# ---- design 1 ----
### Placement view, design 1

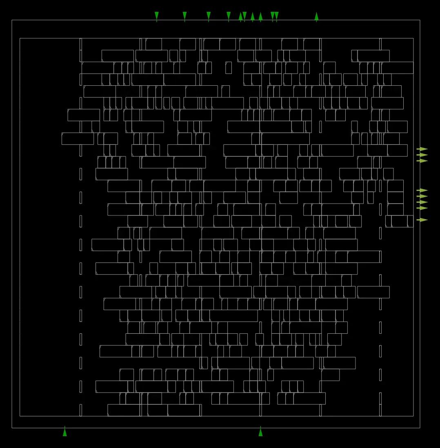
### Zoomed window, design 1

The bar under the picture is 10 microns long. Window x 34 to 59, y 16 to 41 microns. Cells in gray, sequential cells in the stronger gray; small squares are vias.
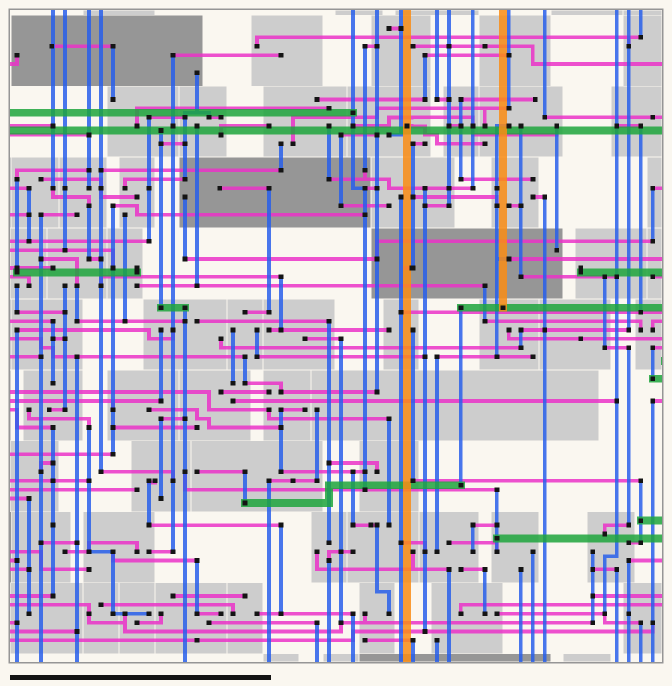
## src/rtl/auth_display_ctrl.sv

```systemverilog
// auth_display_ctrl: keypad authentication sequencer feeding the dual
// 7-segment driver. It collects DIGITS keypad digits, compares them with KEY,
// counts failed attempts and enforces a timed lockout. Display 2 shows a
// status character and display 1 shows a number.
//
// state       | meaning
// ------------+--------------------------------------------------------
// S_IDLE      | waiting for the first digit, shows tries remaining
// S_ENTRY     | collecting digits, shows digit count
// S_CHECK     | one-cycle compare of the entered code against KEY
// S_FAIL      | wrong code, error message shown for MSG_CYCLES
// S_LOCKED    | too many failures, all input ignored for LOCK_CYCLES
// S_UNLOCKED  | access granted until lock_req
module auth_display_ctrl #(
   parameter int                  DIGITS      = 4,
   parameter logic [4*DIGITS-1:0] KEY         = 16'h1234,
   parameter int                  MAX_TRIES   = 3,
   parameter int                  MSG_CYCLES  = 50_000_000,
   parameter int                  LOCK_CYCLES = 500_000_000
) (
   input  logic       clk,
   input  logic       rst,
   input  logic       key_valid,
   input  logic [3:0] key_digit,
   output logic       key_ready,
   input  logic       clear,
   input  logic       lock_req,
   output logic [3:0] bcd1,
   output logic [3:0] bcd2,
   output logic       shift,
   output logic       unlocked,
   output logic       locked
);

   localparam int TW  = $clog2(LOCK_CYCLES + 1);
   localparam int DCW = $clog2(DIGITS + 1);
   localparam logic [TW-1:0]  MSG_LOAD  = TW'(MSG_CYCLES - 1);
   localparam logic [TW-1:0]  LOCK_LOAD = TW'(LOCK_CYCLES - 1);
   localparam logic [DCW-1:0] LAST_DIG  = DCW'(DIGITS - 1);

   // Display-2 character codes understood by the driver in shift mode.
   localparam logic [3:0] CH_DASH   = 4'h8;
   localparam logic [3:0] CH_ERR    = 4'h5;
   localparam logic [3:0] CH_LOCK   = 4'h6;
   localparam logic [3:0] CH_UNLOCK = 4'h7;
   localparam logic [3:0] BLANK     = 4'hF;

   typedef enum logic [2:0] {
      S_IDLE,
      S_ENTRY,
      S_CHECK,
      S_FAIL,
      S_LOCKED,
      S_UNLOCKED
   } state_t;

   state_t                r_state;
   logic [DCW-1:0]        r_dig_cnt;
   logic [4*DIGITS-1:0]   r_code;
   logic [3:0]            r_fail_cnt;
   logic [TW-1:0]         r_timer;
   logic                  w_accept;

   assign w_accept = key_valid && key_ready;

   // Sequencer: digit collection, compare, failure counting and timers.
   always_ff @(posedge clk) begin
      if (rst) begin
         r_state    <= S_IDLE;
         r_dig_cnt  <= '0;
         r_code     <= '0;
         r_fail_cnt <= '0;
         r_timer    <= '0;
      end else begin
         case (r_state)
            S_IDLE: begin
               if (w_accept) begin
                  r_code    <= {r_code[4*DIGITS-5:0], key_digit};
                  r_dig_cnt <= DCW'(1);
                  r_state   <= S_ENTRY;
               end
            end
            S_ENTRY: begin
               // clear beats a simultaneous digit so a half-typed code never survives
               if (clear) begin
                  r_dig_cnt <= '0;
                  r_state   <= S_IDLE;
               end else if (w_accept) begin
                  r_code    <= {r_code[4*DIGITS-5:0], key_digit};
                  r_dig_cnt <= r_dig_cnt + DCW'(1);
                  if (r_dig_cnt == LAST_DIG) begin
                     r_state <= S_CHECK;
                  end
               end
            end
            S_CHECK: begin
               r_dig_cnt <= '0;
               if (r_code == KEY) begin
                  r_fail_cnt <= '0;
                  r_state    <= S_UNLOCKED;
               end else if (int'(r_fail_cnt) + 1 < MAX_TRIES) begin
                  r_fail_cnt <= r_fail_cnt + 4'd1;
                  r_timer    <= MSG_LOAD;
                  r_state    <= S_FAIL;
               end else begin
                  r_timer <= LOCK_LOAD;
                  r_state <= S_LOCKED;
               end
            end
            S_FAIL: begin
               if (r_timer == '0) begin
                  r_state <= S_IDLE;
               end else begin
                  r_timer <= r_timer - TW'(1);
               end
            end
            S_LOCKED: begin
               if (r_timer == '0) begin
                  r_fail_cnt <= '0;
                  r_state    <= S_IDLE;
               end else begin
                  r_timer <= r_timer - TW'(1);
               end
            end
            S_UNLOCKED: begin
               if (lock_req) begin
                  r_state <= S_IDLE;
               end
            end
            default: r_state <= S_IDLE;
         endcase
      end
   end

   // Output decode from registered state only; no input reaches an output.
   always_comb begin
      key_ready = 1'b0;
      bcd1      = BLANK;
      bcd2      = CH_DASH;
      shift     = 1'b1;
      unlocked  = 1'b0;
      locked    = 1'b0;
      case (r_state)
         S_IDLE: begin
            key_ready = 1'b1;
            bcd1      = 4'(MAX_TRIES) - r_fail_cnt;
         end
         S_ENTRY: begin
            key_ready = 1'b1;
            bcd1      = 4'(r_dig_cnt);
         end
         S_CHECK: begin
            bcd1 = 4'(DIGITS);
         end
         S_FAIL: begin
            bcd1 = 4'(MAX_TRIES) - r_fail_cnt;
            bcd2 = CH_ERR;
         end
         S_LOCKED: begin
            bcd2   = CH_LOCK;
            locked = 1'b1;
         end
         S_UNLOCKED: begin
            bcd2     = CH_UNLOCK;
            unlocked = 1'b1;
         end
         default: begin
            bcd1 = BLANK;
         end
      endcase
   end

endmodule
```

## config.mk

```make
export PLATFORM = sky130hd
export DESIGN_NAME = auth_display_ctrl
export DESIGN_NICKNAME = d
export VERILOG_FILES = /design/src/rtl/auth_display_ctrl.sv
export SDC_FILE = /design/constraint.sdc
export NUM_CORES = 1
export LEC_CHECK = 0
export CORE_MARGIN = 1.5
export CORE_UTILIZATION = 35
export CTS_BUF_LIST = sky130_fd_sc_hd__clkbuf_4 sky130_fd_sc_hd__clkbuf_8 sky130_fd_sc_hd__clkbuf_16
export CTS_CLUSTER_DIAMETER = 40
export DETAILED_ROUTE_END_ITERATION = 8
export SLEW_MARGIN = 20
export SYNTH_ARGS = -nofsm -noshare
export SYNTH_HDL_FRONTEND = slang
export SYNTH_SLANG_ARGS = --single-unit
```

## constraint.sdc

```tcl
create_clock -name clk -period 2.38 [get_ports clk]
set_input_delay 0.238 -clock clk [delete_from_list [all_inputs] [get_ports clk]]
set_output_delay 0.238 -clock clk [all_outputs]
set_load 0.02 [all_outputs]
```

==> impl_metrics.tcl <==
# implementation run metrics
set metrics [dict create \
    crit_required_ns 2.59 \
    vias 2802 \
    crit_type "reg2reg" \
    grt_pass1_vias 2611 \
    overflow 0 \
    setup_viol 0 \
    syn_area_per_cell_sq_um 7.79 \
    power_leader "sequential cells" \
    final_area_sq_um 3610 \
    syn-cell-area_sq_um 2900 \
    synthTopCellsByArea "dfxtp_1 (38%), a21oi_1 (9.3%), nand2_1 (7.0%)" \
    cellPowerDensity_nw_per_um2 636 \
    pg_seq_w 0.000987 \
    ctsHoldBuffers 0 \
    seq_power_share_pct 43.0 \
    cts_root_buf "clkbuf_8" \
    min_path_cells 2 \
    top_cell_area_share_pct 38.0 \
    final.setup_skew_ns 0.00696 \
    gp_congestion 0.877 \
    critical_path.max_fanout 4 \
    rsz0062_at_grt "yes" \
    powerClk_w 0.000742 \
    finalSetupTns_ns 0 \
    status "finished clean" \
    cts_buffer_depth 2 \
]
About 'Placement view' of design 1:
Finished Core Util: 45.7%
TAP cells: 102
fin cells: 521

About 'Zoomed window' of design 1:
met4: marked orange. met1: marked magenta. met2: marked blue. met3: marked green.
Netlist names of flops here include r_timer (3). Sequential cells in the window: 3. 55 logic cells have their middle in the window. Most frequent: buf_4 (10), nor2_1 (8), nor3_1 (4).

placed cells by master (no fill, tap or decap), types with 3 or more instances in the layout:
cell type        instances
nor4_1                   3
xor2_1                   4
nor3b_1                  3
nand2b_1                 4
dfxtp_1                 54
o21ai_1                  8
clkdlybuf4s50_1         16
clkbuf_8                 5
nor3_1                  16
buf_4                   37
nor4b_1                  6
o21ai_0                 10
nand3_1                 11
nand2_1                 54
or4_4                    3
a21o_1                   4
nand4b_1                 4
nor2b_1                  3
a211oi_1                 7
o31ai_1                  5
nor2_1                  25
nand4_1                  3
a21oi_1                 54
inv_1                   11
xnor2_1                 10
ha_1                     6
cell type report:
| type | instances | area [sq um] | area share, % |
|---|---|---|---|
| inverter | 12 | 45.0 | 1.25 |
| tap | 102 | 128 | 3.54 |
| sequential | 55 | 1100 | 30.6 |
| clock inverter | 3 | 67.6 | 1.87 |
| timing repair buffer | 58 | 499 | 13.8 |
| clock buffer | 5 | 68.8 | 1.91 |
| multi-input combinational | 286 | 1700 | 47.0 |
per-layer routing:
layer,up-vias,wire length [microns],track usage (%)
li1,1431,-,-
met1,1317,3600,24.0
met2,50,3360,29.3
met3,4,252,2.67
met4,0,70,4.60
met5,-,0,0

# ---- design 2 ----
### Wiring heat map, design 2

33 x 34 tiles, from black (low) to pale yellow (high), scaled to the fullest tile. Values are wire area over tile area, all layers added.
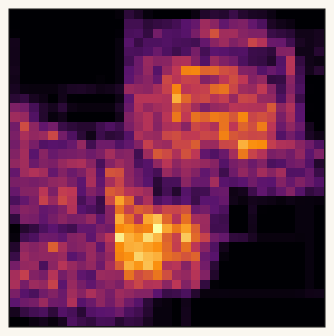
## src/rtl/cnn_tile_pkg.sv

```systemverilog
// Shared types for the CNN tiling path.
// Holds the default dimension width (also used by the tiling controller),
// the tile descriptor struct and the pixel-fetch FSM state enum.
package cnn_tile_pkg;

  localparam int unsigned DIM_W = 16;

  typedef enum logic [0:0] {
    StIdle   = 1'b0,
    StStream = 1'b1
  } tile_state_e;

  // Input-window descriptor; origins are signed so windows may start above/left of the image.
  typedef struct packed {
    logic signed [DIM_W:0] in_row;
    logic signed [DIM_W:0] in_col;
    logic [DIM_W-1:0]      in_h;
    logic [DIM_W-1:0]      in_w;
    logic [DIM_W-1:0]      idx;
  } tile_desc_t;

endpackage

```

## src/rtl/tile_px_addr.sv

```systemverilog
// Combinational pixel position check and HWC address generation.
// Ports:
//   i_in_row/i_in_col  signed window origin (DIM_W+1 bits, two's complement)
//   i_row/i_col        offset within the window
//   i_img_h/i_img_w    image dimensions
//   i_channels         channels per pixel (address stride per pixel)
//   i_base             address of pixel (0,0) channel 0
//   o_pad              position lies outside the image
//   o_addr             base + (r*img_w + c)*channels, or 0 when padding
module tile_px_addr #(
  parameter int unsigned DIM_W  = 16,
  parameter int unsigned ADDR_W = 32,
  parameter int unsigned CH_W   = 16
) (
  input  logic [DIM_W:0]    i_in_row,
  input  logic [DIM_W:0]    i_in_col,
  input  logic [DIM_W-1:0]  i_row,
  input  logic [DIM_W-1:0]  i_col,
  input  logic [DIM_W-1:0]  i_img_h,
  input  logic [DIM_W-1:0]  i_img_w,
  input  logic [CH_W-1:0]   i_channels,
  input  logic [ADDR_W-1:0] i_base,
  output logic              o_pad,
  output logic [ADDR_W-1:0] o_addr
);

  // Signed origin plus unsigned offset cannot overflow DIM_W+2 bits.
  localparam int unsigned PosW = DIM_W + 2;
  localparam int unsigned LinW = 2 * DIM_W + CH_W + 1;
  localparam int unsigned AccW = (LinW > ADDR_W) ? LinW : ADDR_W;

  logic [PosW-1:0] w_r;
  logic [PosW-1:0] w_c;
  logic [AccW-1:0] w_lin;
  logic [AccW-1:0] w_off;
  logic [AccW-1:0] w_sum;

  assign w_r = {i_in_row[DIM_W], i_in_row} + {2'b00, i_row};
  assign w_c = {i_in_col[DIM_W], i_in_col} + {2'b00, i_col};

  // Negative positions are caught by the sign bit; otherwise an unsigned compare suffices.
  assign o_pad = w_r[PosW-1] | w_c[PosW-1] |
                 (w_r >= {2'b00, i_img_h}) | (w_c >= {2'b00, i_img_w});

  // When not padding, r < img_h and c < img_w, so the low DIM_W bits hold the full value.
  assign w_lin  = AccW'(w_r[DIM_W-1:0]) * AccW'(i_img_w) + AccW'(w_c[DIM_W-1:0]);
  assign w_off  = w_lin * AccW'(i_channels);
  assign w_sum  = w_off + AccW'(i_base);
  assign o_addr = o_pad ? '0 : w_sum[ADDR_W-1:0];

  // Address wraps silently at ADDR_W bits.
  if (AccW > ADDR_W) begin : g_unused_hi
    logic unused_hi;
    assign unused_hi = ^w_sum[AccW-1:ADDR_W];
  end

endmodule

```

## src/rtl/tile_px_fetch.sv

```systemverilog
// Tile pixel fetcher: accepts one input-window descriptor at a time and walks it in
// raster order, emitting one pixel request (HWC address of channel 0 or a pad marker)
// per window position toward the line-buffer / DMA read path.
// Ports:
//   clk, rst_n          clock, asynchronous active-low reset
//   i_cfg_*             image geometry / channels / base, sampled on tile accept
//   i_tile_* / o_tile_ready   descriptor valid/ready interface
//   o_px_* / i_px_ready       pixel request valid/ready interface
//   o_tile_done         one-cycle pulse after last pixel accepted or empty tile dropped
//   o_busy              high while streaming a window
// The descriptor register uses cnn_tile_pkg::tile_desc_t, so DIM_W must match the package.
module tile_px_fetch #(
  parameter int unsigned DIM_W  = cnn_tile_pkg::DIM_W,
  parameter int unsigned ADDR_W = 32,
  parameter int unsigned CH_W   = 16
) (
  input  logic                    clk,
  input  logic                    rst_n,
  input  logic [DIM_W-1:0]        i_cfg_img_h,
  input  logic [DIM_W-1:0]        i_cfg_img_w,
  input  logic [CH_W-1:0]         i_cfg_channels,
  input  logic [ADDR_W-1:0]       i_cfg_base_addr,
  input  logic                    i_tile_valid,
  output logic                    o_tile_ready,
  input  logic signed [DIM_W:0]   i_tile_in_row,
  input  logic signed [DIM_W:0]   i_tile_in_col,
  input  logic [DIM_W-1:0]        i_tile_in_h,
  input  logic [DIM_W-1:0]        i_tile_in_w,
  input  logic [DIM_W-1:0]        i_tile_idx,
  output logic                    o_px_valid,
  input  logic                    i_px_ready,
  output logic [ADDR_W-1:0]       o_px_addr,
  output logic                    o_px_pad,
  output logic [DIM_W-1:0]        o_px_row,
  output logic [DIM_W-1:0]        o_px_col,
  output logic [DIM_W-1:0]        o_px_tile_idx,
  output logic                    o_px_last,
  output logic                    o_tile_done,
  output logic                    o_busy
);
  import cnn_tile_pkg::*;

  tile_state_e       r_state, w_state_nxt;
  tile_desc_t        r_desc, w_desc_nxt;
  logic [DIM_W-1:0]  r_img_h, w_img_h_nxt;
  logic [DIM_W-1:0]  r_img_w, w_img_w_nxt;
  logic [CH_W-1:0]   r_ch, w_ch_nxt;
  logic [ADDR_W-1:0] r_base, w_base_nxt;
  logic [DIM_W-1:0]  r_row, w_row_nxt;
  logic [DIM_W-1:0]  r_col, w_col_nxt;
  logic              r_done, w_done_nxt;

  logic              w_streaming;
  logic              w_col_end;
  logic              w_last;
  logic              w_pad;
  logic [ADDR_W-1:0] w_addr;

  assign w_streaming = (r_state == StStream);
  assign w_col_end   = (r_col == r_desc.in_w - DIM_W'(1));
  assign w_last      = (r_row == r_desc.in_h - DIM_W'(1)) && w_col_end;

  tile_px_addr #(
    .DIM_W  (DIM_W),
    .ADDR_W (ADDR_W),
    .CH_W   (CH_W)
  ) u_addr (
    .i_in_row   (r_desc.in_row),
    .i_in_col   (r_desc.in_col),
    .i_row      (r_row),
    .i_col      (r_col),
    .i_img_h    (r_img_h),
    .i_img_w    (r_img_w),
    .i_channels (r_ch),
    .i_base     (r_base),
    .o_pad      (w_pad),
    .o_addr     (w_addr)
  );

  always_comb begin
    w_state_nxt = r_state;
    w_desc_nxt  = r_desc;
    w_img_h_nxt = r_img_h;
    w_img_w_nxt = r_img_w;
    w_ch_nxt    = r_ch;
    w_base_nxt  = r_base;
    w_row_nxt   = r_row;
    w_col_nxt   = r_col;
    w_done_nxt  = 1'b0;
    unique case (r_state)
      StIdle: begin
        if (i_tile_valid) begin
          w_desc_nxt.in_row = i_tile_in_row;
          w_desc_nxt.in_col = i_tile_in_col;
          w_desc_nxt.in_h   = i_tile_in_h;
          w_desc_nxt.in_w   = i_tile_in_w;
          w_desc_nxt.idx    = i_tile_idx;
          w_img_h_nxt       = i_cfg_img_h;
          w_img_w_nxt       = i_cfg_img_w;
          w_ch_nxt          = i_cfg_channels;
          w_base_nxt        = i_cfg_base_addr;
          w_row_nxt         = '0;
          w_col_nxt         = '0;
          // Empty windows are dropped but still reported as done.
          if (i_tile_in_h == '0 || i_tile_in_w == '0) begin
            w_done_nxt = 1'b1;
          end else begin
            w_state_nxt = StStream;
          end
        end
      end
      StStream: begin
        if (i_px_ready) begin
          if (w_last) begin
            w_state_nxt = StIdle;
            w_done_nxt  = 1'b1;
          end
          if (w_col_end) begin
            w_col_nxt = '0;
            w_row_nxt = r_row + DIM_W'(1);
          end else begin
            w_col_nxt = r_col + DIM_W'(1);
          end
        end
      end
      default: w_state_nxt = StIdle;
    endcase
  end

  always_ff @(posedge clk or negedge rst_n) begin
    if (!rst_n) begin
      r_state <= StIdle;
      r_desc  <= '0;
      r_img_h <= '0;
      r_img_w <= '0;
      r_ch    <= '0;
      r_base  <= '0;
      r_row   <= '0;
      r_col   <= '0;
      r_done  <= 1'b0;
    end else begin
      r_state <= w_state_nxt;
      r_desc  <= w_desc_nxt;
      r_img_h <= w_img_h_nxt;
      r_img_w <= w_img_w_nxt;
      r_ch    <= w_ch_nxt;
      r_base  <= w_base_nxt;
      r_row   <= w_row_nxt;
      r_col   <= w_col_nxt;
      r_done  <= w_done_nxt;
    end
  end

  // Pixel outputs are zeroed outside STREAM so idle and reset look identical downstream.
  assign o_tile_ready  = (r_state == StIdle);
  assign o_px_valid    = w_streaming;
  assign o_busy        = w_streaming;
  assign o_tile_done   = r_done;
  assign o_px_addr     = w_streaming ? w_addr : '0;
  assign o_px_pad      = w_streaming & w_pad;
  assign o_px_row      = w_streaming ? r_row : '0;
  assign o_px_col      = w_streaming ? r_col : '0;
  assign o_px_tile_idx = w_streaming ? r_desc.idx : '0;
  assign o_px_last     = w_streaming & w_last;

endmodule

```

## config.mk

```make
export PLATFORM = sky130hd
export DESIGN_NAME = tile_px_fetch
export DESIGN_NICKNAME = d
export VERILOG_FILES = /design/src/rtl/cnn_tile_pkg.sv /design/src/rtl/tile_px_addr.sv /design/src/rtl/tile_px_fetch.sv
export SDC_FILE = /design/constraint.sdc
export NUM_CORES = 2
export LEC_CHECK = 0
export ABC_AREA = 1
export ABC_CLOCK_PERIOD_IN_PS = 37700
export CAP_MARGIN = 40
export CORE_AREA = 2 2 332 334
export CTS_CLUSTER_SIZE = 8
export DETAILED_ROUTE_END_ITERATION = 8
export DIE_AREA = 0 0 334 336
export GPL_TIMING_DRIVEN = 0
export PLACE_DENSITY_LB_ADDON = 0.25
export SLEW_MARGIN = 20
export SYNTH_ARGS = -nofsm -noshare
export SYNTH_HDL_FRONTEND = slang
export SYNTH_SLANG_ARGS = --single-unit
```

## constraint.sdc

```tcl
create_clock -name clk -period 37.7 [get_ports clk]
set_input_delay 9.425 -clock clk [delete_from_list [all_inputs] [get_ports clk]]
set_output_delay 9.425 -clock clk [all_outputs]
set_load 0.02 [all_outputs]
```

==> impl_metrics.tcl <==
# implementation run metrics
set metrics [dict create \
    syn-cell-area_sq_um 33400 \
    async_flop_share_pct 100 \
    r2r_end "r_desc[50]$_DFFE_PN0P_" \
    logic_area_sq_um 23900 \
    crit_type "reg2out" \
    hold_ws_ns 0.487 \
    viasPerCell 4.62 \
    numCtsBuffers 17 \
    clk_latency_ns 0.54 \
    path_depth 55 \
    ctsHoldBuffers 0 \
    edf_count 0 \
    status "finished clean" \
    ant_nets 0 \
    ys_area_sq_um 33400 \
    endpoint "o_px_addr[31]" \
]
## Picture notes: 'Wiring heat map' of design 2
The mean over all tiles is 0.15. 14% of the tiles are over half the peak. The fullest tile reaches 0.60. The emptiest ninth of the die: south-east. 22% of the tiles are nearly empty.
WL/cell: 17.7 microns
GRT Total Usage: 19.7%
drt total wl: 107000 microns

==> layer usage <==
layer	GRT usage [%]	vias to the layer above	share of wire (%)
li1	-	13400	-
met1	25.2	13700	43
met2	33.9	778	47
met3	3.07	140	6.2
met4	6.79	2	3.2
met5	0	-	0.010
==> placed cells by master, fill, tap and decap left out, types with 18 or more instances in the layout <==
cell type,instances
nand2_1,1098
inv_1,1049
fa_1,546
nor2_1,390
clkdlybuf4s50_1,250
ha_1,242
dfrtp_1,196
o21ai_0,133
clkbuf_1,116
a21oi_1,110
nand3_1,79
xor2_1,76
xnor2_1,38
nand4_1,29
nor3_1,23
nor2_2,18
==> flip-flops by register name, summed over array words and instances, names as in the netlist <==
signal,flops
r_desc,82
r_base,32
o_busy,1
r_img_w,16
r_img_h,16
o_tile_done,1
r_ch,16
r_row,16
r_col,16

# ---- design 3 ----
### Clock wires, drivers and flops, design 3

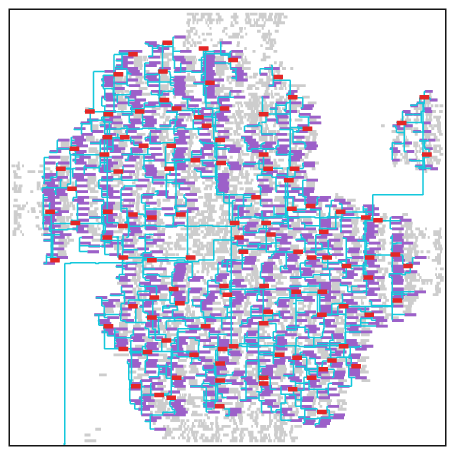
### Placement view, design 3

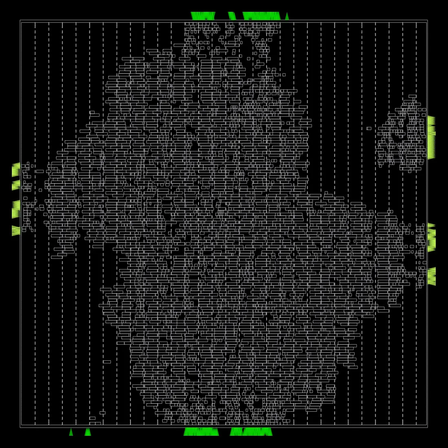
$ cat src/rtl/mem_wb_regfile.sv
// MEM/WB write-back stage and 32-entry register file with write-through read bypass.
// Clearing after reset is sequenced one entry per cycle; busy stalls the pipeline meanwhile.
module mem_wb_regfile #(
  parameter int DATA_W = 32,
  parameter int ADDR_W = 5
) (
  input  logic              clk,
  input  logic              rst,
  input  logic [DATA_W-1:0] read_data_in,
  input  logic [DATA_W-1:0] reg_data_in,
  input  logic [DATA_W-1:0] pc_plus4_in,
  input  logic [ADDR_W-1:0] rd_in,
  input  logic [1:0]        mem_to_reg_in,
  input  logic              reg_write_in,
  input  logic [ADDR_W-1:0] rs_addr,
  input  logic [ADDR_W-1:0] rt_addr,
  output logic [DATA_W-1:0] rs_data,
  output logic [DATA_W-1:0] rt_data,
  output logic [DATA_W-1:0] wb_data,
  output logic              wb_en,
  output logic              busy,
  output logic [31:0]       wb_count
);

  // state | meaning
  // CLEAR | zeroing entry idx each cycle, pipeline stalled
  // RUN   | normal write-back and reads
  typedef enum logic {CLEAR = 1'b0, RUN = 1'b1} state_t;

  localparam int DEPTH = 2 ** ADDR_W;

  state_t              state_q, state_d;
  logic [ADDR_W-1:0]   idx_q, idx_d;
  logic [31:0]         wb_count_q, wb_count_d;
  logic [DATA_W-1:0]   regs_q [DEPTH];

  logic                we;
  logic [ADDR_W-1:0]   waddr;
  logic [DATA_W-1:0]   wdata;

  always_comb begin
    wb_data = '0;
    unique case (mem_to_reg_in)
      2'd0:    wb_data = reg_data_in;
      2'd1:    wb_data = read_data_in;
      2'd2:    wb_data = pc_plus4_in;
      default: wb_data = '0;
    endcase
  end

  assign busy  = ~rst | (state_q == CLEAR);
  assign wb_en = reg_write_in & (rd_in != '0) & (mem_to_reg_in != 2'd3) & ~busy;

  always_comb begin
    state_d    = state_q;
    idx_d      = idx_q;
    wb_count_d = wb_count_q;
    we         = 1'b0;
    waddr      = rd_in;
    wdata      = wb_data;
    case (state_q)
      CLEAR: begin
        we    = 1'b1;
        waddr = idx_q;
        wdata = '0;
        idx_d = idx_q + 1'b1;
        if (idx_q == ADDR_W'(DEPTH - 1)) state_d = RUN;
      end
      default: begin
        if (wb_en) begin
          we         = 1'b1;
          wb_count_d = wb_count_q + 32'd1;
        end
      end
    endcase
  end

  always_ff @(posedge clk) begin
    if (!rst) begin
      state_q    <= CLEAR;
      idx_q      <= '0;
      wb_count_q <= '0;
    end else begin
      state_q    <= state_d;
      idx_q      <= idx_d;
      wb_count_q <= wb_count_d;
    end
  end

  // Storage has no reset; the CLEAR sequence zeroes it through the single write port.
  always_ff @(posedge clk) begin
    if (rst && we) regs_q[waddr] <= wdata;
  end

  always_comb begin
    rs_data = '0;
    rt_data = '0;
    if (!busy) begin
      if (rs_addr == '0)                 rs_data = '0;
      else if (wb_en && rs_addr == rd_in) rs_data = wb_data;
      else                               rs_data = regs_q[rs_addr];
      if (rt_addr == '0)                 rt_data = '0;
      else if (wb_en && rt_addr == rd_in) rt_data = wb_data;
      else                               rt_data = regs_q[rt_addr];
    end
  end

  assign wb_count = wb_count_q;

endmodule

$ cat config.mk
export PLATFORM = sky130hd
export DESIGN_NAME = mem_wb_regfile
export DESIGN_NICKNAME = d
export VERILOG_FILES = /design/src/rtl/mem_wb_regfile.sv
export SDC_FILE = /design/constraint.sdc
export NUM_CORES = 1
export LEC_CHECK = 0
export ABC_CLOCK_PERIOD_IN_PS = 3200
export CAP_MARGIN = 20
export CORE_UTILIZATION = 30
export DETAILED_ROUTE_END_ITERATION = 10
export HOLD_SLACK_MARGIN = 0.08
export REMOVE_ABC_BUFFERS = 1
export SETUP_SLACK_MARGIN = 0.2
export SLEW_MARGIN = 20
export SYNTH_ARGS = -nofsm -noshare
export SYNTH_HDL_FRONTEND = slang
export SYNTH_SLANG_ARGS = --single-unit
export TNS_END_PERCENT = 10
$ cat constraint.sdc
create_clock -name clk -period 3.2 [get_ports clk]
set_clock_uncertainty 0.2 [all_clocks]
set_input_delay 0.32 -clock clk [delete_from_list [all_inputs] [get_ports clk]]
set_output_delay 0.32 -clock clk [all_outputs]
set_load 0.01 [all_outputs]
==> impl_metrics.tcl <==
# implementation run metrics
set metrics [dict create \
    vias 33700 \
    ys_types 48 \
    drc 0 \
    ys_seq_share_pct 62.1 \
    crit_type "reg2out" \
    tool_warnings 28 \
    maxCapViolCount 0 \
    fin_crit_sh_pct 98.6 \
    hp-start "wb_count[10]$_SDFFE_PN0P_" \
    place_ws_ns -0.402 \
    grt_pass1_vias 33900 \
    layout.nets 3717 \
    status "finished clean" \
    antenna_found_initial 8 \
    regArea_sq_um 31500 \
    end_kind "primary output" \
    clk_pin_slew_ns 0.06 \
    ys_cells 2919 \
    cts_htree_levels 3 \
    p_leak_nw 21.5 \
    cpPeakStageDelay_ns 0.50 \
    max_freq_mhz 317 \
    crit_buf_inv 2 \
    numCtsBuffers 113 \
    rrSetupSlack_ns 0.38 \
    seq_power_share_pct 48.5 \
    placed_area_sq_um 61000 \
    cp_slowest_cell "mux4_2" \
    ys_ff 1062 \
    p_sw_w 0.00741 \
]
## Picture notes: 'Clock wires, drivers and flops' of design 3
flip-flops: marked purple, count 1062. cells driving clock nets: marked red, count 113. clock wires: marked cyan, length 12800 microns.
There are 114 routed clock nets.
Skew-Pair Late Insertion Delay: 0.76 ns
clk pwr: 0.0129 W

## Picture notes: 'Placement view' of design 3
fraction of standard cell area that is sequential: 47.8%
Fill cells: 15200
TAP cells: 2204
Finished Core Util: 39.3%
CORE AREA: 168000 sq um

[kinds of logic (layout without fill, tap and decap cells)]
group / Yosys count / after routing / synth area share (%)
multiplexers: 681 / 681 / 22.9
adder cells (fa/ha/maj): 3 / 3 / 0.0740
other: 0 / 6 / 0
AND/OR/NAND/NOR: 293 / 293 / 2.85
buffers and inverters: 262 / 1040 / 2.59
flip-flops: 1062 / 1062 / 62.1
XOR/XNOR: 16 / 16 / 0.276
AND-OR/OR-AND: 602 / 602 / 9.21
[routing by layer]
metal | vias to the layer above | routed length (microns) | GRT usage (%)
li1 | 13900 | - | -
met1 | 17800 | 70100 | 26.5
met2 | 1665 | 87700 | 34.5
met3 | 362 | 15100 | 4.37
met4 | 4 | 9710 | 10.3
met5 | - | 29 | 0
[registers in the layout, indices dropped and copies added, names as in the netlist]
| name | count |
|---|---|
| state_q | 1 |
| idx_q | 5 |
| wb_count | 32 |
| regs_q | 1024 |
[power groups by stage]
stage	logic (W)	registers (W)	clock network, W
finish	0.00323	0.0152	0.0129
global route	0.00337	0.0152	0.0135
detailed placement	0.00309	0.0154	0
floorplan	0.00112	0.0154	0
global placement	0.00310	0.0154	0
CTS	0.00320	0.0151	0.0130

# ---- design 4 ----
### Placement view, design 4

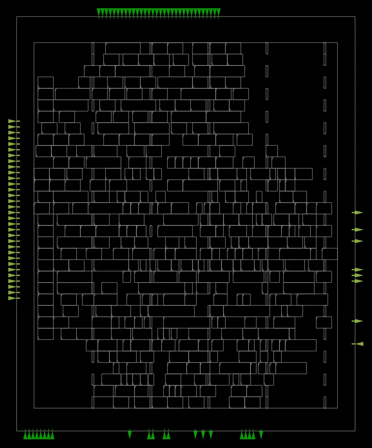
### Gate-type map, design 4

The bar under the picture is 20 microns long.
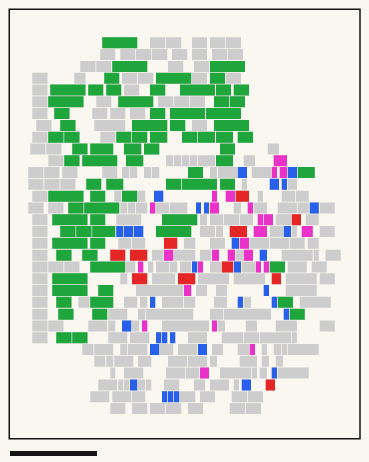
<file path="src/rtl/ball_motion.sv">
// ball_motion: moves the ball one cell per tick on the 16x12 grid, reflecting off walls, bricks and the paddle.
module ball_motion #(
  parameter logic [3:0] PADDLE_ROW = 4'd10,
  parameter logic [3:0] PADDLE_W   = 4'd4,
  parameter logic [3:0] BRICK_ROWS = 4'd5,
  parameter logic [3:0] LOST_ROW   = 4'd11
) (
  input  logic        clock_i,
  input  logic        reset_i,
  input  logic        tick_i,
  input  logic        launch_i,
  input  logic        halt_i,
  input  logic [3:0]  paddle_col_i,
  input  logic [71:0] bricks_i,
  output logic [3:0]  ball_row_index_o,
  output logic [3:0]  ball_col_index_o,
  output logic [1:0]  ball_direction_o,
  output logic        ball_active_o,
  output logic        ball_lost_o
);
  typedef enum logic [1:0] {IDLE, RUN, LOST} state_t;
  // 16 - PADDLE_W, taken modulo 16
  localparam logic [3:0] PC_MAX = 4'd0 - PADDLE_W;
  state_t state_q, state_d;
  logic [3:0] row_q, row_d, col_q, col_d;
  logic [1:0] dir_q, dir_d;
  logic active_q, lost_q;
  logic [3:0] pc, park_col, nr, nc;
  logic a_down, a_right, pad_hit, v, h, d, flip_v, flip_h, park;
  function automatic logic brick(input logic [71:0] b, input logic [3:0] r, input logic [3:0] c);
    logic [3:0] rm;
    rm = r - 4'd1;
    return (r >= 4'd1 && r <= BRICK_ROWS) ? b[{1'b0, rm[2:0], c[3:1]}] : 1'b0;
  endfunction
  always_comb begin
    pc = (paddle_col_i > PC_MAX) ? PC_MAX : paddle_col_i;
    park_col = pc + (PADDLE_W >> 1) - 4'd1;
    a_down = dir_q[1] | (row_q == 4'd0);
    a_right = dir_q[0] ? (col_q != 4'd15) : (col_q == 4'd0);
    nr = a_down ? row_q + 4'd1 : row_q - 4'd1;
    nc = a_right ? col_q + 4'd1 : col_q - 4'd1;
    pad_hit = a_down && (row_q + 4'd1 == PADDLE_ROW) && nc >= pc && nc <= pc + PADDLE_W - 4'd1;
    v = brick(bricks_i, nr, col_q);
    h = brick(bricks_i, row_q, nc);
    d = brick(bricks_i, nr, nc);
    // a lone diagonal brick reflects like a corner hit
    flip_v = v | (~h & d);
    flip_h = h | (~v & d);
    park = (state_q == IDLE) || (state_q == LOST && launch_i);
    state_d = state_q;
    row_d = row_q;
    col_d = col_q;
    dir_d = dir_q;
    if (park) begin
      row_d = PADDLE_ROW - 4'd1;
      col_d = park_col;
      dir_d = 2'b01;
      state_d = (state_q == IDLE && launch_i) ? RUN : IDLE;
    end else if (state_q == RUN && tick_i && !halt_i) begin
      if (pad_hit) dir_d = {1'b0, nc >= pc + (PADDLE_W >> 1)};
      else if (flip_v | flip_h) dir_d = {a_down ^ flip_v, a_right ^ flip_h};
      else begin
        row_d = nr;
        col_d = nc;
        dir_d = {a_down, a_right};
        state_d = (nr == LOST_ROW) ? LOST : RUN;
      end
    end
  end
  always_ff @(posedge clock_i) begin
    if (reset_i) begin
      state_q <= IDLE;
      row_q <= PADDLE_ROW - 4'd1;
      col_q <= park_col;
      dir_q <= 2'b01;
      active_q <= 1'b0;
      lost_q <= 1'b0;
    end else begin
      state_q <= state_d;
      row_q <= row_d;
      col_q <= col_d;
      dir_q <= dir_d;
      active_q <= (state_d == RUN);
      lost_q <= (state_d == LOST);
    end
  end
  assign ball_row_index_o = row_q;
  assign ball_col_index_o = col_q;
  assign ball_direction_o = dir_q;
  assign ball_active_o = active_q;
  assign ball_lost_o = lost_q;
endmodule

</file>
<file path="config.mk">
export PLATFORM = sky130hd
export DESIGN_NAME = ball_motion
export DESIGN_NICKNAME = d
export VERILOG_FILES = /design/src/rtl/ball_motion.sv
export SDC_FILE = /design/constraint.sdc
export NUM_CORES = 1
export LEC_CHECK = 0
export CORE_ASPECT_RATIO = 1.25
export CORE_MARGIN = 4
export CORE_UTILIZATION = 43
export CTS_CLUSTER_DIAMETER = 120
export DETAILED_ROUTE_END_ITERATION = 16
export PLACE_DENSITY = 0.77
export SLEW_MARGIN = 20
export SYNTH_ARGS = -nofsm -noshare
export SYNTH_HDL_FRONTEND = slang
export SYNTH_SLANG_ARGS = --single-unit
</file>
<file path="constraint.sdc">
create_clock -name clock_i -period 5.2 [get_ports clock_i]
set_clock_uncertainty 0.15 [all_clocks]
set_input_delay 0.52 -clock clock_i [delete_from_list [all_inputs] [get_ports clock_i]]
set_output_delay 0.52 -clock clock_i [all_outputs]
set_load 0.03 [all_outputs]
</file>
==> impl_metrics.tcl <==
# implementation run metrics
set metrics [dict create \
    status "finished clean" \
    placed_area_sq_um 3730 \
    crit_buf_inv 0 \
    diodes 0 \
    met2_usage_pct 35.5 \
    ant_nets 0 \
    worstPathCellList "and3_4 > o21ai_0 > xnor2_1 > ha_2 > or4b_1 > a31oi_1 > or3_4 > mux2_2 > mux4_2 > a32o_1 > or4_4 > nand2_1" \
    ff_type "dfxtp_1" \
    hold-path-endpoint "ball_lost_o$_SDFF_PP0_" \
    power_leader "combinational cells" \
    seq_power_share_pct 14.6 \
    ys_cells 300 \
    min_path_cells 2 \
    synthMuxAreaShare_pct 39.0 \
    ys_seq_share_pct 11.3 \
    numCtsBuffers 3 \
    r2r_end "ball_col_index_o[3]$_DFFE_PP_" \
    max_freq_mhz 208 \
    ys_area_sq_um 2830 \
    comb_power_w 0.000646 \
    tool_warnings 44 \
    core_area_sq_um 6290 \
    ys_ff 14 \
    pwr-share-clk_pct 12.2 \
    topCombFamilyByArea "multiplexers" \
    met1_usage_pct 23.0 \
    crit_start "ball_col_index_o[3]$_DFFE_PP_" \
    top_cell_area_share_pct 18.3 \
    clk_pin_slew_ns 0.06 \
    fin_crit_sh_pct 92.5 \
]
## Picture notes: 'Placement view' of design 4
Seq cells: 14
fin cells: 458
Fill cells: 557

## Picture notes: 'Gate-type map' of design 4
NAND gates: marked blue, cells 33. AND and OR gates: marked red, cells 11. multiplexers: marked green, cells 79. NOR gates: marked magenta, cells 26.
Comb/total area: 61.3%
most numerous logic cell after layout: clkdlybuf4s50_1

-- stage by stage --
step / cells / hold WS, ns / power, W
3_3_place_gp: 454 / 0.310 / 0.000760
6_report: 458 / 0.332 / 0.000882
3_5_place_dp: 454 / 0.321 / 0.000776
5_1_grt: 458 / 0.371 / 0.000943
2_1_floorplan: 300 / 0.296 / 0.000609
4_1_cts: 458 / 0.331 / 0.000885
-- area by class of cell --
type	instances	area, sq um
Sequential cell	14	320
Inverter	14	52.6
Clock buffer	4	55.1
Multi-Input combinational cell	247	2320
Timing Repair Buffer	94	928
Tap cell	85	106
Fill cell	557	2500
-- flip-flops by register name, indices dropped and copies added (netlist names) --
signal / count
state_q: 2
ball_direction_o: 2
ball_lost_o: 1
ball_active_o: 1
ball_row_index_o: 4
ball_col_index_o: 4
-- routing by layer --
layer / routed length [microns] / vias up
met4: 58 / 0
met5: 0 / -
met3: 234 / 7
met1: 3140 / 1300
met2: 4180 / 61
li1: - / 1301
-- tightest hold or removal path: cells and delay by family (launching register included) --
kind	cells	cell delay, ns
flip-flops	1	0.32
AND/OR/NAND/NOR	1	0.06
AND-OR/OR-AND	1	0.06

# ---- design 5 ----
--- config.mk ---
export PLATFORM = sky130hd
export DESIGN_NAME = score_sequencer
export DESIGN_NICKNAME = d
export VERILOG_FILES = /design/src/rtl/score_pkg.sv /design/src/rtl/score_sequencer.sv
export SDC_FILE = /design/constraint.sdc
export NUM_CORES = 1
export LEC_CHECK = 0
export CORE_MARGIN = 1.5
export CORE_UTILIZATION = 45
export DETAILED_ROUTE_END_ITERATION = 8
export GPL_TIMING_DRIVEN = 0
export PLACE_DENSITY_LB_ADDON = 0.1
export SLEW_MARGIN = 30
export SYNTH_ARGS = -nofsm -noshare
export SYNTH_HDL_FRONTEND = slang
export SYNTH_SLANG_ARGS = --single-unit
--- constraint.sdc ---
create_clock -name clk -period 1.7 [get_ports clk]
set_input_delay 0.17 -clock clk [delete_from_list [all_inputs] [get_ports clk]]
set_output_delay 0.17 -clock clk [all_outputs]
set_load 0.005 [all_outputs]
--- src/rtl/score_pkg.sv ---
// Shared definitions for the score sequencer: state encoding, entry markers
// and helpers that pull the {pitch, duration} fields out of a ROM word.
package score_pkg;

  typedef enum logic [1:0] {
    ST_IDLE  = 2'd0,
    ST_FETCH = 2'd1,
    ST_LOAD  = 2'd2,
    ST_PLAY  = 2'd3
  } state_e;

  // Duration code that terminates a song, and pitch code that means silence.
  localparam int END_DUR    = 32'd0;
  localparam int REST_PITCH = 32'd0;

  // Low-order mask of w ones; saturates at a full 32-bit word.
  function automatic logic [31:0] field_mask(input int w);
    logic [31:0] mask;
    if (w >= 32) begin
      mask = 32'hFFFF_FFFF;
    end else begin
      mask = (32'd1 << w) - 32'd1;
    end
    return mask;
  endfunction

  // Duration occupies the least-significant dur_w bits of an entry.
  function automatic logic [31:0] entry_dur(input logic [31:0] entry, input int dur_w);
    return entry & field_mask(dur_w);
  endfunction

  // Pitch sits directly above the duration field.
  function automatic logic [31:0] entry_pitch(input logic [31:0] entry,
                                              input int pitch_w,
                                              input int dur_w);
    return (entry >> dur_w) & field_mask(pitch_w);
  endfunction

endpackage

--- src/rtl/score_sequencer.sv ---
// Walks a score ROM one eighth-note tick at a time and presents the current
// pitch downstream. Entries are {pitch, duration}; a zero duration ends the
// song. All outputs are registered.
module score_sequencer
  import score_pkg::*;
#(
  parameter int ADDR_W  = 8,
  parameter int PITCH_W = 6,
  parameter int DUR_W   = 4
) (
  input  logic                       clk,
  input  logic                       reset_n,
  input  logic                       start,
  input  logic                       pause,
  input  logic                       eighth_note_enable,
  output logic [ADDR_W-1:0]          rom_addr,
  input  logic [PITCH_W+DUR_W-1:0]   rom_data,
  output logic [PITCH_W-1:0]         note_pitch,
  output logic                       note_valid,
  output logic                       note_start,
  output logic                       song_done,
  output logic                       busy
);

  localparam logic [ADDR_W-1:0] ADDR_LAST = {ADDR_W{1'b1}};
  localparam logic [ADDR_W-1:0] ADDR_ONE  = ADDR_W'(1);
  localparam logic [DUR_W-1:0]  DUR_ONE   = DUR_W'(1);
  localparam logic [DUR_W-1:0]  DUR_END   = DUR_W'(END_DUR);
  localparam logic [PITCH_W-1:0] PITCH_REST = PITCH_W'(REST_PITCH);

  state_e               state_r, state_s;
  logic [ADDR_W-1:0]    addr_r, addr_s;
  logic [DUR_W-1:0]     dur_cnt_r, dur_cnt_s;
  logic                 tick_pend_r, tick_pend_s;
  logic [PITCH_W-1:0]   pitch_r, pitch_s;
  logic                 valid_r, valid_s;
  logic                 note_start_r, note_start_s;
  logic                 song_done_r, song_done_s;
  logic                 busy_r;

  logic [PITCH_W-1:0]   entry_pitch_s;
  logic [DUR_W-1:0]     entry_dur_s;
  logic                 eff_tick_s;

  // Split the ROM word into its fields and qualify the tick for PLAY.
  always_comb begin
    entry_pitch_s = PITCH_W'(entry_pitch(32'(rom_data), PITCH_W, DUR_W));
    entry_dur_s   = DUR_W'(entry_dur(32'(rom_data), DUR_W));
    eff_tick_s    = (eighth_note_enable | tick_pend_r) & ~pause;
  end

  // Next-state and next-output logic; start overrides everything else.
  always_comb begin
    state_s      = state_r;
    addr_s       = addr_r;
    dur_cnt_s    = dur_cnt_r;
    tick_pend_s  = tick_pend_r;
    pitch_s      = pitch_r;
    valid_s      = valid_r;
    note_start_s = 1'b0;
    song_done_s  = 1'b0;

    if (start) begin
      // Begin (or abort and restart) from the top of the score.
      state_s     = ST_FETCH;
      addr_s      = '0;
      dur_cnt_s   = '0;
      tick_pend_s = 1'b0;
      pitch_s     = '0;
      valid_s     = 1'b0;
    end else begin
      case (state_r)
        ST_IDLE: begin
          state_s = ST_IDLE;
        end

        ST_FETCH: begin
          // ROM address is presented this cycle; data appears in LOAD.
          state_s = ST_LOAD;
          if (eighth_note_enable) begin
            tick_pend_s = 1'b1;
          end else begin
            tick_pend_s = tick_pend_r;
          end
        end

        ST_LOAD: begin
          if (entry_dur_s == DUR_END) begin
            state_s     = ST_IDLE;
            song_done_s = 1'b1;
            pitch_s     = '0;
            valid_s     = 1'b0;
            tick_pend_s = 1'b0;
          end else begin
            state_s      = ST_PLAY;
            pitch_s      = entry_pitch_s;
            valid_s      = (entry_pitch_s != PITCH_REST);
            dur_cnt_s    = entry_dur_s;
            note_start_s = 1'b1;
            if (eighth_note_enable) begin
              tick_pend_s = 1'b1;
            end else begin
              tick_pend_s = tick_pend_r;
            end
          end
        end

        ST_PLAY: begin
          if (eff_tick_s) begin
            tick_pend_s = 1'b0;
            if (dur_cnt_r > DUR_ONE) begin
              dur_cnt_s = dur_cnt_r - DUR_ONE;
            end else if (addr_r == ADDR_LAST) begin
              // Score exhausted: finish rather than wrap the address.
              state_s     = ST_IDLE;
              dur_cnt_s   = '0;
              song_done_s = 1'b1;
              pitch_s     = '0;
              valid_s     = 1'b0;
            end else begin
              state_s   = ST_FETCH;
              dur_cnt_s = '0;
              addr_s    = addr_r + ADDR_ONE;
            end
          end else begin
            // Paused or no tick: everything holds, pending tick stays pending.
            state_s = ST_PLAY;
          end
        end

        default: begin
          state_s     = ST_IDLE;
          addr_s      = '0;
          dur_cnt_s   = '0;
          tick_pend_s = 1'b0;
          pitch_s     = '0;
          valid_s     = 1'b0;
        end
      endcase
    end
  end

  // State and output registers with asynchronous active-low reset.
  always_ff @(posedge clk or negedge reset_n) begin
    if (!reset_n) begin
      state_r      <= ST_IDLE;
      addr_r       <= '0;
      dur_cnt_r    <= '0;
      tick_pend_r  <= 1'b0;
      pitch_r      <= '0;
      valid_r      <= 1'b0;
      note_start_r <= 1'b0;
      song_done_r  <= 1'b0;
      busy_r       <= 1'b0;
    end else begin
      state_r      <= state_s;
      addr_r       <= addr_s;
      dur_cnt_r    <= dur_cnt_s;
      tick_pend_r  <= tick_pend_s;
      pitch_r      <= pitch_s;
      valid_r      <= valid_s;
      note_start_r <= note_start_s;
      song_done_r  <= song_done_s;
      busy_r       <= (state_s != ST_IDLE);
    end
  end

  assign rom_addr   = addr_r;
  assign note_pitch = pitch_r;
  assign note_valid = valid_r;
  assign note_start = note_start_r;
  assign song_done  = song_done_r;
  assign busy       = busy_r;

endmodule

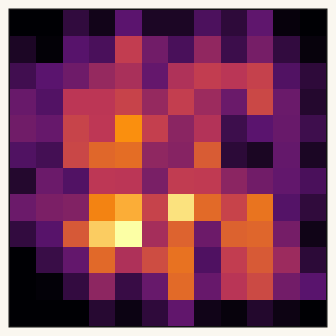
*Wiring heat map, design 5*
12 x 12 tiles, from black (low) to pale yellow (high), scaled to the fullest tile. Values are wire area over tile area, all layers added.
The mean over all tiles is 0.16. 25% of the tiles are over half the peak. The densest ninth of the die: center. The fullest tile reaches 0.48. 9.7% of the tiles are nearly empty.
GRT Total Usage: 21.1%
Vias: 1363
WL/cell: 15.0 microns
drt total wl: 3650 microns

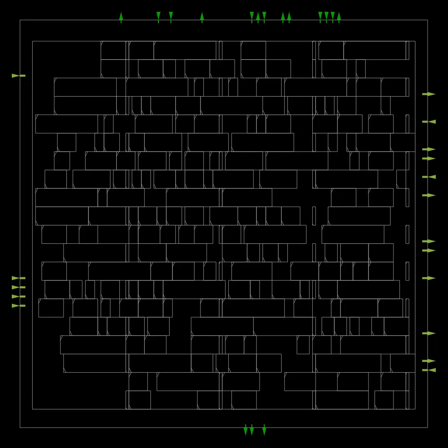
*Placement view, design 5*
fin cells: 244
TAP cells: 44
Finished Core Util: 71.0%

==> impl_metrics.tcl <==
# implementation run metrics
set metrics [dict create \
    ff_count 25 \
    setup_ws_ns -0.162 \
    ys_ff 25 \
    edf_count 0 \
    yosys-top-cells-count "dfrtp_1 (25), inv_1 (15), nand2_1 (12)" \
    crit_start "dur_cnt_r[0]$_DFFE_PN0P_" \
    regArea_sq_um 629 \
    hold_ws_ns 0.361 \
    grt_pass1_vias 1304 \
    cts_buffer_depth 2 \
    cp_slowest_cell "dfrtp_2" \
    comb_cells 104 \
    drc 0 \
    viasPerCell 5.59 \
    arrival_ns 2.07 \
    ys_area_sq_um 1480 \
    logic_area_sq_um 930 \
    ys_cells 149 \
    cellPowerDensity_nw_per_um2 686 \
    clk_latency_ns 0.32 \
    n_fill_cell 247 \
    overflow 0 \
    max_freq_mhz 537 \
    numCtsBuffers 3 \
    end_kind "register" \
    ys_types 45 \
    top_cell_area_share_pct 42.4 \
    status "finished with violations" \
    wl_met1_microns 1570 \
    comb-cell-share_pct 42.6 \
    top_area_cell "dfrtp_1" \
    fp-row-count 20 \
    setup_viol 17 \
    largestClassByArea "logic gates" \
    dp_cells 224 \
    fin_crit_sh_pct 110 \
    ctsResizeCount 12 \
    ys_seq_share_pct 42.4 \
    cpPeakStageDelay_ns 0.44 \
    violations "setup timing" \
]
-- registers in the layout, summed over array words and instances (netlist names) --
name and cells:
note_start 1, rom_addr 8, note_valid 1, busy 1, tick_pend_r 1, note_pitch 6
dur_cnt_r 4, song_done 1, state_r 2
-- how the worst min path moves through the flow --
stage / depth (start not counted) / endpoint
5_1_grt: 2 / rom_addr[5]$_DFFE_PN0P_
4_1_cts: 2 / note_pitch[1]$_DFFE_PN0P_
3_3_place_gp: 1 / note_valid$_DFFE_PN0P_
3_5_place_dp: 1 / rom_addr[3]$_DFFE_PN0P_
6_report: 2 / rom_addr[5]$_DFFE_PN0P_
2_1_floorplan: 0 / busy$_DFF_PN0_
-- power breakdown --
part / switching, W / internal, W / total (W) / leakage [nW]
registers: 0.0000516 / 0.000651 / 0.000702 / 0.326
clock network: 0.000183 / 0.0000881 / 0.000271 / 0.0177
logic: 0.000243 / 0.000284 / 0.000526 / 0.536
total: 0.000477 / 0.00102 / 0.00150 / 0.879

# ---- design 6 ----
### Wiring heat map, design 6

22 x 22 tiles, from black (low) to pale yellow (high), scaled to the fullest tile. Values are wire area over tile area, all layers added.
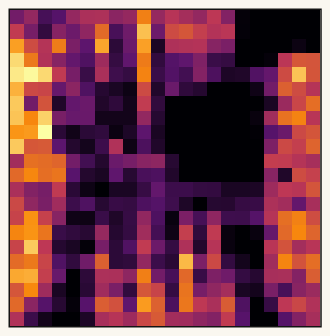
### Gate-type map, design 6

The bar under the picture is 20 microns long.
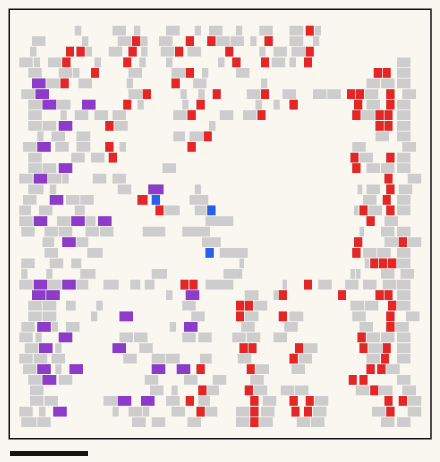
<file path="src/rtl/mem_port_arbiter_pkg.sv">
// Shared types for the fetch/data memory port arbiter.
// Also holds the grant encoding used when MEM_ARB_RR_EN selects round-robin.
package mem_arb_pkg;

  // Owner of the access issued in the previous cycle, i.e. whose read
  // response is on mem_rdata in the current cycle.
  typedef enum logic [1:0] {
    IDLE   = 2'd0,
    RESP_I = 2'd1,
    RESP_D = 2'd2
  } resp_owner_e;

  // Which port won the most recent contended cycle.
  typedef enum logic {
    GRANT_D = 1'b0,
    GRANT_I = 1'b1
  } grant_e;

  // Default data width and the byte-enable width that goes with it.
  localparam int unsigned DEF_DATA_W = 32;
  localparam int unsigned DEF_MASK_W = DEF_DATA_W / 8;

endpackage

</file>
<file path="src/rtl/mem_port_arbiter_grant.sv">
// Issue-stage grant logic: eligibility masking plus the priority choice.
// Fixed data-over-fetch priority by default; with MEM_ARB_RR_EN defined,
// a contended cycle goes to the port that did not win the last contention.
module mem_arb_grant
  import mem_arb_pkg::*;
(
  input  resp_owner_e state,
  input  logic        if_req,
  input  logic        d_req,
`ifdef MEM_ARB_RR_EN
  input  grant_e      last_grant,
  output logic        contention,
`endif
  output logic        grant_i,
  output logic        grant_d
);

  logic   elig_i;
  logic   elig_d;
  grant_e winner;

  // A port is masked in its own response cycle: it is still holding the
  // request it was just served for and must not be issued twice.
  assign elig_i = if_req && (state != RESP_I);
  assign elig_d = d_req  && (state != RESP_D);

`ifdef MEM_ARB_RR_EN
  assign contention = elig_i && elig_d;
  assign winner     = (last_grant == GRANT_D) ? GRANT_I : GRANT_D;
`else
  // The data port belongs to the older instruction, so it wins ties.
  assign winner     = GRANT_D;
`endif

  assign grant_d = elig_d && (!elig_i || (winner == GRANT_D));
  assign grant_i = elig_i && (!elig_d || (winner == GRANT_I));

endmodule

</file>
<file path="src/rtl/mem_port_arbiter.sv">
// Shares one single-ported, 1-cycle-latency memory between the instruction
// fetch port and the load/store port. At most one access issues per cycle;
// the read response is steered to its owner in the following cycle.
// Optional build macro: MEM_ARB_RR_EN (round-robin on contended cycles).
module mem_port_arbiter
  import mem_arb_pkg::*;
#(
  parameter int ADDR_W = 32,
  parameter int DATA_W = DEF_DATA_W
) (
  input  logic                clk,
  input  logic                reset,
  // instruction fetch port
  input  logic                if_req,
  input  logic [ADDR_W-1:0]   if_addr,
  output logic                if_ready,
  output logic [DATA_W-1:0]   if_rdata,
  // data port
  input  logic                d_req,
  input  logic                d_wen,
  input  logic [DATA_W/8-1:0] d_wmask,
  input  logic [ADDR_W-1:0]   d_addr,
  input  logic [DATA_W-1:0]   d_wdata,
  output logic                d_ready,
  output logic [DATA_W-1:0]   d_rdata,
  // memory side
  output logic                mem_req,
  output logic                mem_wen,
  output logic [DATA_W/8-1:0] mem_wmask,
  output logic [ADDR_W-1:0]   mem_addr,
  output logic [DATA_W-1:0]   mem_wdata,
  input  logic [DATA_W-1:0]   mem_rdata
);

  resp_owner_e state;
  logic        d_load_q;
  logic        grant_i;
  logic        grant_d;
`ifdef MEM_ARB_RR_EN
  grant_e      last_grant;
  logic        contention;
`endif

  mem_arb_grant u_grant (
    .state      (state),
    .if_req     (if_req),
    .d_req      (d_req),
`ifdef MEM_ARB_RR_EN
    .last_grant (last_grant),
    .contention (contention),
`endif
    .grant_i    (grant_i),
    .grant_d    (grant_d)
  );

  // Issue mux: drive the memory from whichever port was granted this cycle.
  always_comb begin
    // NOTE: every output gets a default before any branch, so no path can
    // leave a value held and infer a latch.
    mem_req   = 1'b0;
    mem_wen   = 1'b0;
    mem_wmask = '0;
    mem_addr  = '0;
    mem_wdata = '0;
    if (reset) begin
      if (grant_d) begin
        mem_req   = 1'b1;
        mem_wen   = d_wen;
        mem_wmask = d_wen ? d_wmask : '0;
        mem_addr  = d_addr;
        mem_wdata = d_wdata;
      end else if (grant_i) begin
        mem_req   = 1'b1;
        mem_addr  = if_addr;
      end
    end
  end

  // Response-owner FSM with registered ready pulses and load flag.
  always_ff @(posedge clk) begin
    // NOTE: state updates use non-blocking assignments so every register
    // samples the pre-edge values, independent of statement order.
    if (!reset) begin
      state    <= IDLE;
      if_ready <= 1'b0;
      d_ready  <= 1'b0;
      d_load_q <= 1'b0;
`ifdef MEM_ARB_RR_EN
      last_grant <= GRANT_D;
`endif
    end else begin
      if (grant_d) begin
        state <= RESP_D;
      end else if (grant_i) begin
        state <= RESP_I;
      end else begin
        state <= IDLE;
      end
      if_ready <= grant_i;
      d_ready  <= grant_d;
      d_load_q <= grant_d && !d_wen;
`ifdef MEM_ARB_RR_EN
      if (contention) begin
        last_grant <= grant_d ? GRANT_D : GRANT_I;
      end
`endif
    end
  end

  // Response steering: read data goes only to its owner, zero otherwise.
  assign if_rdata = if_ready ? mem_rdata : '0;
  assign d_rdata  = (d_ready && d_load_q) ? mem_rdata : '0;

endmodule

</file>
<file path="config.mk">
export PLATFORM = sky130hd
export DESIGN_NAME = mem_port_arbiter
export DESIGN_NICKNAME = d
export VERILOG_FILES = /design/src/rtl/mem_port_arbiter_pkg.sv /design/src/rtl/mem_port_arbiter_grant.sv /design/src/rtl/mem_port_arbiter.sv
export SDC_FILE = /design/constraint.sdc
export NUM_CORES = 1
export LEC_CHECK = 0
export ABC_CLOCK_PERIOD_IN_PS = 2600
export CAP_MARGIN = 5
export CORE_AREA = 2 2 106 108
export DETAILED_ROUTE_END_ITERATION = 12
export DIE_AREA = 0 0 108 110
export GPL_TIMING_DRIVEN = 0
export HOLD_SLACK_MARGIN = 0.06
export PLACE_DENSITY_LB_ADDON = 0.08
export SLEW_MARGIN = 20
export SYNTH_ARGS = -nofsm -noshare
export SYNTH_HDL_FRONTEND = slang
export SYNTH_SLANG_ARGS = --single-unit
</file>
<file path="constraint.sdc">
create_clock -name clk -period 2.6 [get_ports clk]
set_input_delay 0.52 -clock clk [delete_from_list [all_inputs] [get_ports clk]]
set_output_delay 0.52 -clock clk [all_outputs]
set_load 0.02 [all_outputs]
</file>
==> impl_metrics.tcl <==
# implementation run metrics
set metrics [dict create \
    comb_cells 143 \
    bufAreaShareNonClock_pct 66.4 \
    hold-path-endpoint "if_ready$_SDFF_PN0_" \
    critical_path.max_fanout 10 \
    ff_type "dfxtp_1" \
    tapCellCount 140 \
    crit_start "d_req" \
    setup_viol 0 \
    cts_sinks 4 \
    overflow 0 \
    drt_wl_total_microns 8460 \
    cp_slowest_cell "clkdlybuf4s50_1" \
    ctsResizeCount 105 \
    ant_nets 0 \
    logic_area_sq_um 1030 \
    p_leak_nw 1.74 \
    syn_area_per_cell_sq_um 7.25 \
    cpPeakStageDelay_ns 0.54 \
    grt_first_pass_wirelength_microns 11900 \
    drc 0 \
    fp_util_pct 11.6 \
    dr.pass1.iters 4 \
    status "finished clean" \
    cts_htree_levels 1 \
    worstPathCellList "clkdlybuf4s50_1 > and3_1 > buf_6 > buf_2 > and2_1 > clkdlybuf4s15_1" \
    dp_hpwl_microns 7420 \
    io-pin-count 273 \
    timing.rr.start "d_ready$_SDFF_PN0_" \
    drive_gt1_share_pct 15.7 \
    vdd_drop_max_uv 77.1 \
    ys_types 12 \
    worst_pin_slew_ns 0.345 \
    postCtsSetupRepairBufs 0 \
    ys_seq_share_pct 6.46 \
    final-clk-cell-share_pct 1.04 \
    edf_count 0 \
]
Notes on 'Wiring heat map' of design 6 above:
The densest ninth of the die: north-west. 24% of the tiles are over half the peak. 16% of the tiles are nearly empty. The fullest tile reaches 0.39.

Notes on 'Gate-type map' of design 6 above:
AND-OR and OR-AND gates: marked purple, cells 33. AND and OR gates: marked red, cells 105, where widely spread. NOR gates: marked blue, cells 3.
fin cells: 585
most numerous logic cell after layout: clkdlybuf4s50_1

power by group:
| group | switching, W | internal, W | total, W |
|---|---|---|---|
| clock network | 0.0000287 | 0.0000984 | 0.000127 |
| registers | 0.00000439 | 0.0000651 | 0.0000695 |
| logic | 0.000242 | 0.000329 | 0.000572 |
| total | 0.000275 | 0.000493 | 0.000768 |
logic make-up after synthesis:
family | after synthesis | synth area share [%]
AND-OR/OR-AND | 34 | 27.4
buffers and inverters | 24 | 10.9
flip-flops | 4 | 6.46
AND/OR/NAND/NOR | 109 | 55.2
state kept, by name (all words and copies together) (netlist names):
signal and cells:
state 1, d_load_q 1, if_ready 1, d_ready 1
per-layer routing:
metal,GRT usage (%),part of all wire (%)
met1,11.5,31
met5,0,0
met4,2.93,1.0
met3,4.12,13
met2,26.4,56
worst register-to-register path, cell delays in order, from the launching register on:
cell      delay (ns)
dfxtp_1         0.47
nor2b_1         0.16
o21ai_4         0.26
clkbuf_4        0.25
and2_1          0.14
layout by cell type, fill, tap and decap left out, drive strengths merged:
cell and n:
clkdlybuf4s15 13, dlygate4sd2 9, nand2b 1, clkbuf 65
o221a 1, o21ai 1, buf 8, and3 37
clkdlybuf4s50 203, a32o 32, nor2b 3, and2 68
dfxtp 4

# ---- design 7 ----
### Wiring heat map, design 7

28 x 28 tiles, from black (low) to pale yellow (high), scaled to the fullest tile. Values are wire area over tile area, all layers added.
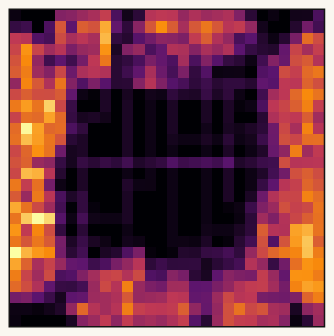
### Drive-strength map, design 7

The bar under the picture is 100 microns long.
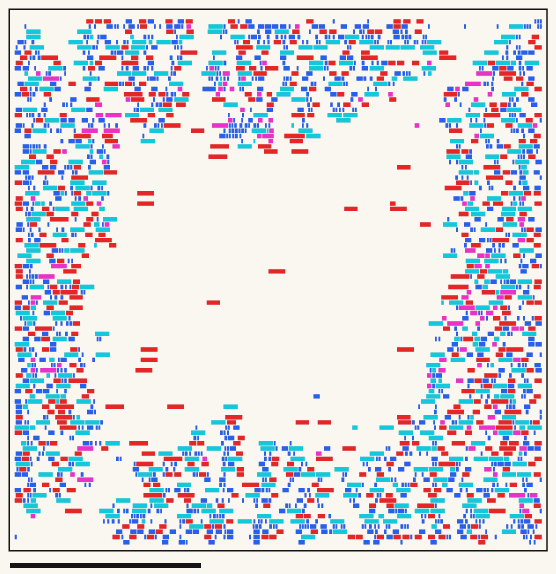
$ cat config.mk
export PLATFORM = sky130hd
export DESIGN_NAME = ddr_line_master
export DESIGN_NICKNAME = d
export VERILOG_FILES = /design/src/rtl/ddr_line_master.sv
export SDC_FILE = /design/constraint.sdc
export NUM_CORES = 1
export LEC_CHECK = 0
export ABC_AREA = 1
export CORE_AREA = 2 2 278 280
export DETAILED_ROUTE_END_ITERATION = 8
export DIE_AREA = 0 0 280 282
export GPL_ROUTABILITY_DRIVEN = 0
export MAX_ROUTING_LAYER = met4
export PLACE_DENSITY = 0.41
export RECOVER_POWER = 100
export REMOVE_ABC_BUFFERS = 1
export SLEW_MARGIN = 15
export SYNTH_ARGS = -nofsm -noshare
export SYNTH_HDL_FRONTEND = slang
export SYNTH_SLANG_ARGS = --single-unit
$ cat constraint.sdc
create_clock -name clk -period 1.1 [get_ports clk]
set_clock_uncertainty 0.05 [all_clocks]
set_input_delay 0.275 -clock clk [delete_from_list [all_inputs] [get_ports clk]]
set_output_delay 0.275 -clock clk [all_outputs]
set_load 0.02 [all_outputs]
$ cat src/rtl/ddr_line_master.sv
// ddr_line_master
//   Bridges the data-cache refill/eviction path to a 128-bit AXI4 memory
//   port. One 16-byte line write and one 16-byte line read can be in
//   flight at the same time. Each is issued as a single-beat INCR burst.
//
// Ports
//   clk, rst             clock, synchronous active-high reset
//   wr_addr/wr_data      line write request payload, latched on accept
//   wr_valid/wr_ready    write request handshake (wr_ready = channel idle)
//   rd_addr              line read request address, latched on accept
//   rd_avalid/rd_aready  read request handshake (rd_aready = channel idle
//                        and no undelivered line pending)
//   rd_data/rd_valid     returned line, held until rd_dready
//   rd_dready            consumer accepts rd_data
//   M_AXI_AW*/W*/B*      AXI4 write address, data and response channels
//   M_AXI_AR*/R*         AXI4 read address and data channels
//
// Configuration
//   DDR_MASTER_RETRY_EN  when defined, a non-OKAY BRESP/RRESP reissues the
//                        same transaction; otherwise responses are ignored.
//
// All outputs are registered.

module ddr_line_master (
  input  logic         clk,
  input  logic         rst,
  input  logic [26:0]  wr_addr,
  input  logic [127:0] wr_data,
  input  logic         wr_valid,
  output logic         wr_ready,
  input  logic [26:0]  rd_addr,
  input  logic         rd_avalid,
  output logic         rd_aready,
  output logic [127:0] rd_data,
  output logic         rd_valid,
  input  logic         rd_dready,
  output logic [26:0]  M_AXI_AWADDR,
  output logic [7:0]   M_AXI_AWLEN,
  output logic [2:0]   M_AXI_AWSIZE,
  output logic [1:0]   M_AXI_AWBURST,
  output logic         M_AXI_AWLOCK,
  output logic [3:0]   M_AXI_AWCACHE,
  output logic [2:0]   M_AXI_AWPROT,
  output logic [3:0]   M_AXI_AWQOS,
  output logic         M_AXI_AWVALID,
  input  logic         M_AXI_AWREADY,
  output logic [127:0] M_AXI_WDATA,
  output logic [15:0]  M_AXI_WSTRB,
  output logic         M_AXI_WLAST,
  output logic         M_AXI_WVALID,
  input  logic         M_AXI_WREADY,
  input  logic [1:0]   M_AXI_BRESP,
  input  logic         M_AXI_BVALID,
  output logic         M_AXI_BREADY,
  output logic [26:0]  M_AXI_ARADDR,
  output logic [7:0]   M_AXI_ARLEN,
  output logic [2:0]   M_AXI_ARSIZE,
  output logic [1:0]   M_AXI_ARBURST,
  output logic [1:0]   M_AXI_ARLOCK,
  output logic [3:0]   M_AXI_ARCACHE,
  output logic [2:0]   M_AXI_ARPROT,
  output logic [3:0]   M_AXI_ARQOS,
  output logic         M_AXI_ARVALID,
  input  logic         M_AXI_ARREADY,
  input  logic [127:0] M_AXI_RDATA,
  input  logic [1:0]   M_AXI_RRESP,
  input  logic         M_AXI_RLAST,
  input  logic         M_AXI_RVALID,
  output logic         M_AXI_RREADY
);

  typedef enum logic [1:0] {W_IDLE, W_SEND, W_RESP} w_state_t;
  typedef enum logic [1:0] {R_IDLE, R_ADDR, R_DATA} r_state_t;

  w_state_t w_state, w_next;
  r_state_t r_state, r_next;

  logic aw_vld_next;
  logic w_vld_next;
  logic rd_vld_next;
  logic rd_capture;
  logic w_bad_resp;
  logic r_bad_resp;

  // Single-beat, full-line, cacheable-bufferable bursts only.
  assign M_AXI_AWLEN   = 8'd0;
  assign M_AXI_AWSIZE  = 3'b100;
  assign M_AXI_AWBURST = 2'b01;
  assign M_AXI_AWLOCK  = 1'b0;
  assign M_AXI_AWCACHE = 4'b0011;
  assign M_AXI_AWPROT  = 3'b000;
  assign M_AXI_AWQOS   = 4'd0;
  assign M_AXI_WSTRB   = 16'hFFFF;
  assign M_AXI_WLAST   = 1'b1;
  assign M_AXI_ARLEN   = 8'd0;
  assign M_AXI_ARSIZE  = 3'b100;
  assign M_AXI_ARBURST = 2'b01;
  assign M_AXI_ARLOCK  = 2'b00;
  assign M_AXI_ARCACHE = 4'b0011;
  assign M_AXI_ARPROT  = 3'b000;
  assign M_AXI_ARQOS   = 4'd0;

`ifdef DDR_MASTER_RETRY_EN
  assign w_bad_resp = (M_AXI_BRESP != 2'b00);
  assign r_bad_resp = (M_AXI_RRESP != 2'b00);
`else
  logic unused_resp;
  assign unused_resp = ^{M_AXI_BRESP, M_AXI_RRESP};
  assign w_bad_resp  = 1'b0;
  assign r_bad_resp  = 1'b0;
`endif

  // ---------------- write channel ----------------
  always_ff @(posedge clk) begin
    if (rst) w_state <= W_IDLE;
    else     w_state <= w_next;
  end

  // AWVALID and WVALID retire independently; W_RESP is entered once both
  // have handshaken, whichever order that happens in.
  always_comb begin
    w_next      = w_state;
    aw_vld_next = M_AXI_AWVALID;
    w_vld_next  = M_AXI_WVALID;
    case (w_state)
      W_IDLE: begin
        if (wr_valid) begin
          w_next      = W_SEND;
          aw_vld_next = 1'b1;
          w_vld_next  = 1'b1;
        end
      end
      W_SEND: begin
        if (M_AXI_AWVALID && M_AXI_AWREADY) aw_vld_next = 1'b0;
        if (M_AXI_WVALID && M_AXI_WREADY)   w_vld_next  = 1'b0;
        if (!aw_vld_next && !w_vld_next)    w_next      = W_RESP;
      end
      W_RESP: begin
        if (M_AXI_BVALID) begin
          if (w_bad_resp) begin
            w_next      = W_SEND;
            aw_vld_next = 1'b1;
            w_vld_next  = 1'b1;
          end else begin
            w_next = W_IDLE;
          end
        end
      end
      default: begin
        w_next      = W_IDLE;
        aw_vld_next = 1'b0;
        w_vld_next  = 1'b0;
      end
    endcase
  end

  // Handshake outputs are registered from the next state so wr_ready drops
  // right after the accepting edge.
  always_ff @(posedge clk) begin
    if (rst) begin
      wr_ready      <= 1'b1;
      M_AXI_AWVALID <= 1'b0;
      M_AXI_WVALID  <= 1'b0;
      M_AXI_BREADY  <= 1'b0;
      M_AXI_AWADDR  <= 27'd0;
      M_AXI_WDATA   <= 128'd0;
    end else begin
      wr_ready      <= (w_next == W_IDLE);
      M_AXI_AWVALID <= aw_vld_next;
      M_AXI_WVALID  <= w_vld_next;
      M_AXI_BREADY  <= (w_next == W_RESP);
      if (w_state == W_IDLE && wr_valid) begin
        M_AXI_AWADDR <= wr_addr;
        M_AXI_WDATA  <= wr_data;
      end
    end
  end

  // ---------------- read channel ----------------
  always_ff @(posedge clk) begin
    if (rst) r_state <= R_IDLE;
    else     r_state <= r_next;
  end

  // A beat without RLAST is consumed and dropped; only the last beat is
  // delivered to the cache.
  always_comb begin
    r_next      = r_state;
    rd_vld_next = rd_valid && !rd_dready;
    rd_capture  = 1'b0;
    case (r_state)
      R_IDLE: begin
        if (rd_avalid && rd_aready) r_next = R_ADDR;
      end
      R_ADDR: begin
        if (M_AXI_ARREADY) r_next = R_DATA;
      end
      R_DATA: begin
        if (M_AXI_RVALID && M_AXI_RLAST) begin
          if (r_bad_resp) begin
            r_next = R_ADDR;
          end else begin
            r_next      = R_IDLE;
            rd_capture  = 1'b1;
            rd_vld_next = 1'b1;
          end
        end
      end
      default: r_next = R_IDLE;
    endcase
  end

  always_ff @(posedge clk) begin
    if (rst) begin
      rd_aready     <= 1'b1;
      rd_valid      <= 1'b0;
      rd_data       <= 128'd0;
      M_AXI_ARVALID <= 1'b0;
      M_AXI_RREADY  <= 1'b0;
      M_AXI_ARADDR  <= 27'd0;
    end else begin
      rd_aready     <= (r_next == R_IDLE) && !rd_vld_next;
      rd_valid      <= rd_vld_next;
      M_AXI_ARVALID <= (r_next == R_ADDR);
      M_AXI_RREADY  <= (r_next == R_DATA);
      if (rd_capture)
        rd_data <= M_AXI_RDATA;
      if (rd_avalid && rd_aready)
        M_AXI_ARADDR <= rd_addr;
    end
  end

endmodule

==> impl_metrics.tcl <==
# implementation run metrics
set metrics [dict create \
    status "finished with violations" \
    violations "setup timing" \
    largestClassByArea "buffers" \
    period_minus_slack_ns 1.38 \
    setup_viol 607 \
    slew_violations 0 \
    pwr-share-clk_pct 39.2 \
    cellPowerDensity_nw_per_um2 1480 \
    cts_htree_levels 2 \
    syn-cell-area_sq_um 11800 \
    cpPeakStageDelay_ns 0.37 \
    max_freq_mhz 727 \
    xor_area_share_pct 0 \
    r2r_end "rd_data[88]$_SDFFE_PP0P_" \
    regArea_sq_um 6890 \
    setup_ws_ns -0.276 \
    p_sw_w 0.00955 \
    reg2reg_depth 8 \
    syn_area_per_cell_sq_um 7.98 \
    seq_power_share_pct 38.8 \
]
About 'Wiring heat map' of design 7:
15% of the tiles are nearly empty. The fullest tile reaches 0.38. The mean over all tiles is 0.11. 26% of the tiles are over half the peak. The densest ninth of the die: south-east.

About 'Drive-strength map' of design 7:
drive 6 and up: marked red, cells 452, share 20%, most used buf_6. drive 1 or less: marked blue, cells 1279, share 57%, most used nor2_1. drive 2: marked cyan, cells 385, share 17%, most used dfxtp_2. drive 3 to 4: marked magenta, cells 111, share 5.0%, most used buf_4.

## registers in the layout, indices dropped and copies added (netlist names)
signal and cells:
w_state 2, M_AXI_AWVALID 1, M_AXI_AWADDR 27, M_AXI_RREADY 1, M_AXI_ARADDR 27, rd_valid 1, M_AXI_WDATA 128, wr_ready 1
M_AXI_BREADY 1, r_state 2, M_AXI_WVALID 1, rd_data 128, rd_aready 1, M_AXI_ARVALID 1
## per-stage QoR
stage | hold WS [ns] | utilization, % | cell area, sq um
final | 0.245 | 30.6 | 23100
after floorplan | 0.294 | - | 10800
after global routing | 0.217 | 30.6 | 23100
after detailed placement | 0.422 | 25.5 | 19300
after CTS | 0.190 | 29.2 | 22100
after global placement | 0.414 | 25.5 | 19300
## how the worst min path moves through the flow
stage          slack [ns]                           end
2_1_floorplan        0.29       M_AXI_BREADY$_SDFF_PP0_
3_3_place_gp         0.41   M_AXI_WDATA[0]$_SDFFE_PP0P_
3_5_place_dp         0.42  M_AXI_WDATA[66]$_SDFFE_PP0P_
4_1_cts              0.19      rd_data[25]$_SDFFE_PP0P_
5_1_grt              0.22      rd_data[25]$_SDFFE_PP0P_
6_report             0.25      rd_data[33]$_SDFFE_PP0P_

# ---- design 8 ----
### config.mk
export PLATFORM = sky130hd
export DESIGN_NAME = mem_sequencer
export DESIGN_NICKNAME = d
export VERILOG_FILES = /design/src/rtl/mem_sequencer.sv
export SDC_FILE = /design/constraint.sdc
export NUM_CORES = 1
export LEC_CHECK = 0
export CELL_PAD_IN_SITES_DETAIL_PLACEMENT = 2
export CELL_PAD_IN_SITES_GLOBAL_PLACEMENT = 2
export CORE_MARGIN = 3
export CORE_UTILIZATION = 32
export CTS_CLUSTER_SIZE = 10
export DETAILED_ROUTE_END_ITERATION = 12
export PLACE_DENSITY_LB_ADDON = 0.15
export SYNTH_ARGS = -nofsm -noshare
export SYNTH_HDL_FRONTEND = slang
export SYNTH_SLANG_ARGS = --single-unit
### constraint.sdc
create_clock -name clk -period 6.4 [get_ports clk]
set_input_delay 0.96 -clock clk [delete_from_list [all_inputs] [get_ports clk]]
set_output_delay 0.96 -clock clk [all_outputs]
set_load 0.02 [all_outputs]
### src/rtl/mem_sequencer.sv
`default_nettype none
// ============================================================================
//  Module      : mem_sequencer
//  Description : Byte-serial memory sequencer. Turns a one-cycle fetch or
//                load/store start pulse into 1, 2 or 4 little-endian RAM
//                beats and stalls the stage counter until the access is done.
//  Revision    : 1.0 - initial release
// ============================================================================
module mem_sequencer (
    input  logic        clk,
    input  logic        rst,
    input  logic        start_fetch,
    input  logic        start_memory,
    input  logic [31:0] pc,
    input  logic [31:0] mem_addr,
    input  logic        mem_we,
    input  logic [1:0]  mem_width,
    input  logic        mem_signed,
    input  logic [31:0] store_data,
    output logic        blocked,
    output logic [31:0] instr,
    output logic [31:0] load_data,
    output logic        misaligned,
    output logic        ram_req,
    output logic [31:0] ram_addr,
    output logic        ram_we,
    output logic [7:0]  ram_wdata,
    input  logic        ram_ack,
    input  logic [7:0]  ram_rdata
);

    typedef enum logic [0:0] {
        IDLE = 1'b0,
        XFER = 1'b1
    } state_t;

    state_t      state;
    logic [1:0]  beat;          // index of the byte currently on the RAM port
    logic [1:0]  last_beat;     // index of the final beat of this access
    logic [31:0] base;
    logic [31:0] wbuf;
    logic [31:0] asm_q;         // bytes collected so far
    logic [1:0]  width;
    logic        is_fetch;
    logic        is_store;
    logic        sgn;

    logic [31:0] start_addr;
    logic [1:0]  start_last;
    logic        bad_align;
    logic [4:0]  lane;
    logic [31:0] assembled;
    logic [31:0] extended;

    assign lane       = {beat, 3'b000};
    assign start_addr = start_fetch ? pc : mem_addr;

    // The stall must cover the start cycle itself, hence combinational
    assign blocked   = start_fetch | start_memory | (state != IDLE);
    assign ram_req   = (state == XFER);
    assign ram_addr  = base + {30'b0, beat};
    assign ram_we    = (state == XFER) & is_store;
    assign ram_wdata = wbuf[lane +: 8];

    // Beat count and alignment check for the request being started; fetch wins
    always_comb begin
        start_last = 2'd3;
        bad_align  = 1'b0;
        if (start_fetch) begin
            start_last = 2'd3;
            bad_align  = (pc[1:0] != 2'b00);
        end else begin
            case (mem_width)
                2'd0: begin
                    start_last = 2'd0;
                    bad_align  = 1'b0;
                end
                2'd1: begin
                    start_last = 2'd1;
                    bad_align  = mem_addr[0];
                end
                default: begin
                    start_last = 2'd3;
                    bad_align  = (mem_addr[1:0] != 2'b00);
                end
            endcase
        end
    end

    // Collected bytes with the byte arriving this cycle merged into its lane
    always_comb begin
        assembled            = asm_q;
        assembled[lane +: 8] = ram_rdata;
    end

    // Zero/sign extension of the completed load value
    always_comb begin
        case (width)
            2'd0:    extended = sgn ? {{24{assembled[7]}}, assembled[7:0]}
                                    : {24'h0, assembled[7:0]};
            2'd1:    extended = sgn ? {{16{assembled[15]}}, assembled[15:0]}
                                    : {16'h0, assembled[15:0]};
            default: extended = assembled;
        endcase
    end

    // Access sequencer: accept a start in IDLE, step beats on ack in XFER
    always_ff @(posedge clk or negedge rst) begin
        if (!rst) begin
            state      <= IDLE;
            beat       <= 2'd0;
            last_beat  <= 2'd0;
            base       <= 32'h0;
            wbuf       <= 32'h0;
            asm_q      <= 32'h0;
            width      <= 2'd0;
            is_fetch   <= 1'b0;
            is_store   <= 1'b0;
            sgn        <= 1'b0;
            instr      <= 32'h0;
            load_data  <= 32'h0;
            misaligned <= 1'b0;
        end else begin
            case (state)
                IDLE: begin
                    if (start_fetch || start_memory) begin
                        if (bad_align) begin
                            misaligned <= 1'b1;
                        end else begin
                            misaligned <= 1'b0;
                            state      <= XFER;
                            beat       <= 2'd0;
                            last_beat  <= start_last;
                            base       <= start_addr;
                            is_fetch   <= start_fetch;
                            is_store   <= ~start_fetch & mem_we;
                            width      <= mem_width;
                            sgn        <= mem_signed;
                            wbuf       <= store_data;
                            asm_q      <= 32'h0;
                        end
                    end
                end
                XFER: begin
                    if (ram_ack) begin
                        asm_q <= assembled;
                        if (beat == last_beat) begin
                            state <= IDLE;
                            beat  <= 2'd0;
                            if (is_fetch) begin
                                instr <= assembled;
                            end else if (!is_store) begin
                                load_data <= extended;
                            end
                        end else begin
                            beat <= beat + 2'd1;
                        end
                    end
                end
                default: state <= IDLE;
            endcase
        end
    end

endmodule
`default_nettype wire

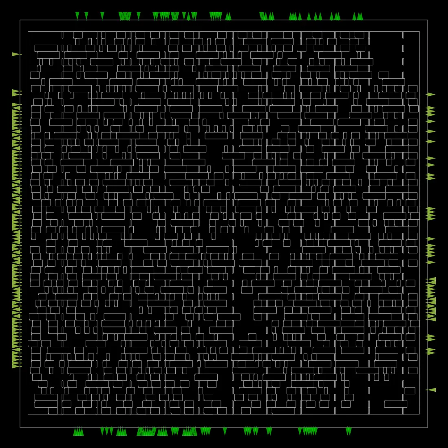
*Placement view, design 8*
Fill cells: 2580
Cell Rows: 57
CORE AREA: 24600 sq um
Finished Core Util: 45.3%

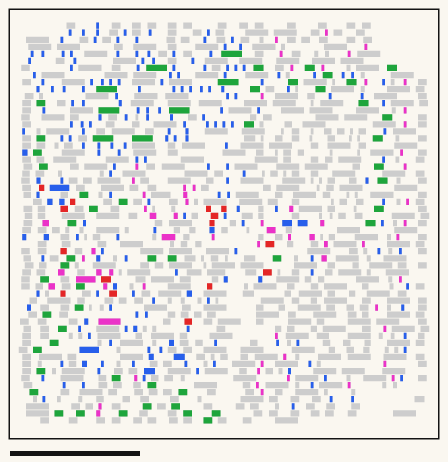
*Gate-type map, design 8*
The bar under the picture is 50 microns long.
NOR gates: marked magenta, cells 66, where widely spread. NAND gates: marked blue, cells 211. AND and OR gates: marked red, cells 15. multiplexers: marked green, cells 57, where widely spread.
fin cells: 1338
most numerous logic cell after layout: clkdlybuf4s50_1
Comb/total area: 31.5%

==> impl_metrics.tcl <==
# implementation run metrics
set metrics [dict create \
    status "finished clean" \
    crit_required_ns 5.44 \
    grt.total_usage_pct 20.1 \
    syn_nets 921 \
    n_all_buffers 228 \
    fin_crit_sh_pct 76.9 \
    comb_cells 548 \
    async_flop_share_pct 100 \
    hold_ws_ns 0.399 \
    final_area_sq_um 11100 \
    hold_viol_final 0 \
    setup_viol 0 \
    xor_area_share_pct 3.46 \
    top_cell_area_share_pct 52.8 \
    dr.pass1.iters 4 \
    cts_buffer_depth 2 \
    gp_congestion 0.732 \
    p_leak_nw 4.89 \
    topRoutingLayerUsed "met5" \
    p_sw_w 0.00196 \
    ys_types 51 \
    diodes 0 \
    chipArea_sq_um 27300 \
    antenna_found_initial 4 \
    compound_area_share_pct 13.2 \
    inv_count 35 \
    ys_sh_simple_pct 16.6 \
    final.setup_skew_ns 0.0135 \
    ys_ff 171 \
    vias 6862 \
    ys_seq_share_pct 52.8 \
    drt_iter0_markers 316 \
    mostFrequentLayoutCells "clkdlybuf4s50_1 (218), nand2_1 (187), dfrtp_1 (171), o21ai_0 (52), nor2_1 (46)" \
    end_kind "primary output" \
    most_common_cell "nand2_1" \
    timing.rr.start "beat[1]$_DFFE_PN0P_" \
    p_int_w 0.00293 \
    slew_headroom_pct 24.1 \
    maxCapViolCount 0 \
    ys_area_sq_um 8110 \
    bufAreaShareNonClock_pct 20.3 \
    seq_power_share_pct 37.2 \
    setup_ws_ns 1.48 \
    cellPowerDensity_nw_per_um2 438 \
]
metrics by stage:
stage | util, % | cells | power [W]
after floorplan | - | 800 | 0.00291
after global placement | 43.0 | 1306 | 0.00385
after detailed placement | 43.0 | 1306 | 0.00394
after CTS | 45.3 | 1338 | 0.00497
after global routing | 45.3 | 1338 | 0.00523
final | 45.3 | 1338 | 0.00488
power by group through the flow:
stage / clock (W) / combinational [W] / sequential [W]
after global routing: 0.00108 / 0.00227 / 0.00188
after detailed placement: 0 / 0.00209 / 0.00184
after CTS: 0.00103 / 0.00211 / 0.00183
after floorplan: 0 / 0.00104 / 0.00186
final: 0.00100 / 0.00206 / 0.00181
after global placement: 0 / 0.00203 / 0.00182
flip-flops by register name, indices dropped and copies added (netlist names):
name / flops
instr: 32
asm_q: 32
is_store: 1
load_data: 32
beat: 2
sgn: 1
base: 32
is_fetch: 1
wbuf: 32
last_beat: 2
misaligned: 1
width: 2
ram_req: 1
worst max-delay path: stages (launching register included):
cell,delay (ns)
dfrtp_1,0.76
inv_1,0.27
fa_1,0.52
and3b_1,0.31
nor4b_4,0.56
nor3b_1,0.29
xor2_1,0.19
clkdlybuf4s50_1,0.63

# ---- design 9 ----
$ cat src/rtl/coin_pkg.sv
// Shared coin codes and acceptor FSM states; imported by the acceptor,
// the vending controller and the benches so everyone agrees on the encoding.
package coin_pkg;

   localparam logic [1:0] COIN_NONE = 2'd0;
   localparam logic [1:0] COIN_5    = 2'd1;
   localparam logic [1:0] COIN_10   = 2'd2;

   typedef enum logic [1:0] {
      IDLE,
      DRIVE,
      GAP
   } coin_acc_state_t;

endpackage

$ cat src/rtl/coin_debounce.sv
// Two-flop synchronizer plus run-length debouncer for one raw coin sensor.
// o_accept is a one-clock pulse on the clock edge where the state flips 0->1.
module coin_debounce #(
   parameter int DEBOUNCE_CYCLES = 4
) (
   input  logic clock,
   input  logic reset,
   input  logic i_sense,
   output logic o_accept
);

   localparam int RUN_W = (DEBOUNCE_CYCLES > 1) ? $clog2(DEBOUNCE_CYCLES) : 1;
   localparam logic [RUN_W-1:0] RUN_LAST = RUN_W'(DEBOUNCE_CYCLES - 1);

   logic             r_sync1;
   logic             r_sync2;
   logic             r_state;
   logic [RUN_W-1:0] r_run;
   logic             w_differ;
   logic             w_flip;

   assign w_differ = (r_sync2 != r_state);
   assign w_flip   = w_differ && (r_run == RUN_LAST);

   // The accept is combinational from the flip condition so the queue push
   // lands on the same edge the debounced state changes.
   assign o_accept = w_flip && r_sync2;

   always_ff @(posedge clock) begin
      if (reset) begin
         r_sync1 <= 1'b0;
         r_sync2 <= 1'b0;
         r_state <= 1'b0;
         r_run   <= '0;
      end else begin
         r_sync1 <= i_sense;
         r_sync2 <= r_sync1;
         if (w_flip) begin
            r_state <= r_sync2;
            r_run   <= '0;
         end else if (w_differ) begin
            r_run <= r_run + 1'b1;
         end else begin
            r_run <= '0;
         end
      end
   end

endmodule

$ cat src/rtl/coin_acceptor.sv
// Coin front-end: debounced nickel/dime sensors, coin queue and pulse/gap FSM
// feeding the vending controller. Define COIN_ACCEPTOR_FIFO_EN for a real queue.
module coin_acceptor
   import coin_pkg::*;
#(
   parameter int DEBOUNCE_CYCLES = 4,
   parameter int PULSE_CYCLES    = 1,
   parameter int GAP_CYCLES      = 2,
   parameter int FIFO_DEPTH      = 4
) (
   input  logic       clock,
   input  logic       reset,
   input  logic       nickel_sense,
   input  logic       dime_sense,
   input  logic       newspaper,
   output logic [1:0] coin,
   output logic       busy,
   output logic       dropped,
   output logic       jam
);

   if (FIFO_DEPTH < 2 || FIFO_DEPTH > 16 || (FIFO_DEPTH & (FIFO_DEPTH - 1)) != 0) begin : g_badDepth
      $error("coin_acceptor: FIFO_DEPTH must be a power of two in 2..16");
   end
   if (PULSE_CYCLES < 1 || PULSE_CYCLES > 15 || GAP_CYCLES < 1 || GAP_CYCLES > 15) begin : g_badTiming
      $error("coin_acceptor: PULSE_CYCLES and GAP_CYCLES must be in 1..15");
   end

   localparam int TMR_MAX = (PULSE_CYCLES > GAP_CYCLES) ? PULSE_CYCLES : GAP_CYCLES;
   localparam int TMR_W   = (TMR_MAX > 1) ? $clog2(TMR_MAX) : 1;
   localparam logic [TMR_W-1:0] PULSE_LAST = TMR_W'(PULSE_CYCLES - 1);
   localparam logic [TMR_W-1:0] GAP_LAST   = TMR_W'(GAP_CYCLES - 1);

   logic            w_nickelAccept;
   logic            w_dimeAccept;
   logic            w_push;
   logic            w_stored;
   logic [1:0]      w_pushCode;
   logic            w_pop;
   logic            w_empty;
   logic            w_full;
   logic [1:0]      w_head;
   logic            w_canIssue;

   coin_acc_state_t r_state;
   logic [TMR_W-1:0] r_timer;
   logic [1:0]      r_coin;
   logic            r_dropped;
   logic            r_jam;

   coin_debounce #(.DEBOUNCE_CYCLES(DEBOUNCE_CYCLES)) u_nickelDebounce (
      .clock    (clock),
      .reset    (reset),
      .i_sense  (nickel_sense),
      .o_accept (w_nickelAccept)
   );

   coin_debounce #(.DEBOUNCE_CYCLES(DEBOUNCE_CYCLES)) u_dimeDebounce (
      .clock    (clock),
      .reset    (reset),
      .i_sense  (dime_sense),
      .o_accept (w_dimeAccept)
   );

   // Simultaneous accepts are ambiguous, so neither coin is credited.
   assign w_push     = w_nickelAccept ^ w_dimeAccept;
   assign w_pushCode = w_nickelAccept ? COIN_5 : COIN_10;
   assign w_stored   = w_push && (!w_full || w_pop);

   assign w_canIssue = !w_empty && !newspaper;
   assign w_pop      = w_canIssue &&
                       ((r_state == IDLE) || ((r_state == GAP) && (r_timer == GAP_LAST)));

`ifdef COIN_ACCEPTOR_FIFO_EN
   localparam int PTR_W = $clog2(FIFO_DEPTH);
   localparam int CNT_W = $clog2(FIFO_DEPTH + 1);

   logic [1:0]       r_mem [FIFO_DEPTH];
   logic [PTR_W-1:0] r_wptr;
   logic [PTR_W-1:0] r_rptr;
   logic [CNT_W-1:0] r_count;

   assign w_empty = (r_count == '0);
   assign w_full  = (r_count == CNT_W'(FIFO_DEPTH));
   assign w_head  = r_mem[r_rptr];

   always_ff @(posedge clock) begin
      if (w_stored) begin
         r_mem[r_wptr] <= w_pushCode;
      end
   end

   always_ff @(posedge clock) begin
      if (reset) begin
         r_wptr  <= '0;
         r_rptr  <= '0;
         r_count <= '0;
      end else begin
         if (w_stored) begin
            r_wptr <= r_wptr + 1'b1;
         end
         if (w_pop) begin
            r_rptr <= r_rptr + 1'b1;
         end
         r_count <= r_count + CNT_W'(w_stored) - CNT_W'(w_pop);
      end
   end
`else
   logic [1:0] r_hold;
   logic       r_valid;

   assign w_empty = !r_valid;
   assign w_full  = r_valid;
   assign w_head  = r_hold;

   always_ff @(posedge clock) begin
      if (reset) begin
         r_hold  <= COIN_NONE;
         r_valid <= 1'b0;
      end else if (w_stored) begin
         r_hold  <= w_pushCode;
         r_valid <= 1'b1;
      end else if (w_pop) begin
         r_valid <= 1'b0;
      end
   end
`endif

   // The last GAP clock pops directly into DRIVE so queued coins leave at a
   // PULSE+GAP period without an extra IDLE clock in between.
   always_ff @(posedge clock) begin
      if (reset) begin
         r_state   <= IDLE;
         r_timer   <= '0;
         r_coin    <= COIN_NONE;
         r_dropped <= 1'b0;
         r_jam     <= 1'b0;
      end else begin
         r_dropped <= w_push && !w_stored;
         r_jam     <= w_nickelAccept && w_dimeAccept;
         case (r_state)
            IDLE: begin
               if (w_pop) begin
                  r_coin  <= w_head;
                  r_timer <= '0;
                  r_state <= DRIVE;
               end
            end
            DRIVE: begin
               if (r_timer == PULSE_LAST) begin
                  r_coin  <= COIN_NONE;
                  r_timer <= '0;
                  r_state <= GAP;
               end else begin
                  r_timer <= r_timer + 1'b1;
               end
            end
            GAP: begin
               if (r_timer == GAP_LAST) begin
                  r_timer <= '0;
                  if (w_pop) begin
                     r_coin  <= w_head;
                     r_state <= DRIVE;
                  end else begin
                     r_state <= IDLE;
                  end
               end else begin
                  r_timer <= r_timer + 1'b1;
               end
            end
            default: begin
               r_coin  <= COIN_NONE;
               r_state <= IDLE;
            end
         endcase
      end
   end

   assign coin    = r_coin;
   assign busy    = (r_state != IDLE) || !w_empty;
   assign dropped = r_dropped;
   assign jam     = r_jam;

endmodule

$ cat config.mk
export PLATFORM = sky130hd
export DESIGN_NAME = coin_acceptor
export DESIGN_NICKNAME = d
export VERILOG_FILES = /design/src/rtl/coin_pkg.sv /design/src/rtl/coin_debounce.sv /design/src/rtl/coin_acceptor.sv
export SDC_FILE = /design/constraint.sdc
export NUM_CORES = 1
export LEC_CHECK = 0
export CORE_ASPECT_RATIO = 0.5
export CORE_MARGIN = 10
export CORE_UTILIZATION = 30
export DETAILED_ROUTE_END_ITERATION = 12
export PLACE_DENSITY = 0.59
export SLEW_MARGIN = 15
export SYNTH_ARGS = -nofsm -noshare
export SYNTH_HDL_FRONTEND = slang
export SYNTH_HIERARCHICAL = 1
export SYNTH_SLANG_ARGS = --single-unit
$ cat constraint.sdc
create_clock -name clock -period 1.4 [get_ports clock]
set_input_delay 0.35 -clock clock [delete_from_list [all_inputs] [get_ports clock]]
set_output_delay 0.35 -clock clock [all_outputs]
set_load 0.01 [all_outputs]
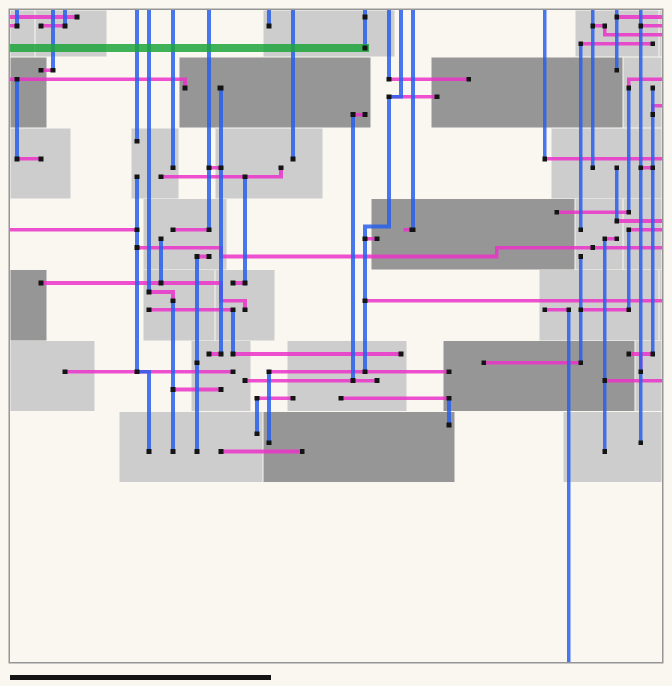
*Zoomed window, design 9*
The bar under the picture is 10 microns long. Window x 34 to 59, y 4 to 29 microns. Cells in gray, sequential cells in the stronger gray; small squares are vias.
met1: marked magenta. met2: marked blue. met3: marked green.
Most frequent: dfxtp_1 (4), buf_4 (3), xnor2_1 (2). Sequential cells in the window: 5. 22 logic cells have their middle in the window. Netlist names of flops here include u_nickelDebounce/r_run (2).

==> impl_metrics.tcl <==
# implementation run metrics
set metrics [dict create \
    ys_ff 20 \
    p_total_w 0.000984 \
    logic_area_sq_um 403 \
    ys_types 26 \
    dieHeight_microns 56.2 \
    setup_viol 1 \
    cts_buffer_depth 2 \
    fin_crit_sh_pct 102 \
    drive_gt1_share_pct 33.0 \
    vias 557 \
    maxCapViolCount 0 \
    ant_nets 0 \
    slew_headroom_pct 83.0 \
    overflow 0 \
    layout.nets 101 \
    antenna_found_initial 0 \
    top_cell_area_share_pct 50.8 \
    violations "setup timing" \
    diodes 0 \
    ys_sh_adder_pct 4.76 \
    hold_class "reg2reg" \
    crit_type "reg2out" \
    status "finished with violations" \
    end_kind "primary output" \
    setup_ws_ns -0.0262 \
    wl_per_cell_microns 11.3 \
    p_sw_share_pct 19.4 \
    edf_count 0 \
    dr.pass1.iters 4 \
    chipArea_sq_um 5200 \
    seq_power_share_pct 58.9 \
]
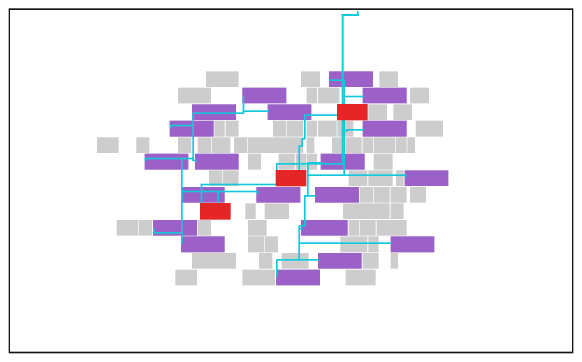
*Clock wires, drivers and flops, design 9*
flip-flops: marked purple, count 20. cells driving clock nets: marked red, count 3. clock wires: marked cyan, length 242 microns.
There are 4 routed clock nets.
Clock power frac: 36.7%
Final Skew: 0.00534 ns
clk pwr: 0.000361 W
Skew-Pair Late Insertion Delay: 0.25 ns

-- through the flow --
step	area, sq um	setup slack, ns	util (%)	instances	TNS [ns]
finish	1070	-0.0262	41.7	128	-0.0262
floorplan	791	0.0215	-	71	0
CTS	1050	-0.0367	41.0	128	-0.0367
detailed placement	996	-0.282	39.0	125	-1.40
global placement	996	-0.249	39.0	125	-1.21
global route	1070	-0.0462	41.7	128	-0.0830
-- final timing paths --
path	startpoint	end	cells after the start
min reg2reg	u_nickelDebounce/r_sync1$_SDFF_PP0_	u_nickelDebounce/r_sync2$_SDFF_PP0_	1
max	r_state[1]$_SDFFE_PP0P_	busy	2
min	u_nickelDebounce/r_sync1$_SDFF_PP0_	u_nickelDebounce/r_sync2$_SDFF_PP0_	1
max reg2reg	u_dimeDebounce/r_run[0]$_SDFF_PP0_	r_hold[0]$_SDFFE_PP0P_	6
-- state kept, by name, summed over array words and instances, names as in the netlist, 2 cells and up --
name                    cells
u_dimeDebounce/r_run        2
coin                        2
r_hold                      2
u_nickelDebounce/r_run      2
r_state                     2
-- repair_timing --
item,CTS,global route
resized,10,7
pin swaps,2,4
setup endpoints to repair,8,5

# ---- design 10 ----
### Gate-type map, design 10

The bar under the picture is 20 microns long.
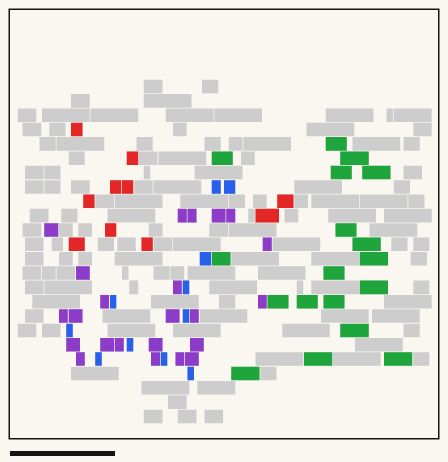
### Placement view, design 10

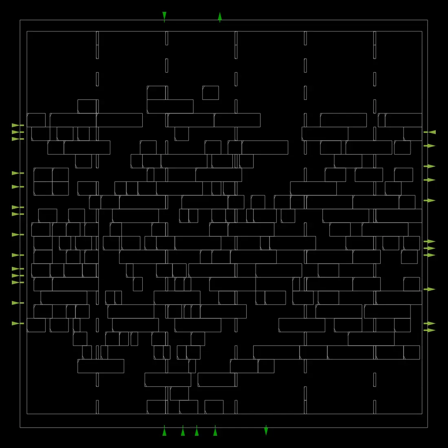
`src/rtl/serial_addsub.sv`:
```
// Bit-serial adder/subtractor: one full-adder cell processes the operands LSB first,
// taking WIDTH clocks per operation, with carry-out and signed-overflow flags.
module serial_addsub #(
    parameter int WIDTH = 8
) (
    input  logic             clk,
    input  logic             rst,
    input  logic             start,
    input  logic             sub,
    input  logic [WIDTH-1:0] a,
    input  logic [WIDTH-1:0] b,
    output logic             busy,
    output logic             done,
    output logic [WIDTH-1:0] sum,
    output logic             cout,
    output logic             ovf
);

    localparam int CW = $clog2(WIDTH + 1);
    localparam logic [CW-1:0] LAST = CW'(WIDTH - 1);

    typedef enum logic [1:0] {
        IDLE = 2'd0,
        RUN  = 2'd1,
        DONE = 2'd2
    } state_t;

    state_t           r_state;
    logic [WIDTH-1:0] r_a;
    logic [WIDTH-1:0] r_b;
    logic [WIDTH-1:0] r_res;
    logic [WIDTH-1:0] r_sum;
    logic [CW-1:0]    r_cnt;
    logic             r_c;
    logic             r_busy;
    logic             r_done;
    logic             r_cout;
    logic             r_ovf;

    logic             w_s;
    logic             w_c;
    logic [WIDTH-1:0] w_res_next;

    // Shared full-adder cell; the new sum bit enters the result from the MSB side.
    always_comb begin
        w_s        = (r_a[0] ^ r_b[0]) ^ r_c;
        w_c        = (r_a[0] & r_b[0]) | (r_b[0] & r_c) | (r_c & r_a[0]);
        w_res_next = r_res >> 1;
        w_res_next[WIDTH-1] = w_s;
    end

    always_ff @(posedge clk or posedge rst) begin
        if (rst) begin
            r_state <= IDLE;
            r_a     <= '0;
            r_b     <= '0;
            r_res   <= '0;
            r_sum   <= '0;
            r_cnt   <= '0;
            r_c     <= 1'b0;
            r_busy  <= 1'b0;
            r_done  <= 1'b0;
            r_cout  <= 1'b0;
            r_ovf   <= 1'b0;
        end else begin
            case (r_state)
                IDLE: begin
                    r_done <= 1'b0;
                    if (start) begin
                        // Subtraction is a + ~b + 1: invert b and seed the carry with sub.
                        r_a     <= a;
                        r_b     <= sub ? ~b : b;
                        r_c     <= sub;
                        r_cnt   <= '0;
                        r_busy  <= 1'b1;
                        r_state <= RUN;
                    end
                end
                RUN: begin
                    r_a   <= r_a >> 1;
                    r_b   <= r_b >> 1;
                    r_c   <= w_c;
                    r_res <= w_res_next;
                    r_cnt <= r_cnt + CW'(1);
                    if (r_cnt == LAST) begin
                        // On the MSB step r_c is the carry into the MSB, w_c the carry out.
                        r_sum   <= w_res_next;
                        r_cout  <= w_c;
                        r_ovf   <= r_c ^ w_c;
                        r_busy  <= 1'b0;
                        r_done  <= 1'b1;
                        r_state <= DONE;
                    end
                end
                DONE: begin
                    r_done  <= 1'b0;
                    r_state <= IDLE;
                end
                default: begin
                    r_busy  <= 1'b0;
                    r_done  <= 1'b0;
                    r_state <= IDLE;
                end
            endcase
        end
    end

    assign busy = r_busy;
    assign done = r_done;
    assign sum  = r_sum;
    assign cout = r_cout;
    assign ovf  = r_ovf;

endmodule

```
`config.mk`:
```
export PLATFORM = sky130hd
export DESIGN_NAME = serial_addsub
export DESIGN_NICKNAME = d
export VERILOG_FILES = /design/src/rtl/serial_addsub.sv
export SDC_FILE = /design/constraint.sdc
export NUM_CORES = 1
export LEC_CHECK = 0
export CAP_MARGIN = 40
export CORE_UTILIZATION = 30
export CTS_BUF_LIST = sky130_fd_sc_hd__clkbuf_16
export DETAILED_ROUTE_END_ITERATION = 7
export SETUP_SLACK_MARGIN = 0.1
export SLEW_MARGIN = 20
export SYNTH_ARGS = -nofsm -noshare
export SYNTH_HDL_FRONTEND = slang
export SYNTH_SLANG_ARGS = --single-unit
export TNS_END_PERCENT = 1
```
`constraint.sdc`:
```
create_clock -name clk -period 1.6 [get_ports clk]
set_input_delay 0.48 -clock clk [delete_from_list [all_inputs] [get_ports clk]]
set_output_delay 0.48 -clock clk [all_outputs]
set_load 0.02 [all_outputs]
```
==> impl_metrics.tcl <==
# implementation run metrics
set metrics [dict create \
    grt_max_degree 43 \
    dr.pass1.iters 4 \
    arrival_ns 0.99 \
    r2r_end "sum[6]$_DFFE_PP0P_" \
    chipArea_sq_um 6580 \
    crit_type "reg2out" \
    placed_area_sq_um 2310 \
    ys_types 33 \
    gp_congestion 0.745 \
    drt_wl_total_microns 3610 \
    cp_slowest_cell "dfrtp_1" \
    diodes 0 \
    crit_buf_inv 1 \
    syn_area_per_cell_sq_um 13.1 \
    ys_seq_share_pct 55.9 \
    stdcell_count 259 \
    hold_ws_ns 0.473 \
    synthMuxAreaShare_pct 12.3 \
    cts_buffer_depth 2 \
    ys_sh_simple_pct 7.26 \
    io-pin-count 32 \
    cts_sinks 42 \
    ys_warn_count 0 \
    status "finished clean" \
    grt.total_usage_pct 12.8 \
    clk_latency_ns 0.28 \
    slew_headroom_pct 84.2 \
    cts_root_buf "clkbuf_16" \
    ant_nets 0 \
    ys_sh_adder_pct 1.73 \
]
About 'Gate-type map' of design 10:
NAND gates: marked blue, cells 11. AND and OR gates: marked red, cells 10. multiplexers: marked green, cells 18. inverting AOI/OAI gates: marked purple, cells 23.

About 'Placement view' of design 10:
Cell Rows: 28
CORE AREA: 5990 sq um
fraction of standard cell area that is sequential: 42.9%
TAP cells: 75
Finished Core Util: 40.9%

power by group:
part	total [W]	switching [W]	internal, W	leakage, nW
clock	0.000937	0.000374	0.000563	0.0724
combinational	0.00158	0.000700	0.000884	0.527
sequential	0.00176	0.000277	0.00148	0.538
total	0.00428	0.00135	0.00293	1.14
per-layer routing:
metal	GRT usage [%]	wire length, microns	vias to the layer above
met5	0	0	-
met4	5.89	51	0
met3	3.71	146	4
met2	19.1	1640	33
met1	17.2	1770	582
li1	-	-	602
state kept, by name, indices dropped and copies added, names as in the netlist:
name     cells
r_a          8
r_state      2
cout         1
ovf          1
r_cnt        4
r_b          8
r_res        7
sum          8
done         1
r_c          1
busy         1
cell usage after synthesis (all sizes together) (2+ instances only):
library cell	n
a21oi	4
a221o	7
a22o	3
a22oi	8
and2	2
and3	7
buf	8
clkbuf	2
dfrtp	42
inv	3
mux2	17
nand2	8
nor2b	2
o21ai	9
xor2	8
layout make-up:
type | count | area, sq um
inverter | 3 | 11.3
timing repair buffer | 43 | 399
multi-input combinational | 88 | 758
tap | 75 | 93.8
sequential | 42 | 1050
clock inverter | 3 | 12.5
fill | 572 | 3540
clock buffer | 5 | 125

# ---- design 11 ----
### Clock wires, drivers and flops, design 11

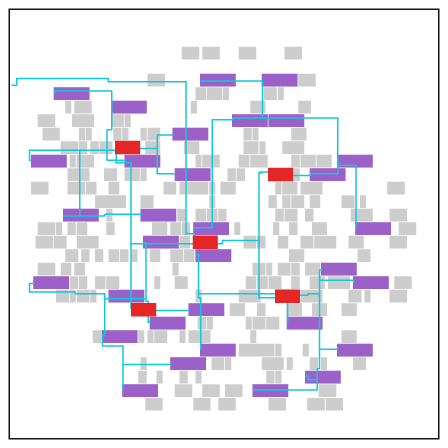
### Wiring heat map, design 11

17 x 17 tiles, from black (low) to pale yellow (high), scaled to the fullest tile. Values are wire area over tile area, all layers added.
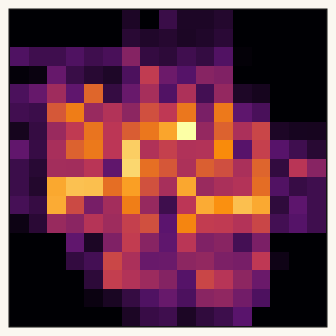
### Zoomed window, design 11

The bar under the picture is 10 microns long. Window x 31 to 56, y 13 to 38 microns. Cells in gray, sequential cells in the stronger gray; small squares are vias.
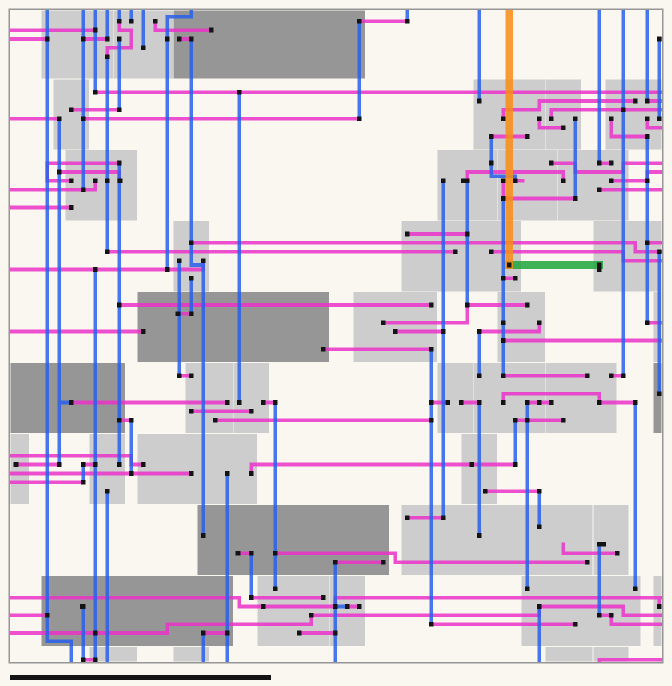
## config.mk

```make
export PLATFORM = sky130hd
export DESIGN_NAME = conv_accumulator
export DESIGN_NICKNAME = d
export VERILOG_FILES = /design/src/rtl/conv_pkg.sv /design/src/rtl/conv_accumulator_tap_counter.sv /design/src/rtl/conv_accumulator.sv
export SDC_FILE = /design/constraint.sdc
export NUM_CORES = 1
export LEC_CHECK = 0
export CORE_MARGIN = 4
export CORE_UTILIZATION = 29
export CTS_CLUSTER_DIAMETER = 30
export DETAILED_ROUTE_END_ITERATION = 7
export PLACE_DENSITY = 0.52
export SLEW_MARGIN = 20
export SYNTH_ARGS = -nofsm -noshare
export SYNTH_HDL_FRONTEND = slang
export SYNTH_SLANG_ARGS = --single-unit
```

## constraint.sdc

```tcl
create_clock -name clk -period 2.7 [get_ports clk]
set_input_delay 0.405 -clock clk [delete_from_list [all_inputs] [get_ports clk]]
set_output_delay 0.405 -clock clk [all_outputs]
set_load 0.01 [all_outputs]
```

## src/rtl/conv_pkg.sv

```systemverilog
// Shared defaults and state encoding for the convolution accumulator slice.
// Latency: n/a (types and constants only).
// Backpressure: n/a.
package conv_pkg;

    // Default geometry: 9 taps of 4b x 4b products (max 225), 12-bit sums (max 2025).
    localparam int TAPS_DEF = 9;
    localparam int DW_DEF   = 8;
    localparam int OW_DEF   = 12;

    typedef enum logic [1:0] {
        ST_IDLE = 2'd0,
        ST_ACC  = 2'd1,
        ST_HOLD = 2'd2
    } state_t;

endpackage : conv_pkg

```

## src/rtl/conv_accumulator_tap_counter.sv

```systemverilog
// Window tap counter: counts accepted products and flags the one that completes a window.
// Latency: count updates on the edge after i_en; o_last is combinational from i_en.
// Backpressure: none; the parent gates i_en with its own handshake.
//
// Ports:
//   clk, rst  - clock, synchronous active-high reset
//   i_clr     - clear count to zero (wins over i_en)
//   i_en      - one product accepted this cycle
//   o_cnt     - products accepted so far in the current window
//   o_last    - this cycle's accepted product is number TAPS of the window
module tap_counter #(
    parameter int TAPS = conv_pkg::TAPS_DEF
) (
    input  logic       clk,
    input  logic       rst,
    input  logic       i_clr,
    input  logic       i_en,
    output logic [3:0] o_cnt,
    output logic       o_last
);

    localparam logic [3:0] LAST_CNT = 4'(TAPS - 1);

    logic [3:0] r_cnt;

    assign o_cnt  = r_cnt;
    assign o_last = i_en && (r_cnt == LAST_CNT);

    always_ff @(posedge clk) begin
        if (rst || i_clr) begin
            r_cnt <= '0;
        end else if (i_en) begin
            // Wrap to zero on the terminal product so the count never has to reach 16.
            r_cnt <= o_last ? 4'd0 : r_cnt + 4'd1;
        end
    end

endmodule : tap_counter

```

## src/rtl/conv_accumulator.sv

```systemverilog
// Sums TAPS unsigned products per window and presents the total on a valid/ready output.
// Latency: dout/out_valid are registered, valid one cycle after the last product is accepted.
// Backpressure: in_ready drops while a result waits in HOLD; the result is held until out_ready.
//
// Ports:
//   clk, rst             - clock, synchronous active-high reset (highest priority)
//   Start                - window enable; low during accumulation aborts the window
//   din/in_valid/in_ready  - product input handshake (in_ready high only while accumulating)
//   dout/out_valid/out_ready - completed window sum handshake
//   tap_cnt              - products accepted so far in the current window
module conv_accumulator
    import conv_pkg::*;
#(
    parameter int TAPS = TAPS_DEF,
    parameter int DW   = DW_DEF,
    parameter int OW   = OW_DEF
) (
    input  logic          clk,
    input  logic          rst,
    input  logic          Start,
    input  logic [DW-1:0] din,
    input  logic          in_valid,
    output logic          in_ready,
    output logic [OW-1:0] dout,
    output logic          out_valid,
    input  logic          out_ready,
    output logic [3:0]    tap_cnt
);

    state_t        r_state;
    logic [OW-1:0] r_acc;
    logic [OW-1:0] r_dout;
    logic          r_out_valid;
    logic          r_in_ready;

    logic          w_xfer;
    logic          w_last;
    logic          w_clr;
    logic [OW-1:0] w_sum;

    // An abort (Start low) takes precedence over a product offered in the same cycle.
    assign w_xfer = (r_state == ST_ACC) && Start && in_valid && r_in_ready;
    // Outside an active window the count is held at zero, so every window starts clean.
    assign w_clr  = !((r_state == ST_ACC) && Start);
    assign w_sum  = r_acc + {{(OW-DW){1'b0}}, din};

    tap_counter #(
        .TAPS (TAPS)
    ) u_tap_counter (
        .clk    (clk),
        .rst    (rst),
        .i_clr  (w_clr),
        .i_en   (w_xfer),
        .o_cnt  (tap_cnt),
        .o_last (w_last)
    );

    always_ff @(posedge clk) begin
        if (rst) begin
            r_state     <= ST_IDLE;
            r_acc       <= '0;
            r_dout      <= '0;
            r_out_valid <= 1'b0;
            r_in_ready  <= 1'b0;
        end else begin
            case (r_state)
                ST_IDLE: begin
                    if (Start) begin
                        r_acc      <= '0;
                        r_in_ready <= 1'b1;
                        r_state    <= ST_ACC;
                    end
                end
                ST_ACC: begin
                    if (!Start) begin
                        r_acc      <= '0;
                        r_in_ready <= 1'b0;
                        r_state    <= ST_IDLE;
                    end else if (w_xfer) begin
                        if (w_last) begin
                            r_dout      <= w_sum;
                            r_out_valid <= 1'b1;
                            r_acc       <= '0;
                            r_in_ready  <= 1'b0;
                            r_state     <= ST_HOLD;
                        end else begin
                            r_acc <= w_sum;
                        end
                    end
                end
                ST_HOLD: begin
                    // Start is deliberately ignored until the pending result is taken.
                    if (out_ready) begin
                        r_out_valid <= 1'b0;
                        r_acc       <= '0;
                        r_in_ready  <= Start;
                        r_state     <= Start ? ST_ACC : ST_IDLE;
                    end
                end
                default: begin
                    r_in_ready <= 1'b0;
                    r_state    <= ST_IDLE;
                end
            endcase
        end
    end

    assign in_ready  = r_in_ready;
    assign dout      = r_dout;
    assign out_valid = r_out_valid;

endmodule : conv_accumulator

```

==> impl_metrics.tcl <==
# implementation run metrics
set metrics [dict create \
    status "finished clean" \
    most_common_cell "dfxtp_1" \
    logic_area_sq_um 1060 \
    clk_latency_ns 0.28 \
    p_sw_share_pct 24.6 \
    grt_use_met3_pct 2.76 \
    drive_gt1_share_pct 8.44 \
    wl_met1_microns 2070 \
    layout.nets 263 \
    vdd_drop_max_uv 224 \
    worstPathCellList "clkdlybuf4s50_1 > ha_1 > inv_1 > fa_1 > nand2b_1 > a21o_1 > a211oi_1 > xnor2_1 > a211oi_2" \
    edf_count 0 \
    p_leak_nw 0.795 \
    max_freq_mhz 417 \
    dp_hpwl_microns 3040 \
    top_cell_area_share_pct 36.1 \
    p_sw_w 0.000221 \
    cpPeakStageDelay_ns 0.47 \
    dieHeight_microns 86.2 \
    rrSetupSlack_ns 0.56 \
    cts_sinks 32 \
    p_total_w 0.000900 \
    end_kind "register" \
    cts_root_buf "clkbuf_8" \
    ff_type "dfxtp_1" \
    maxCapViolCount 0 \
    syn_inst 205 \
    wl_met3_microns 192 \
    ant_nets 0 \
    io-pin-count 31 \
    postCtsSetupRepairBufs 0 \
    ctsResizeCount 0 \
    mostFrequentLayoutCells "dfxtp_1 (32), clkdlybuf4s50_1 (30), nor2_1 (22), a21oi_1 (18), nand2_1 (17)" \
    ys_seq_share_pct 36.1 \
    worst_pin_slew_ns 0.763 \
    slew_headroom_pct 49.1 \
    stdcell_count 312 \
    ys_area_sq_um 1770 \
    fin_util_pct 37.4 \
    setup_ws_ns 0.299 \
    fp-row-count 28 \
    syn_to_final_growth_pct 25.1 \
]
Notes on 'Clock wires, drivers and flops' of design 11 above:
flip-flops: marked purple, count 32. cells driving clock nets: marked red, count 5. clock wires: marked cyan, length 565 microns.
There are 6 routed clock nets.

Notes on 'Wiring heat map' of design 11 above:
19% of the tiles are over half the peak. The mean over all tiles is 0.090. 26% of the tiles are nearly empty.
WL/cell: 13.5 microns
GRT Total Usage: 12.3%
Vias: 1522
drt total wl: 4220 microns

Notes on 'Zoomed window' of design 11 above:
met4: marked orange. met1: marked magenta. met2: marked blue. met3: marked green.
Netlist names of flops here include r_acc (3), dout (2). Most frequent: dfxtp_1 (5), nor2_1 (4). 33 logic cells have their middle in the window. Sequential cells in the window: 5.

-- flip-flops by register name, indices dropped and copies added, names as in the netlist --
signal and count:
r_acc 12, in_ready 1, r_state 2, dout 12, out_valid 1, u_tap_counter.o_cnt 4
-- final timing paths --
kind,startpoint,endpoint,cells after the start
min,dout[2]$_SDFFE_PP0P_,dout[2]$_SDFFE_PP0P_,2
max,din[0],dout[10]$_SDFFE_PP0P_,9
min reg2reg,dout[2]$_SDFFE_PP0P_,dout[2]$_SDFFE_PP0P_,2
max reg2reg,r_acc[0]$_SDFFE_PP0P_,dout[10]$_SDFFE_PP0P_,8
-- final cells by class --
type | instances | share of cell area (%)
Tap cell | 75 | 4.23
Inverter | 9 | 1.52
Multi-Input combinational cell | 158 | 47.7
Timing Repair Buffer | 33 | 14.6
Clock buffer | 5 | 3.10
Sequential cell | 32 | 28.9
-- power groups by stage --
stage	Clock, W	Sequential [W]	Combinational, W
6_report	0.000340	0.000480	0.0000791
2_1_floorplan	0	0.000489	0.0000465
5_1_grt	0.000369	0.000481	0.0000895
3_5_place_dp	0	0.000491	0.0000799
3_3_place_gp	0	0.000491	0.0000800
4_1_cts	0.000358	0.000480	0.0000807

# ---- design 12 ----
### src/rtl/traffic_fsm.sv
// Two-road traffic light controller with flashing-yellow fail-safe.
// Optional pedestrian walk logic is enabled by defining TRAFFIC_PED_WALK_EN.
module traffic_fsm #(
  parameter int FLASH_HALF_PERIOD = 4
) (
  input  logic       clk,
  input  logic       rst,
  input  logic       time_out,
  input  logic       fault,
  input  logic       ped_req,
  output logic [1:0] c_state,
  output logic [2:0] main_light,
  output logic [2:0] side_light,
  output logic       tmr_rst,
  output logic       flash_active,
  output logic       ped_walk,
  output logic       ped_ack
);

  // Low two bits double as the phase code reported to the timer.
  typedef enum logic [2:0] {
    MG    = 3'b000,
    MY    = 3'b010,
    SG    = 3'b011,
    SY    = 3'b001,
    FLASH = 3'b100
  } state_t;

  localparam logic [7:0] HP_LAST = 8'(FLASH_HALF_PERIOD - 1);

  state_t     state_q, state_d;
  logic [7:0] cnt_q, cnt_d;
  logic       blink_q, blink_d;
  logic [1:0] c_state_q, c_state_d;
  logic [2:0] main_q, main_d;
  logic [2:0] side_q, side_d;
  logic       tmr_q, tmr_d;

  // Phase sequencing, fault override and blink timing.
  always_comb begin
    state_d = state_q;
    cnt_d   = cnt_q;
    blink_d = blink_q;
    if (fault) begin
      state_d = FLASH;
      if (state_q != FLASH) begin
        cnt_d   = 8'd0;
        blink_d = 1'b1;
      end else if (cnt_q == HP_LAST) begin
        cnt_d   = 8'd0;
        blink_d = ~blink_q;
      end else begin
        cnt_d = cnt_q + 8'd1;
      end
    end else if (state_q == FLASH) begin
      state_d = MG;
      cnt_d   = 8'd0;
      blink_d = 1'b0;
    end else if (time_out) begin
      unique case (state_q)
        MG:      state_d = MY;
        MY:      state_d = SG;
        SG:      state_d = SY;
        SY:      state_d = MG;
        default: state_d = MG;
      endcase
    end
  end

  // Lamp and timer outputs decoded from the upcoming state.
  always_comb begin
    c_state_d = state_d[1:0];
    tmr_d     = (state_d == FLASH);
    main_d    = 3'b100;
    side_d    = 3'b100;
    unique case (state_d)
      MG: begin
        main_d = 3'b001;
        side_d = 3'b100;
      end
      MY: begin
        main_d = 3'b010;
        side_d = 3'b100;
      end
      SG: begin
        main_d = 3'b100;
        side_d = 3'b001;
      end
      SY: begin
        main_d = 3'b100;
        side_d = 3'b010;
      end
      default: begin
        main_d = {1'b0, blink_d, 1'b0};
        side_d = {1'b0, blink_d, 1'b0};
      end
    endcase
  end

  // Core state and output registers.
  always_ff @(posedge clk) begin
    if (rst) begin
      state_q   <= MG;
      cnt_q     <= 8'd0;
      blink_q   <= 1'b0;
      c_state_q <= 2'b00;
      main_q    <= 3'b001;
      side_q    <= 3'b100;
      tmr_q     <= 1'b0;
    end else begin
      state_q   <= state_d;
      cnt_q     <= cnt_d;
      blink_q   <= blink_d;
      c_state_q <= c_state_d;
      main_q    <= main_d;
      side_q    <= side_d;
      tmr_q     <= tmr_d;
    end
  end

  assign c_state      = c_state_q;
  assign main_light   = main_q;
  assign side_light   = side_q;
  assign tmr_rst      = tmr_q;
  assign flash_active = tmr_q;

`ifdef TRAFFIC_PED_WALK_EN
  logic pend_q, pend_d;
  logic walk_q, walk_d;
  logic ack_q, ack_d;
  logic enter_sg;

  // Request latch; a pending request is served on the next MY->SG entry.
  always_comb begin
    enter_sg = (state_q == MY) && (state_d == SG);
    pend_d   = pend_q | ped_req;
    ack_d    = 1'b0;
    if (state_d == FLASH) begin
      pend_d = 1'b0;
    end else if (enter_sg && pend_q) begin
      pend_d = ped_req;
      ack_d  = 1'b1;
    end
    walk_d = (state_d == SG) && (walk_q || (enter_sg && pend_q));
  end

  // Pedestrian registers.
  always_ff @(posedge clk) begin
    if (rst) begin
      pend_q <= 1'b0;
      walk_q <= 1'b0;
      ack_q  <= 1'b0;
    end else begin
      pend_q <= pend_d;
      walk_q <= walk_d;
      ack_q  <= ack_d;
    end
  end

  assign ped_walk = walk_q;
  assign ped_ack  = ack_q;
`else
  logic ped_unused;
  assign ped_unused = ped_req;
  assign ped_walk   = 1'b0;
  assign ped_ack    = 1'b0;
`endif

endmodule

### config.mk
export PLATFORM = sky130hd
export DESIGN_NAME = traffic_fsm
export DESIGN_NICKNAME = d
export VERILOG_FILES = /design/src/rtl/traffic_fsm.sv
export SDC_FILE = /design/constraint.sdc
export NUM_CORES = 1
export LEC_CHECK = 0
export ABC_AREA = 1
export CORE_UTILIZATION = 49
export CTS_CLUSTER_SIZE = 40
export DETAILED_ROUTE_END_ITERATION = 6
export PLACE_DENSITY = 0.75
export SLEW_MARGIN = 10
export SYNTH_ARGS = -nofsm -noshare
export SYNTH_HDL_FRONTEND = slang
export SYNTH_SLANG_ARGS = --single-unit
### constraint.sdc
create_clock -name clk -period 3 [get_ports clk]
set_input_delay 0.3 -clock clk [delete_from_list [all_inputs] [get_ports clk]]
set_output_delay 0.3 -clock clk [all_outputs]
set_load 0.01 [all_outputs]
==> impl_metrics.tcl <==
# implementation run metrics
set metrics [dict create \
    endpoint "c_state[1]" \
    reg2reg_depth 8 \
    place_ws_ns 1.33 \
    vdd_drop_max_uv 329 \
    port_buffers 13 \
    fp-row-count 15 \
    p_int_w 0.000336 \
    syn_to_final_growth_pct 15.9 \
    numCtsBuffers 3 \
    cts_root_buf "clkbuf_4" \
    slew_headroom_pct 63.0 \
    wl_per_cell_microns 11.1 \
    final_area_sq_um 1100 \
    finalSetupTns_ns 0 \
    placed_area_sq_um 1070 \
    vias 825 \
    mostFrequentLayoutCell "nand2_1" \
    pwr-share-clk_pct 28.9 \
    status "finished clean" \
    syn_area_per_cell_sq_um 7.63 \
    stdcell_count 161 \
    pg_seq_w 0.000265 \
    powerClk_w 0.000132 \
    ant_nets 0 \
    comb_power_w 0.0000609 \
    drt_iter0_markers 23 \
    crit_type "reg2out" \
    p_sw_share_pct 26.8 \
    crit_start "state_q[1]$_SDFF_PP0_" \
    cts_htree_levels 1 \
    end_kind "primary output" \
    worst_pin_slew_ns 0.553 \
    viasPerCell 5.12 \
]
worst reg2reg max path, delay by kind of cell (launching register included):
family / cells / cell delay (ns)
AOI/OAI and AO/OA: 1 / 0.07
adders and majority gates: 1 / 0.24
DFF: 1 / 0.40
and+or+nand+nor: 6 / 0.57
area by class of cell:
| class | count | area, sq um | share of cell area, % |
|---|---|---|---|
| clock buffer | 3 | 22.5 | 2.05 |
| clock inverter | 1 | 5.00 | 0.457 |
| inverter | 16 | 60.1 | 5.48 |
| multi-input combinational | 84 | 467 | 42.6 |
| sequential | 19 | 380 | 34.7 |
| tap | 25 | 31.3 | 2.85 |
| timing repair buffer | 13 | 130 | 11.9 |
logic make-up (layout without fill, tap and decap cells):
group           count (synthesis)  count (layout)  synth area share [%]
simple gates                   64              64                  36.9
buf+inv                        22              33                  10.8
flops                          19              19                  40.2
compound gates                 17              17                  10.3
fa+ha+maj                       1               1                  1.32
other cells                     1               2                 0.396
metal layers:
layer  vias up  track usage, %  routed length, microns
li1        416               -                       -
met1       380            24.4                     820
met2        25            31.3                     859
met3         4            3.57                      77
met4         0            10.0                      31
met5         -               0                       0
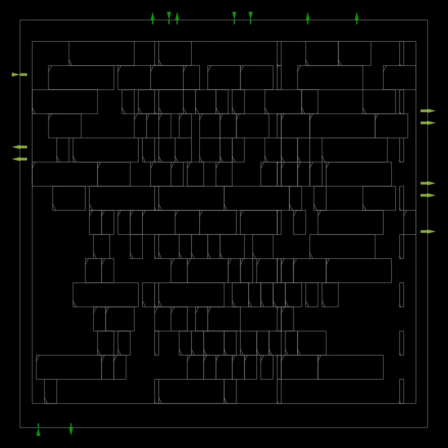
*Placement view, design 12*
fraction of standard cell area that is sequential: 34.7%
Fill cells: 173
Finished Core Util: 62.1%

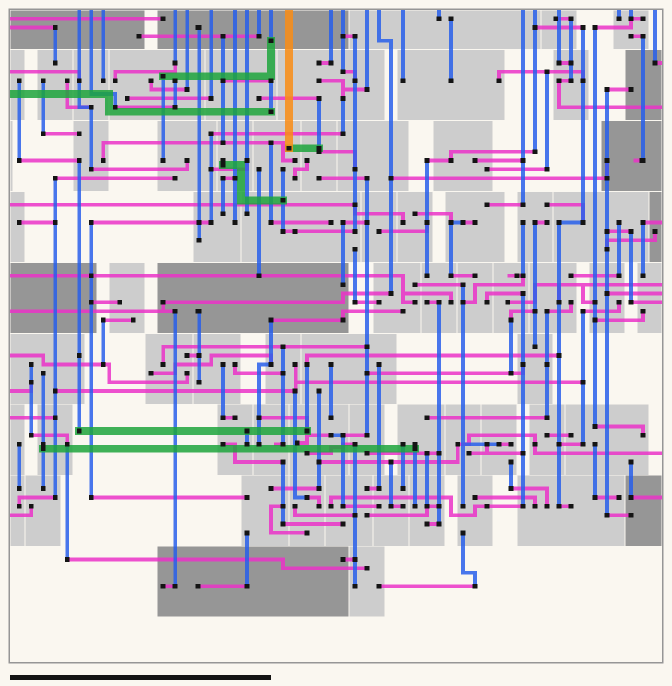
*Zoomed window, design 12*
The bar under the picture is 10 microns long. Window x 10 to 35, y 1 to 26 microns. Cells in gray, sequential cells in the stronger gray; small squares are vias.
met1: marked magenta. met4: marked orange. met3: marked green. met2: marked blue.
61 logic cells have their middle in the window. Most frequent: nand2_1 (18), nor2_1 (5). Sequential cells in the window: 4. Netlist names of flops here include cnt_q (4).



==> layout pictures side by side <==
Gate-type map.
(a)
The bar under the picture is 10 microns long.
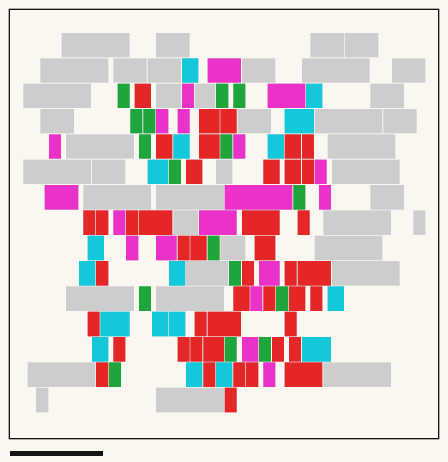
(b)
The bar under the picture is 20 microns long.
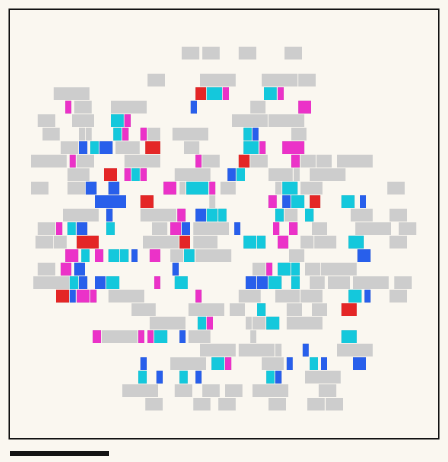
(c)
The bar under the picture is 100 microns long.
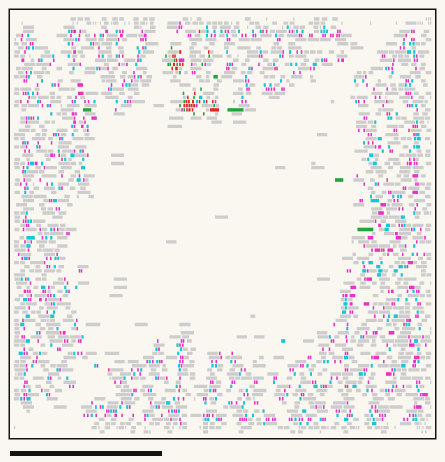
(d)
The bar under the picture is 20 microns long.
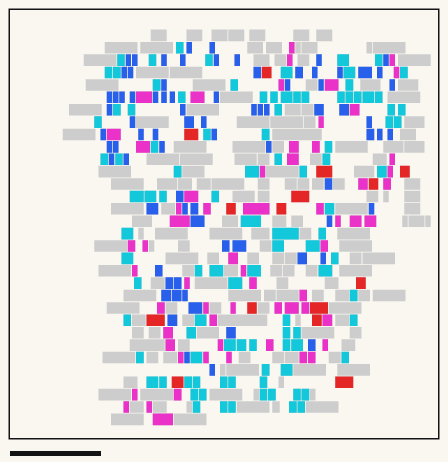
(e)
The bar under the picture is 20 microns long.
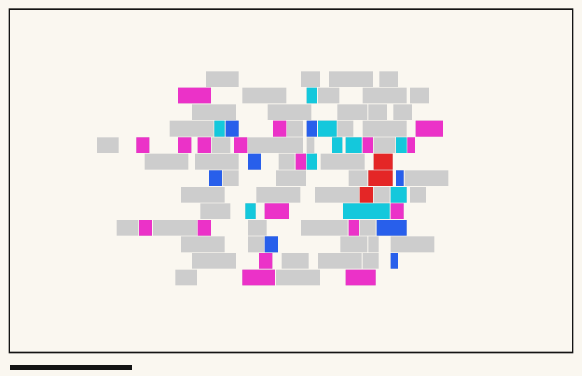
(f)
The bar under the picture is 20 microns long.
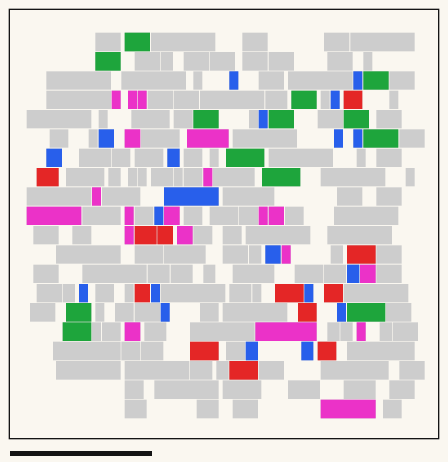
design 1 -> (d)
design 7 -> (c)
design 12 -> (a)
design 9 -> (e)
design 11 -> (b)
design 5 -> (f)
Of these, most cells: (c)


==> screenshots <==
Clock wires, drivers and flops.
image #1
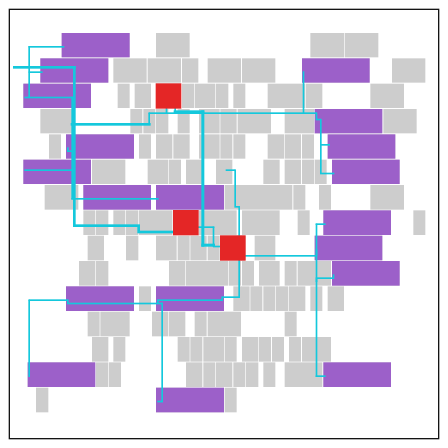
image #2
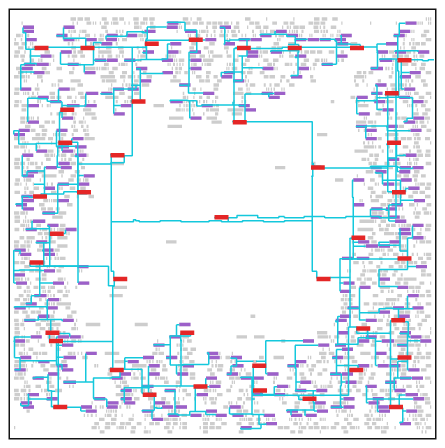
image #3
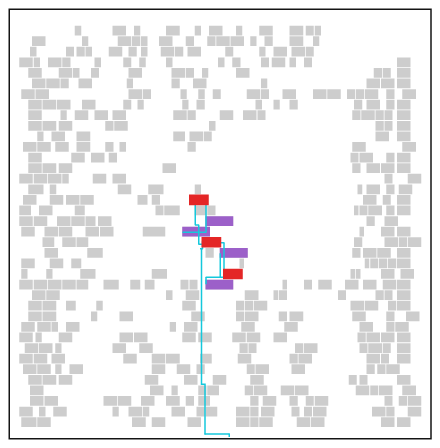
image #4
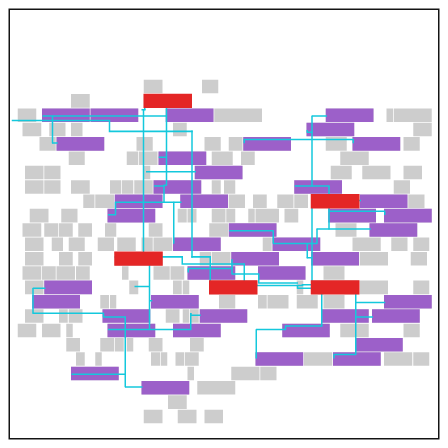
image #5
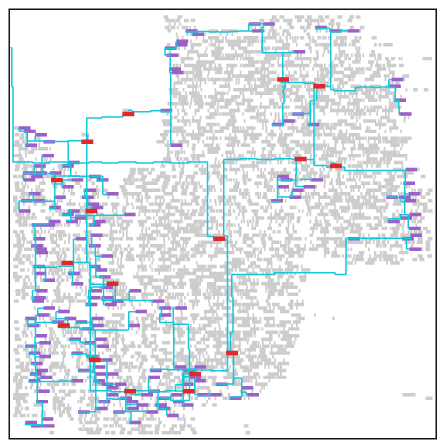
image #6
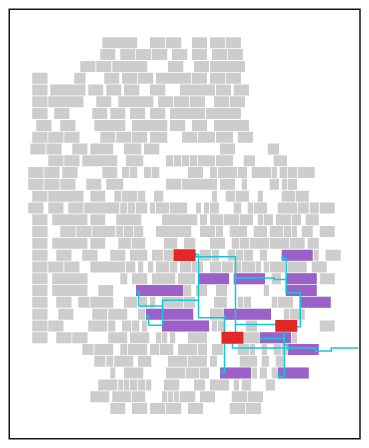
The one with the fewest sequential cells is image #3.
- image #4 = design 10
- image #1 = design 12
- image #5 = design 2
- image #3 = design 6
- image #6 = design 4
- image #2 = design 7

Key to image #3:
clock wires: marked cyan, length 117 microns. flip-flops: marked purple, count 4. cells driving clock nets: marked red, count 3.
Position of the flops: center.

No activity file was given, so power comes from the tool's default toggle rates.
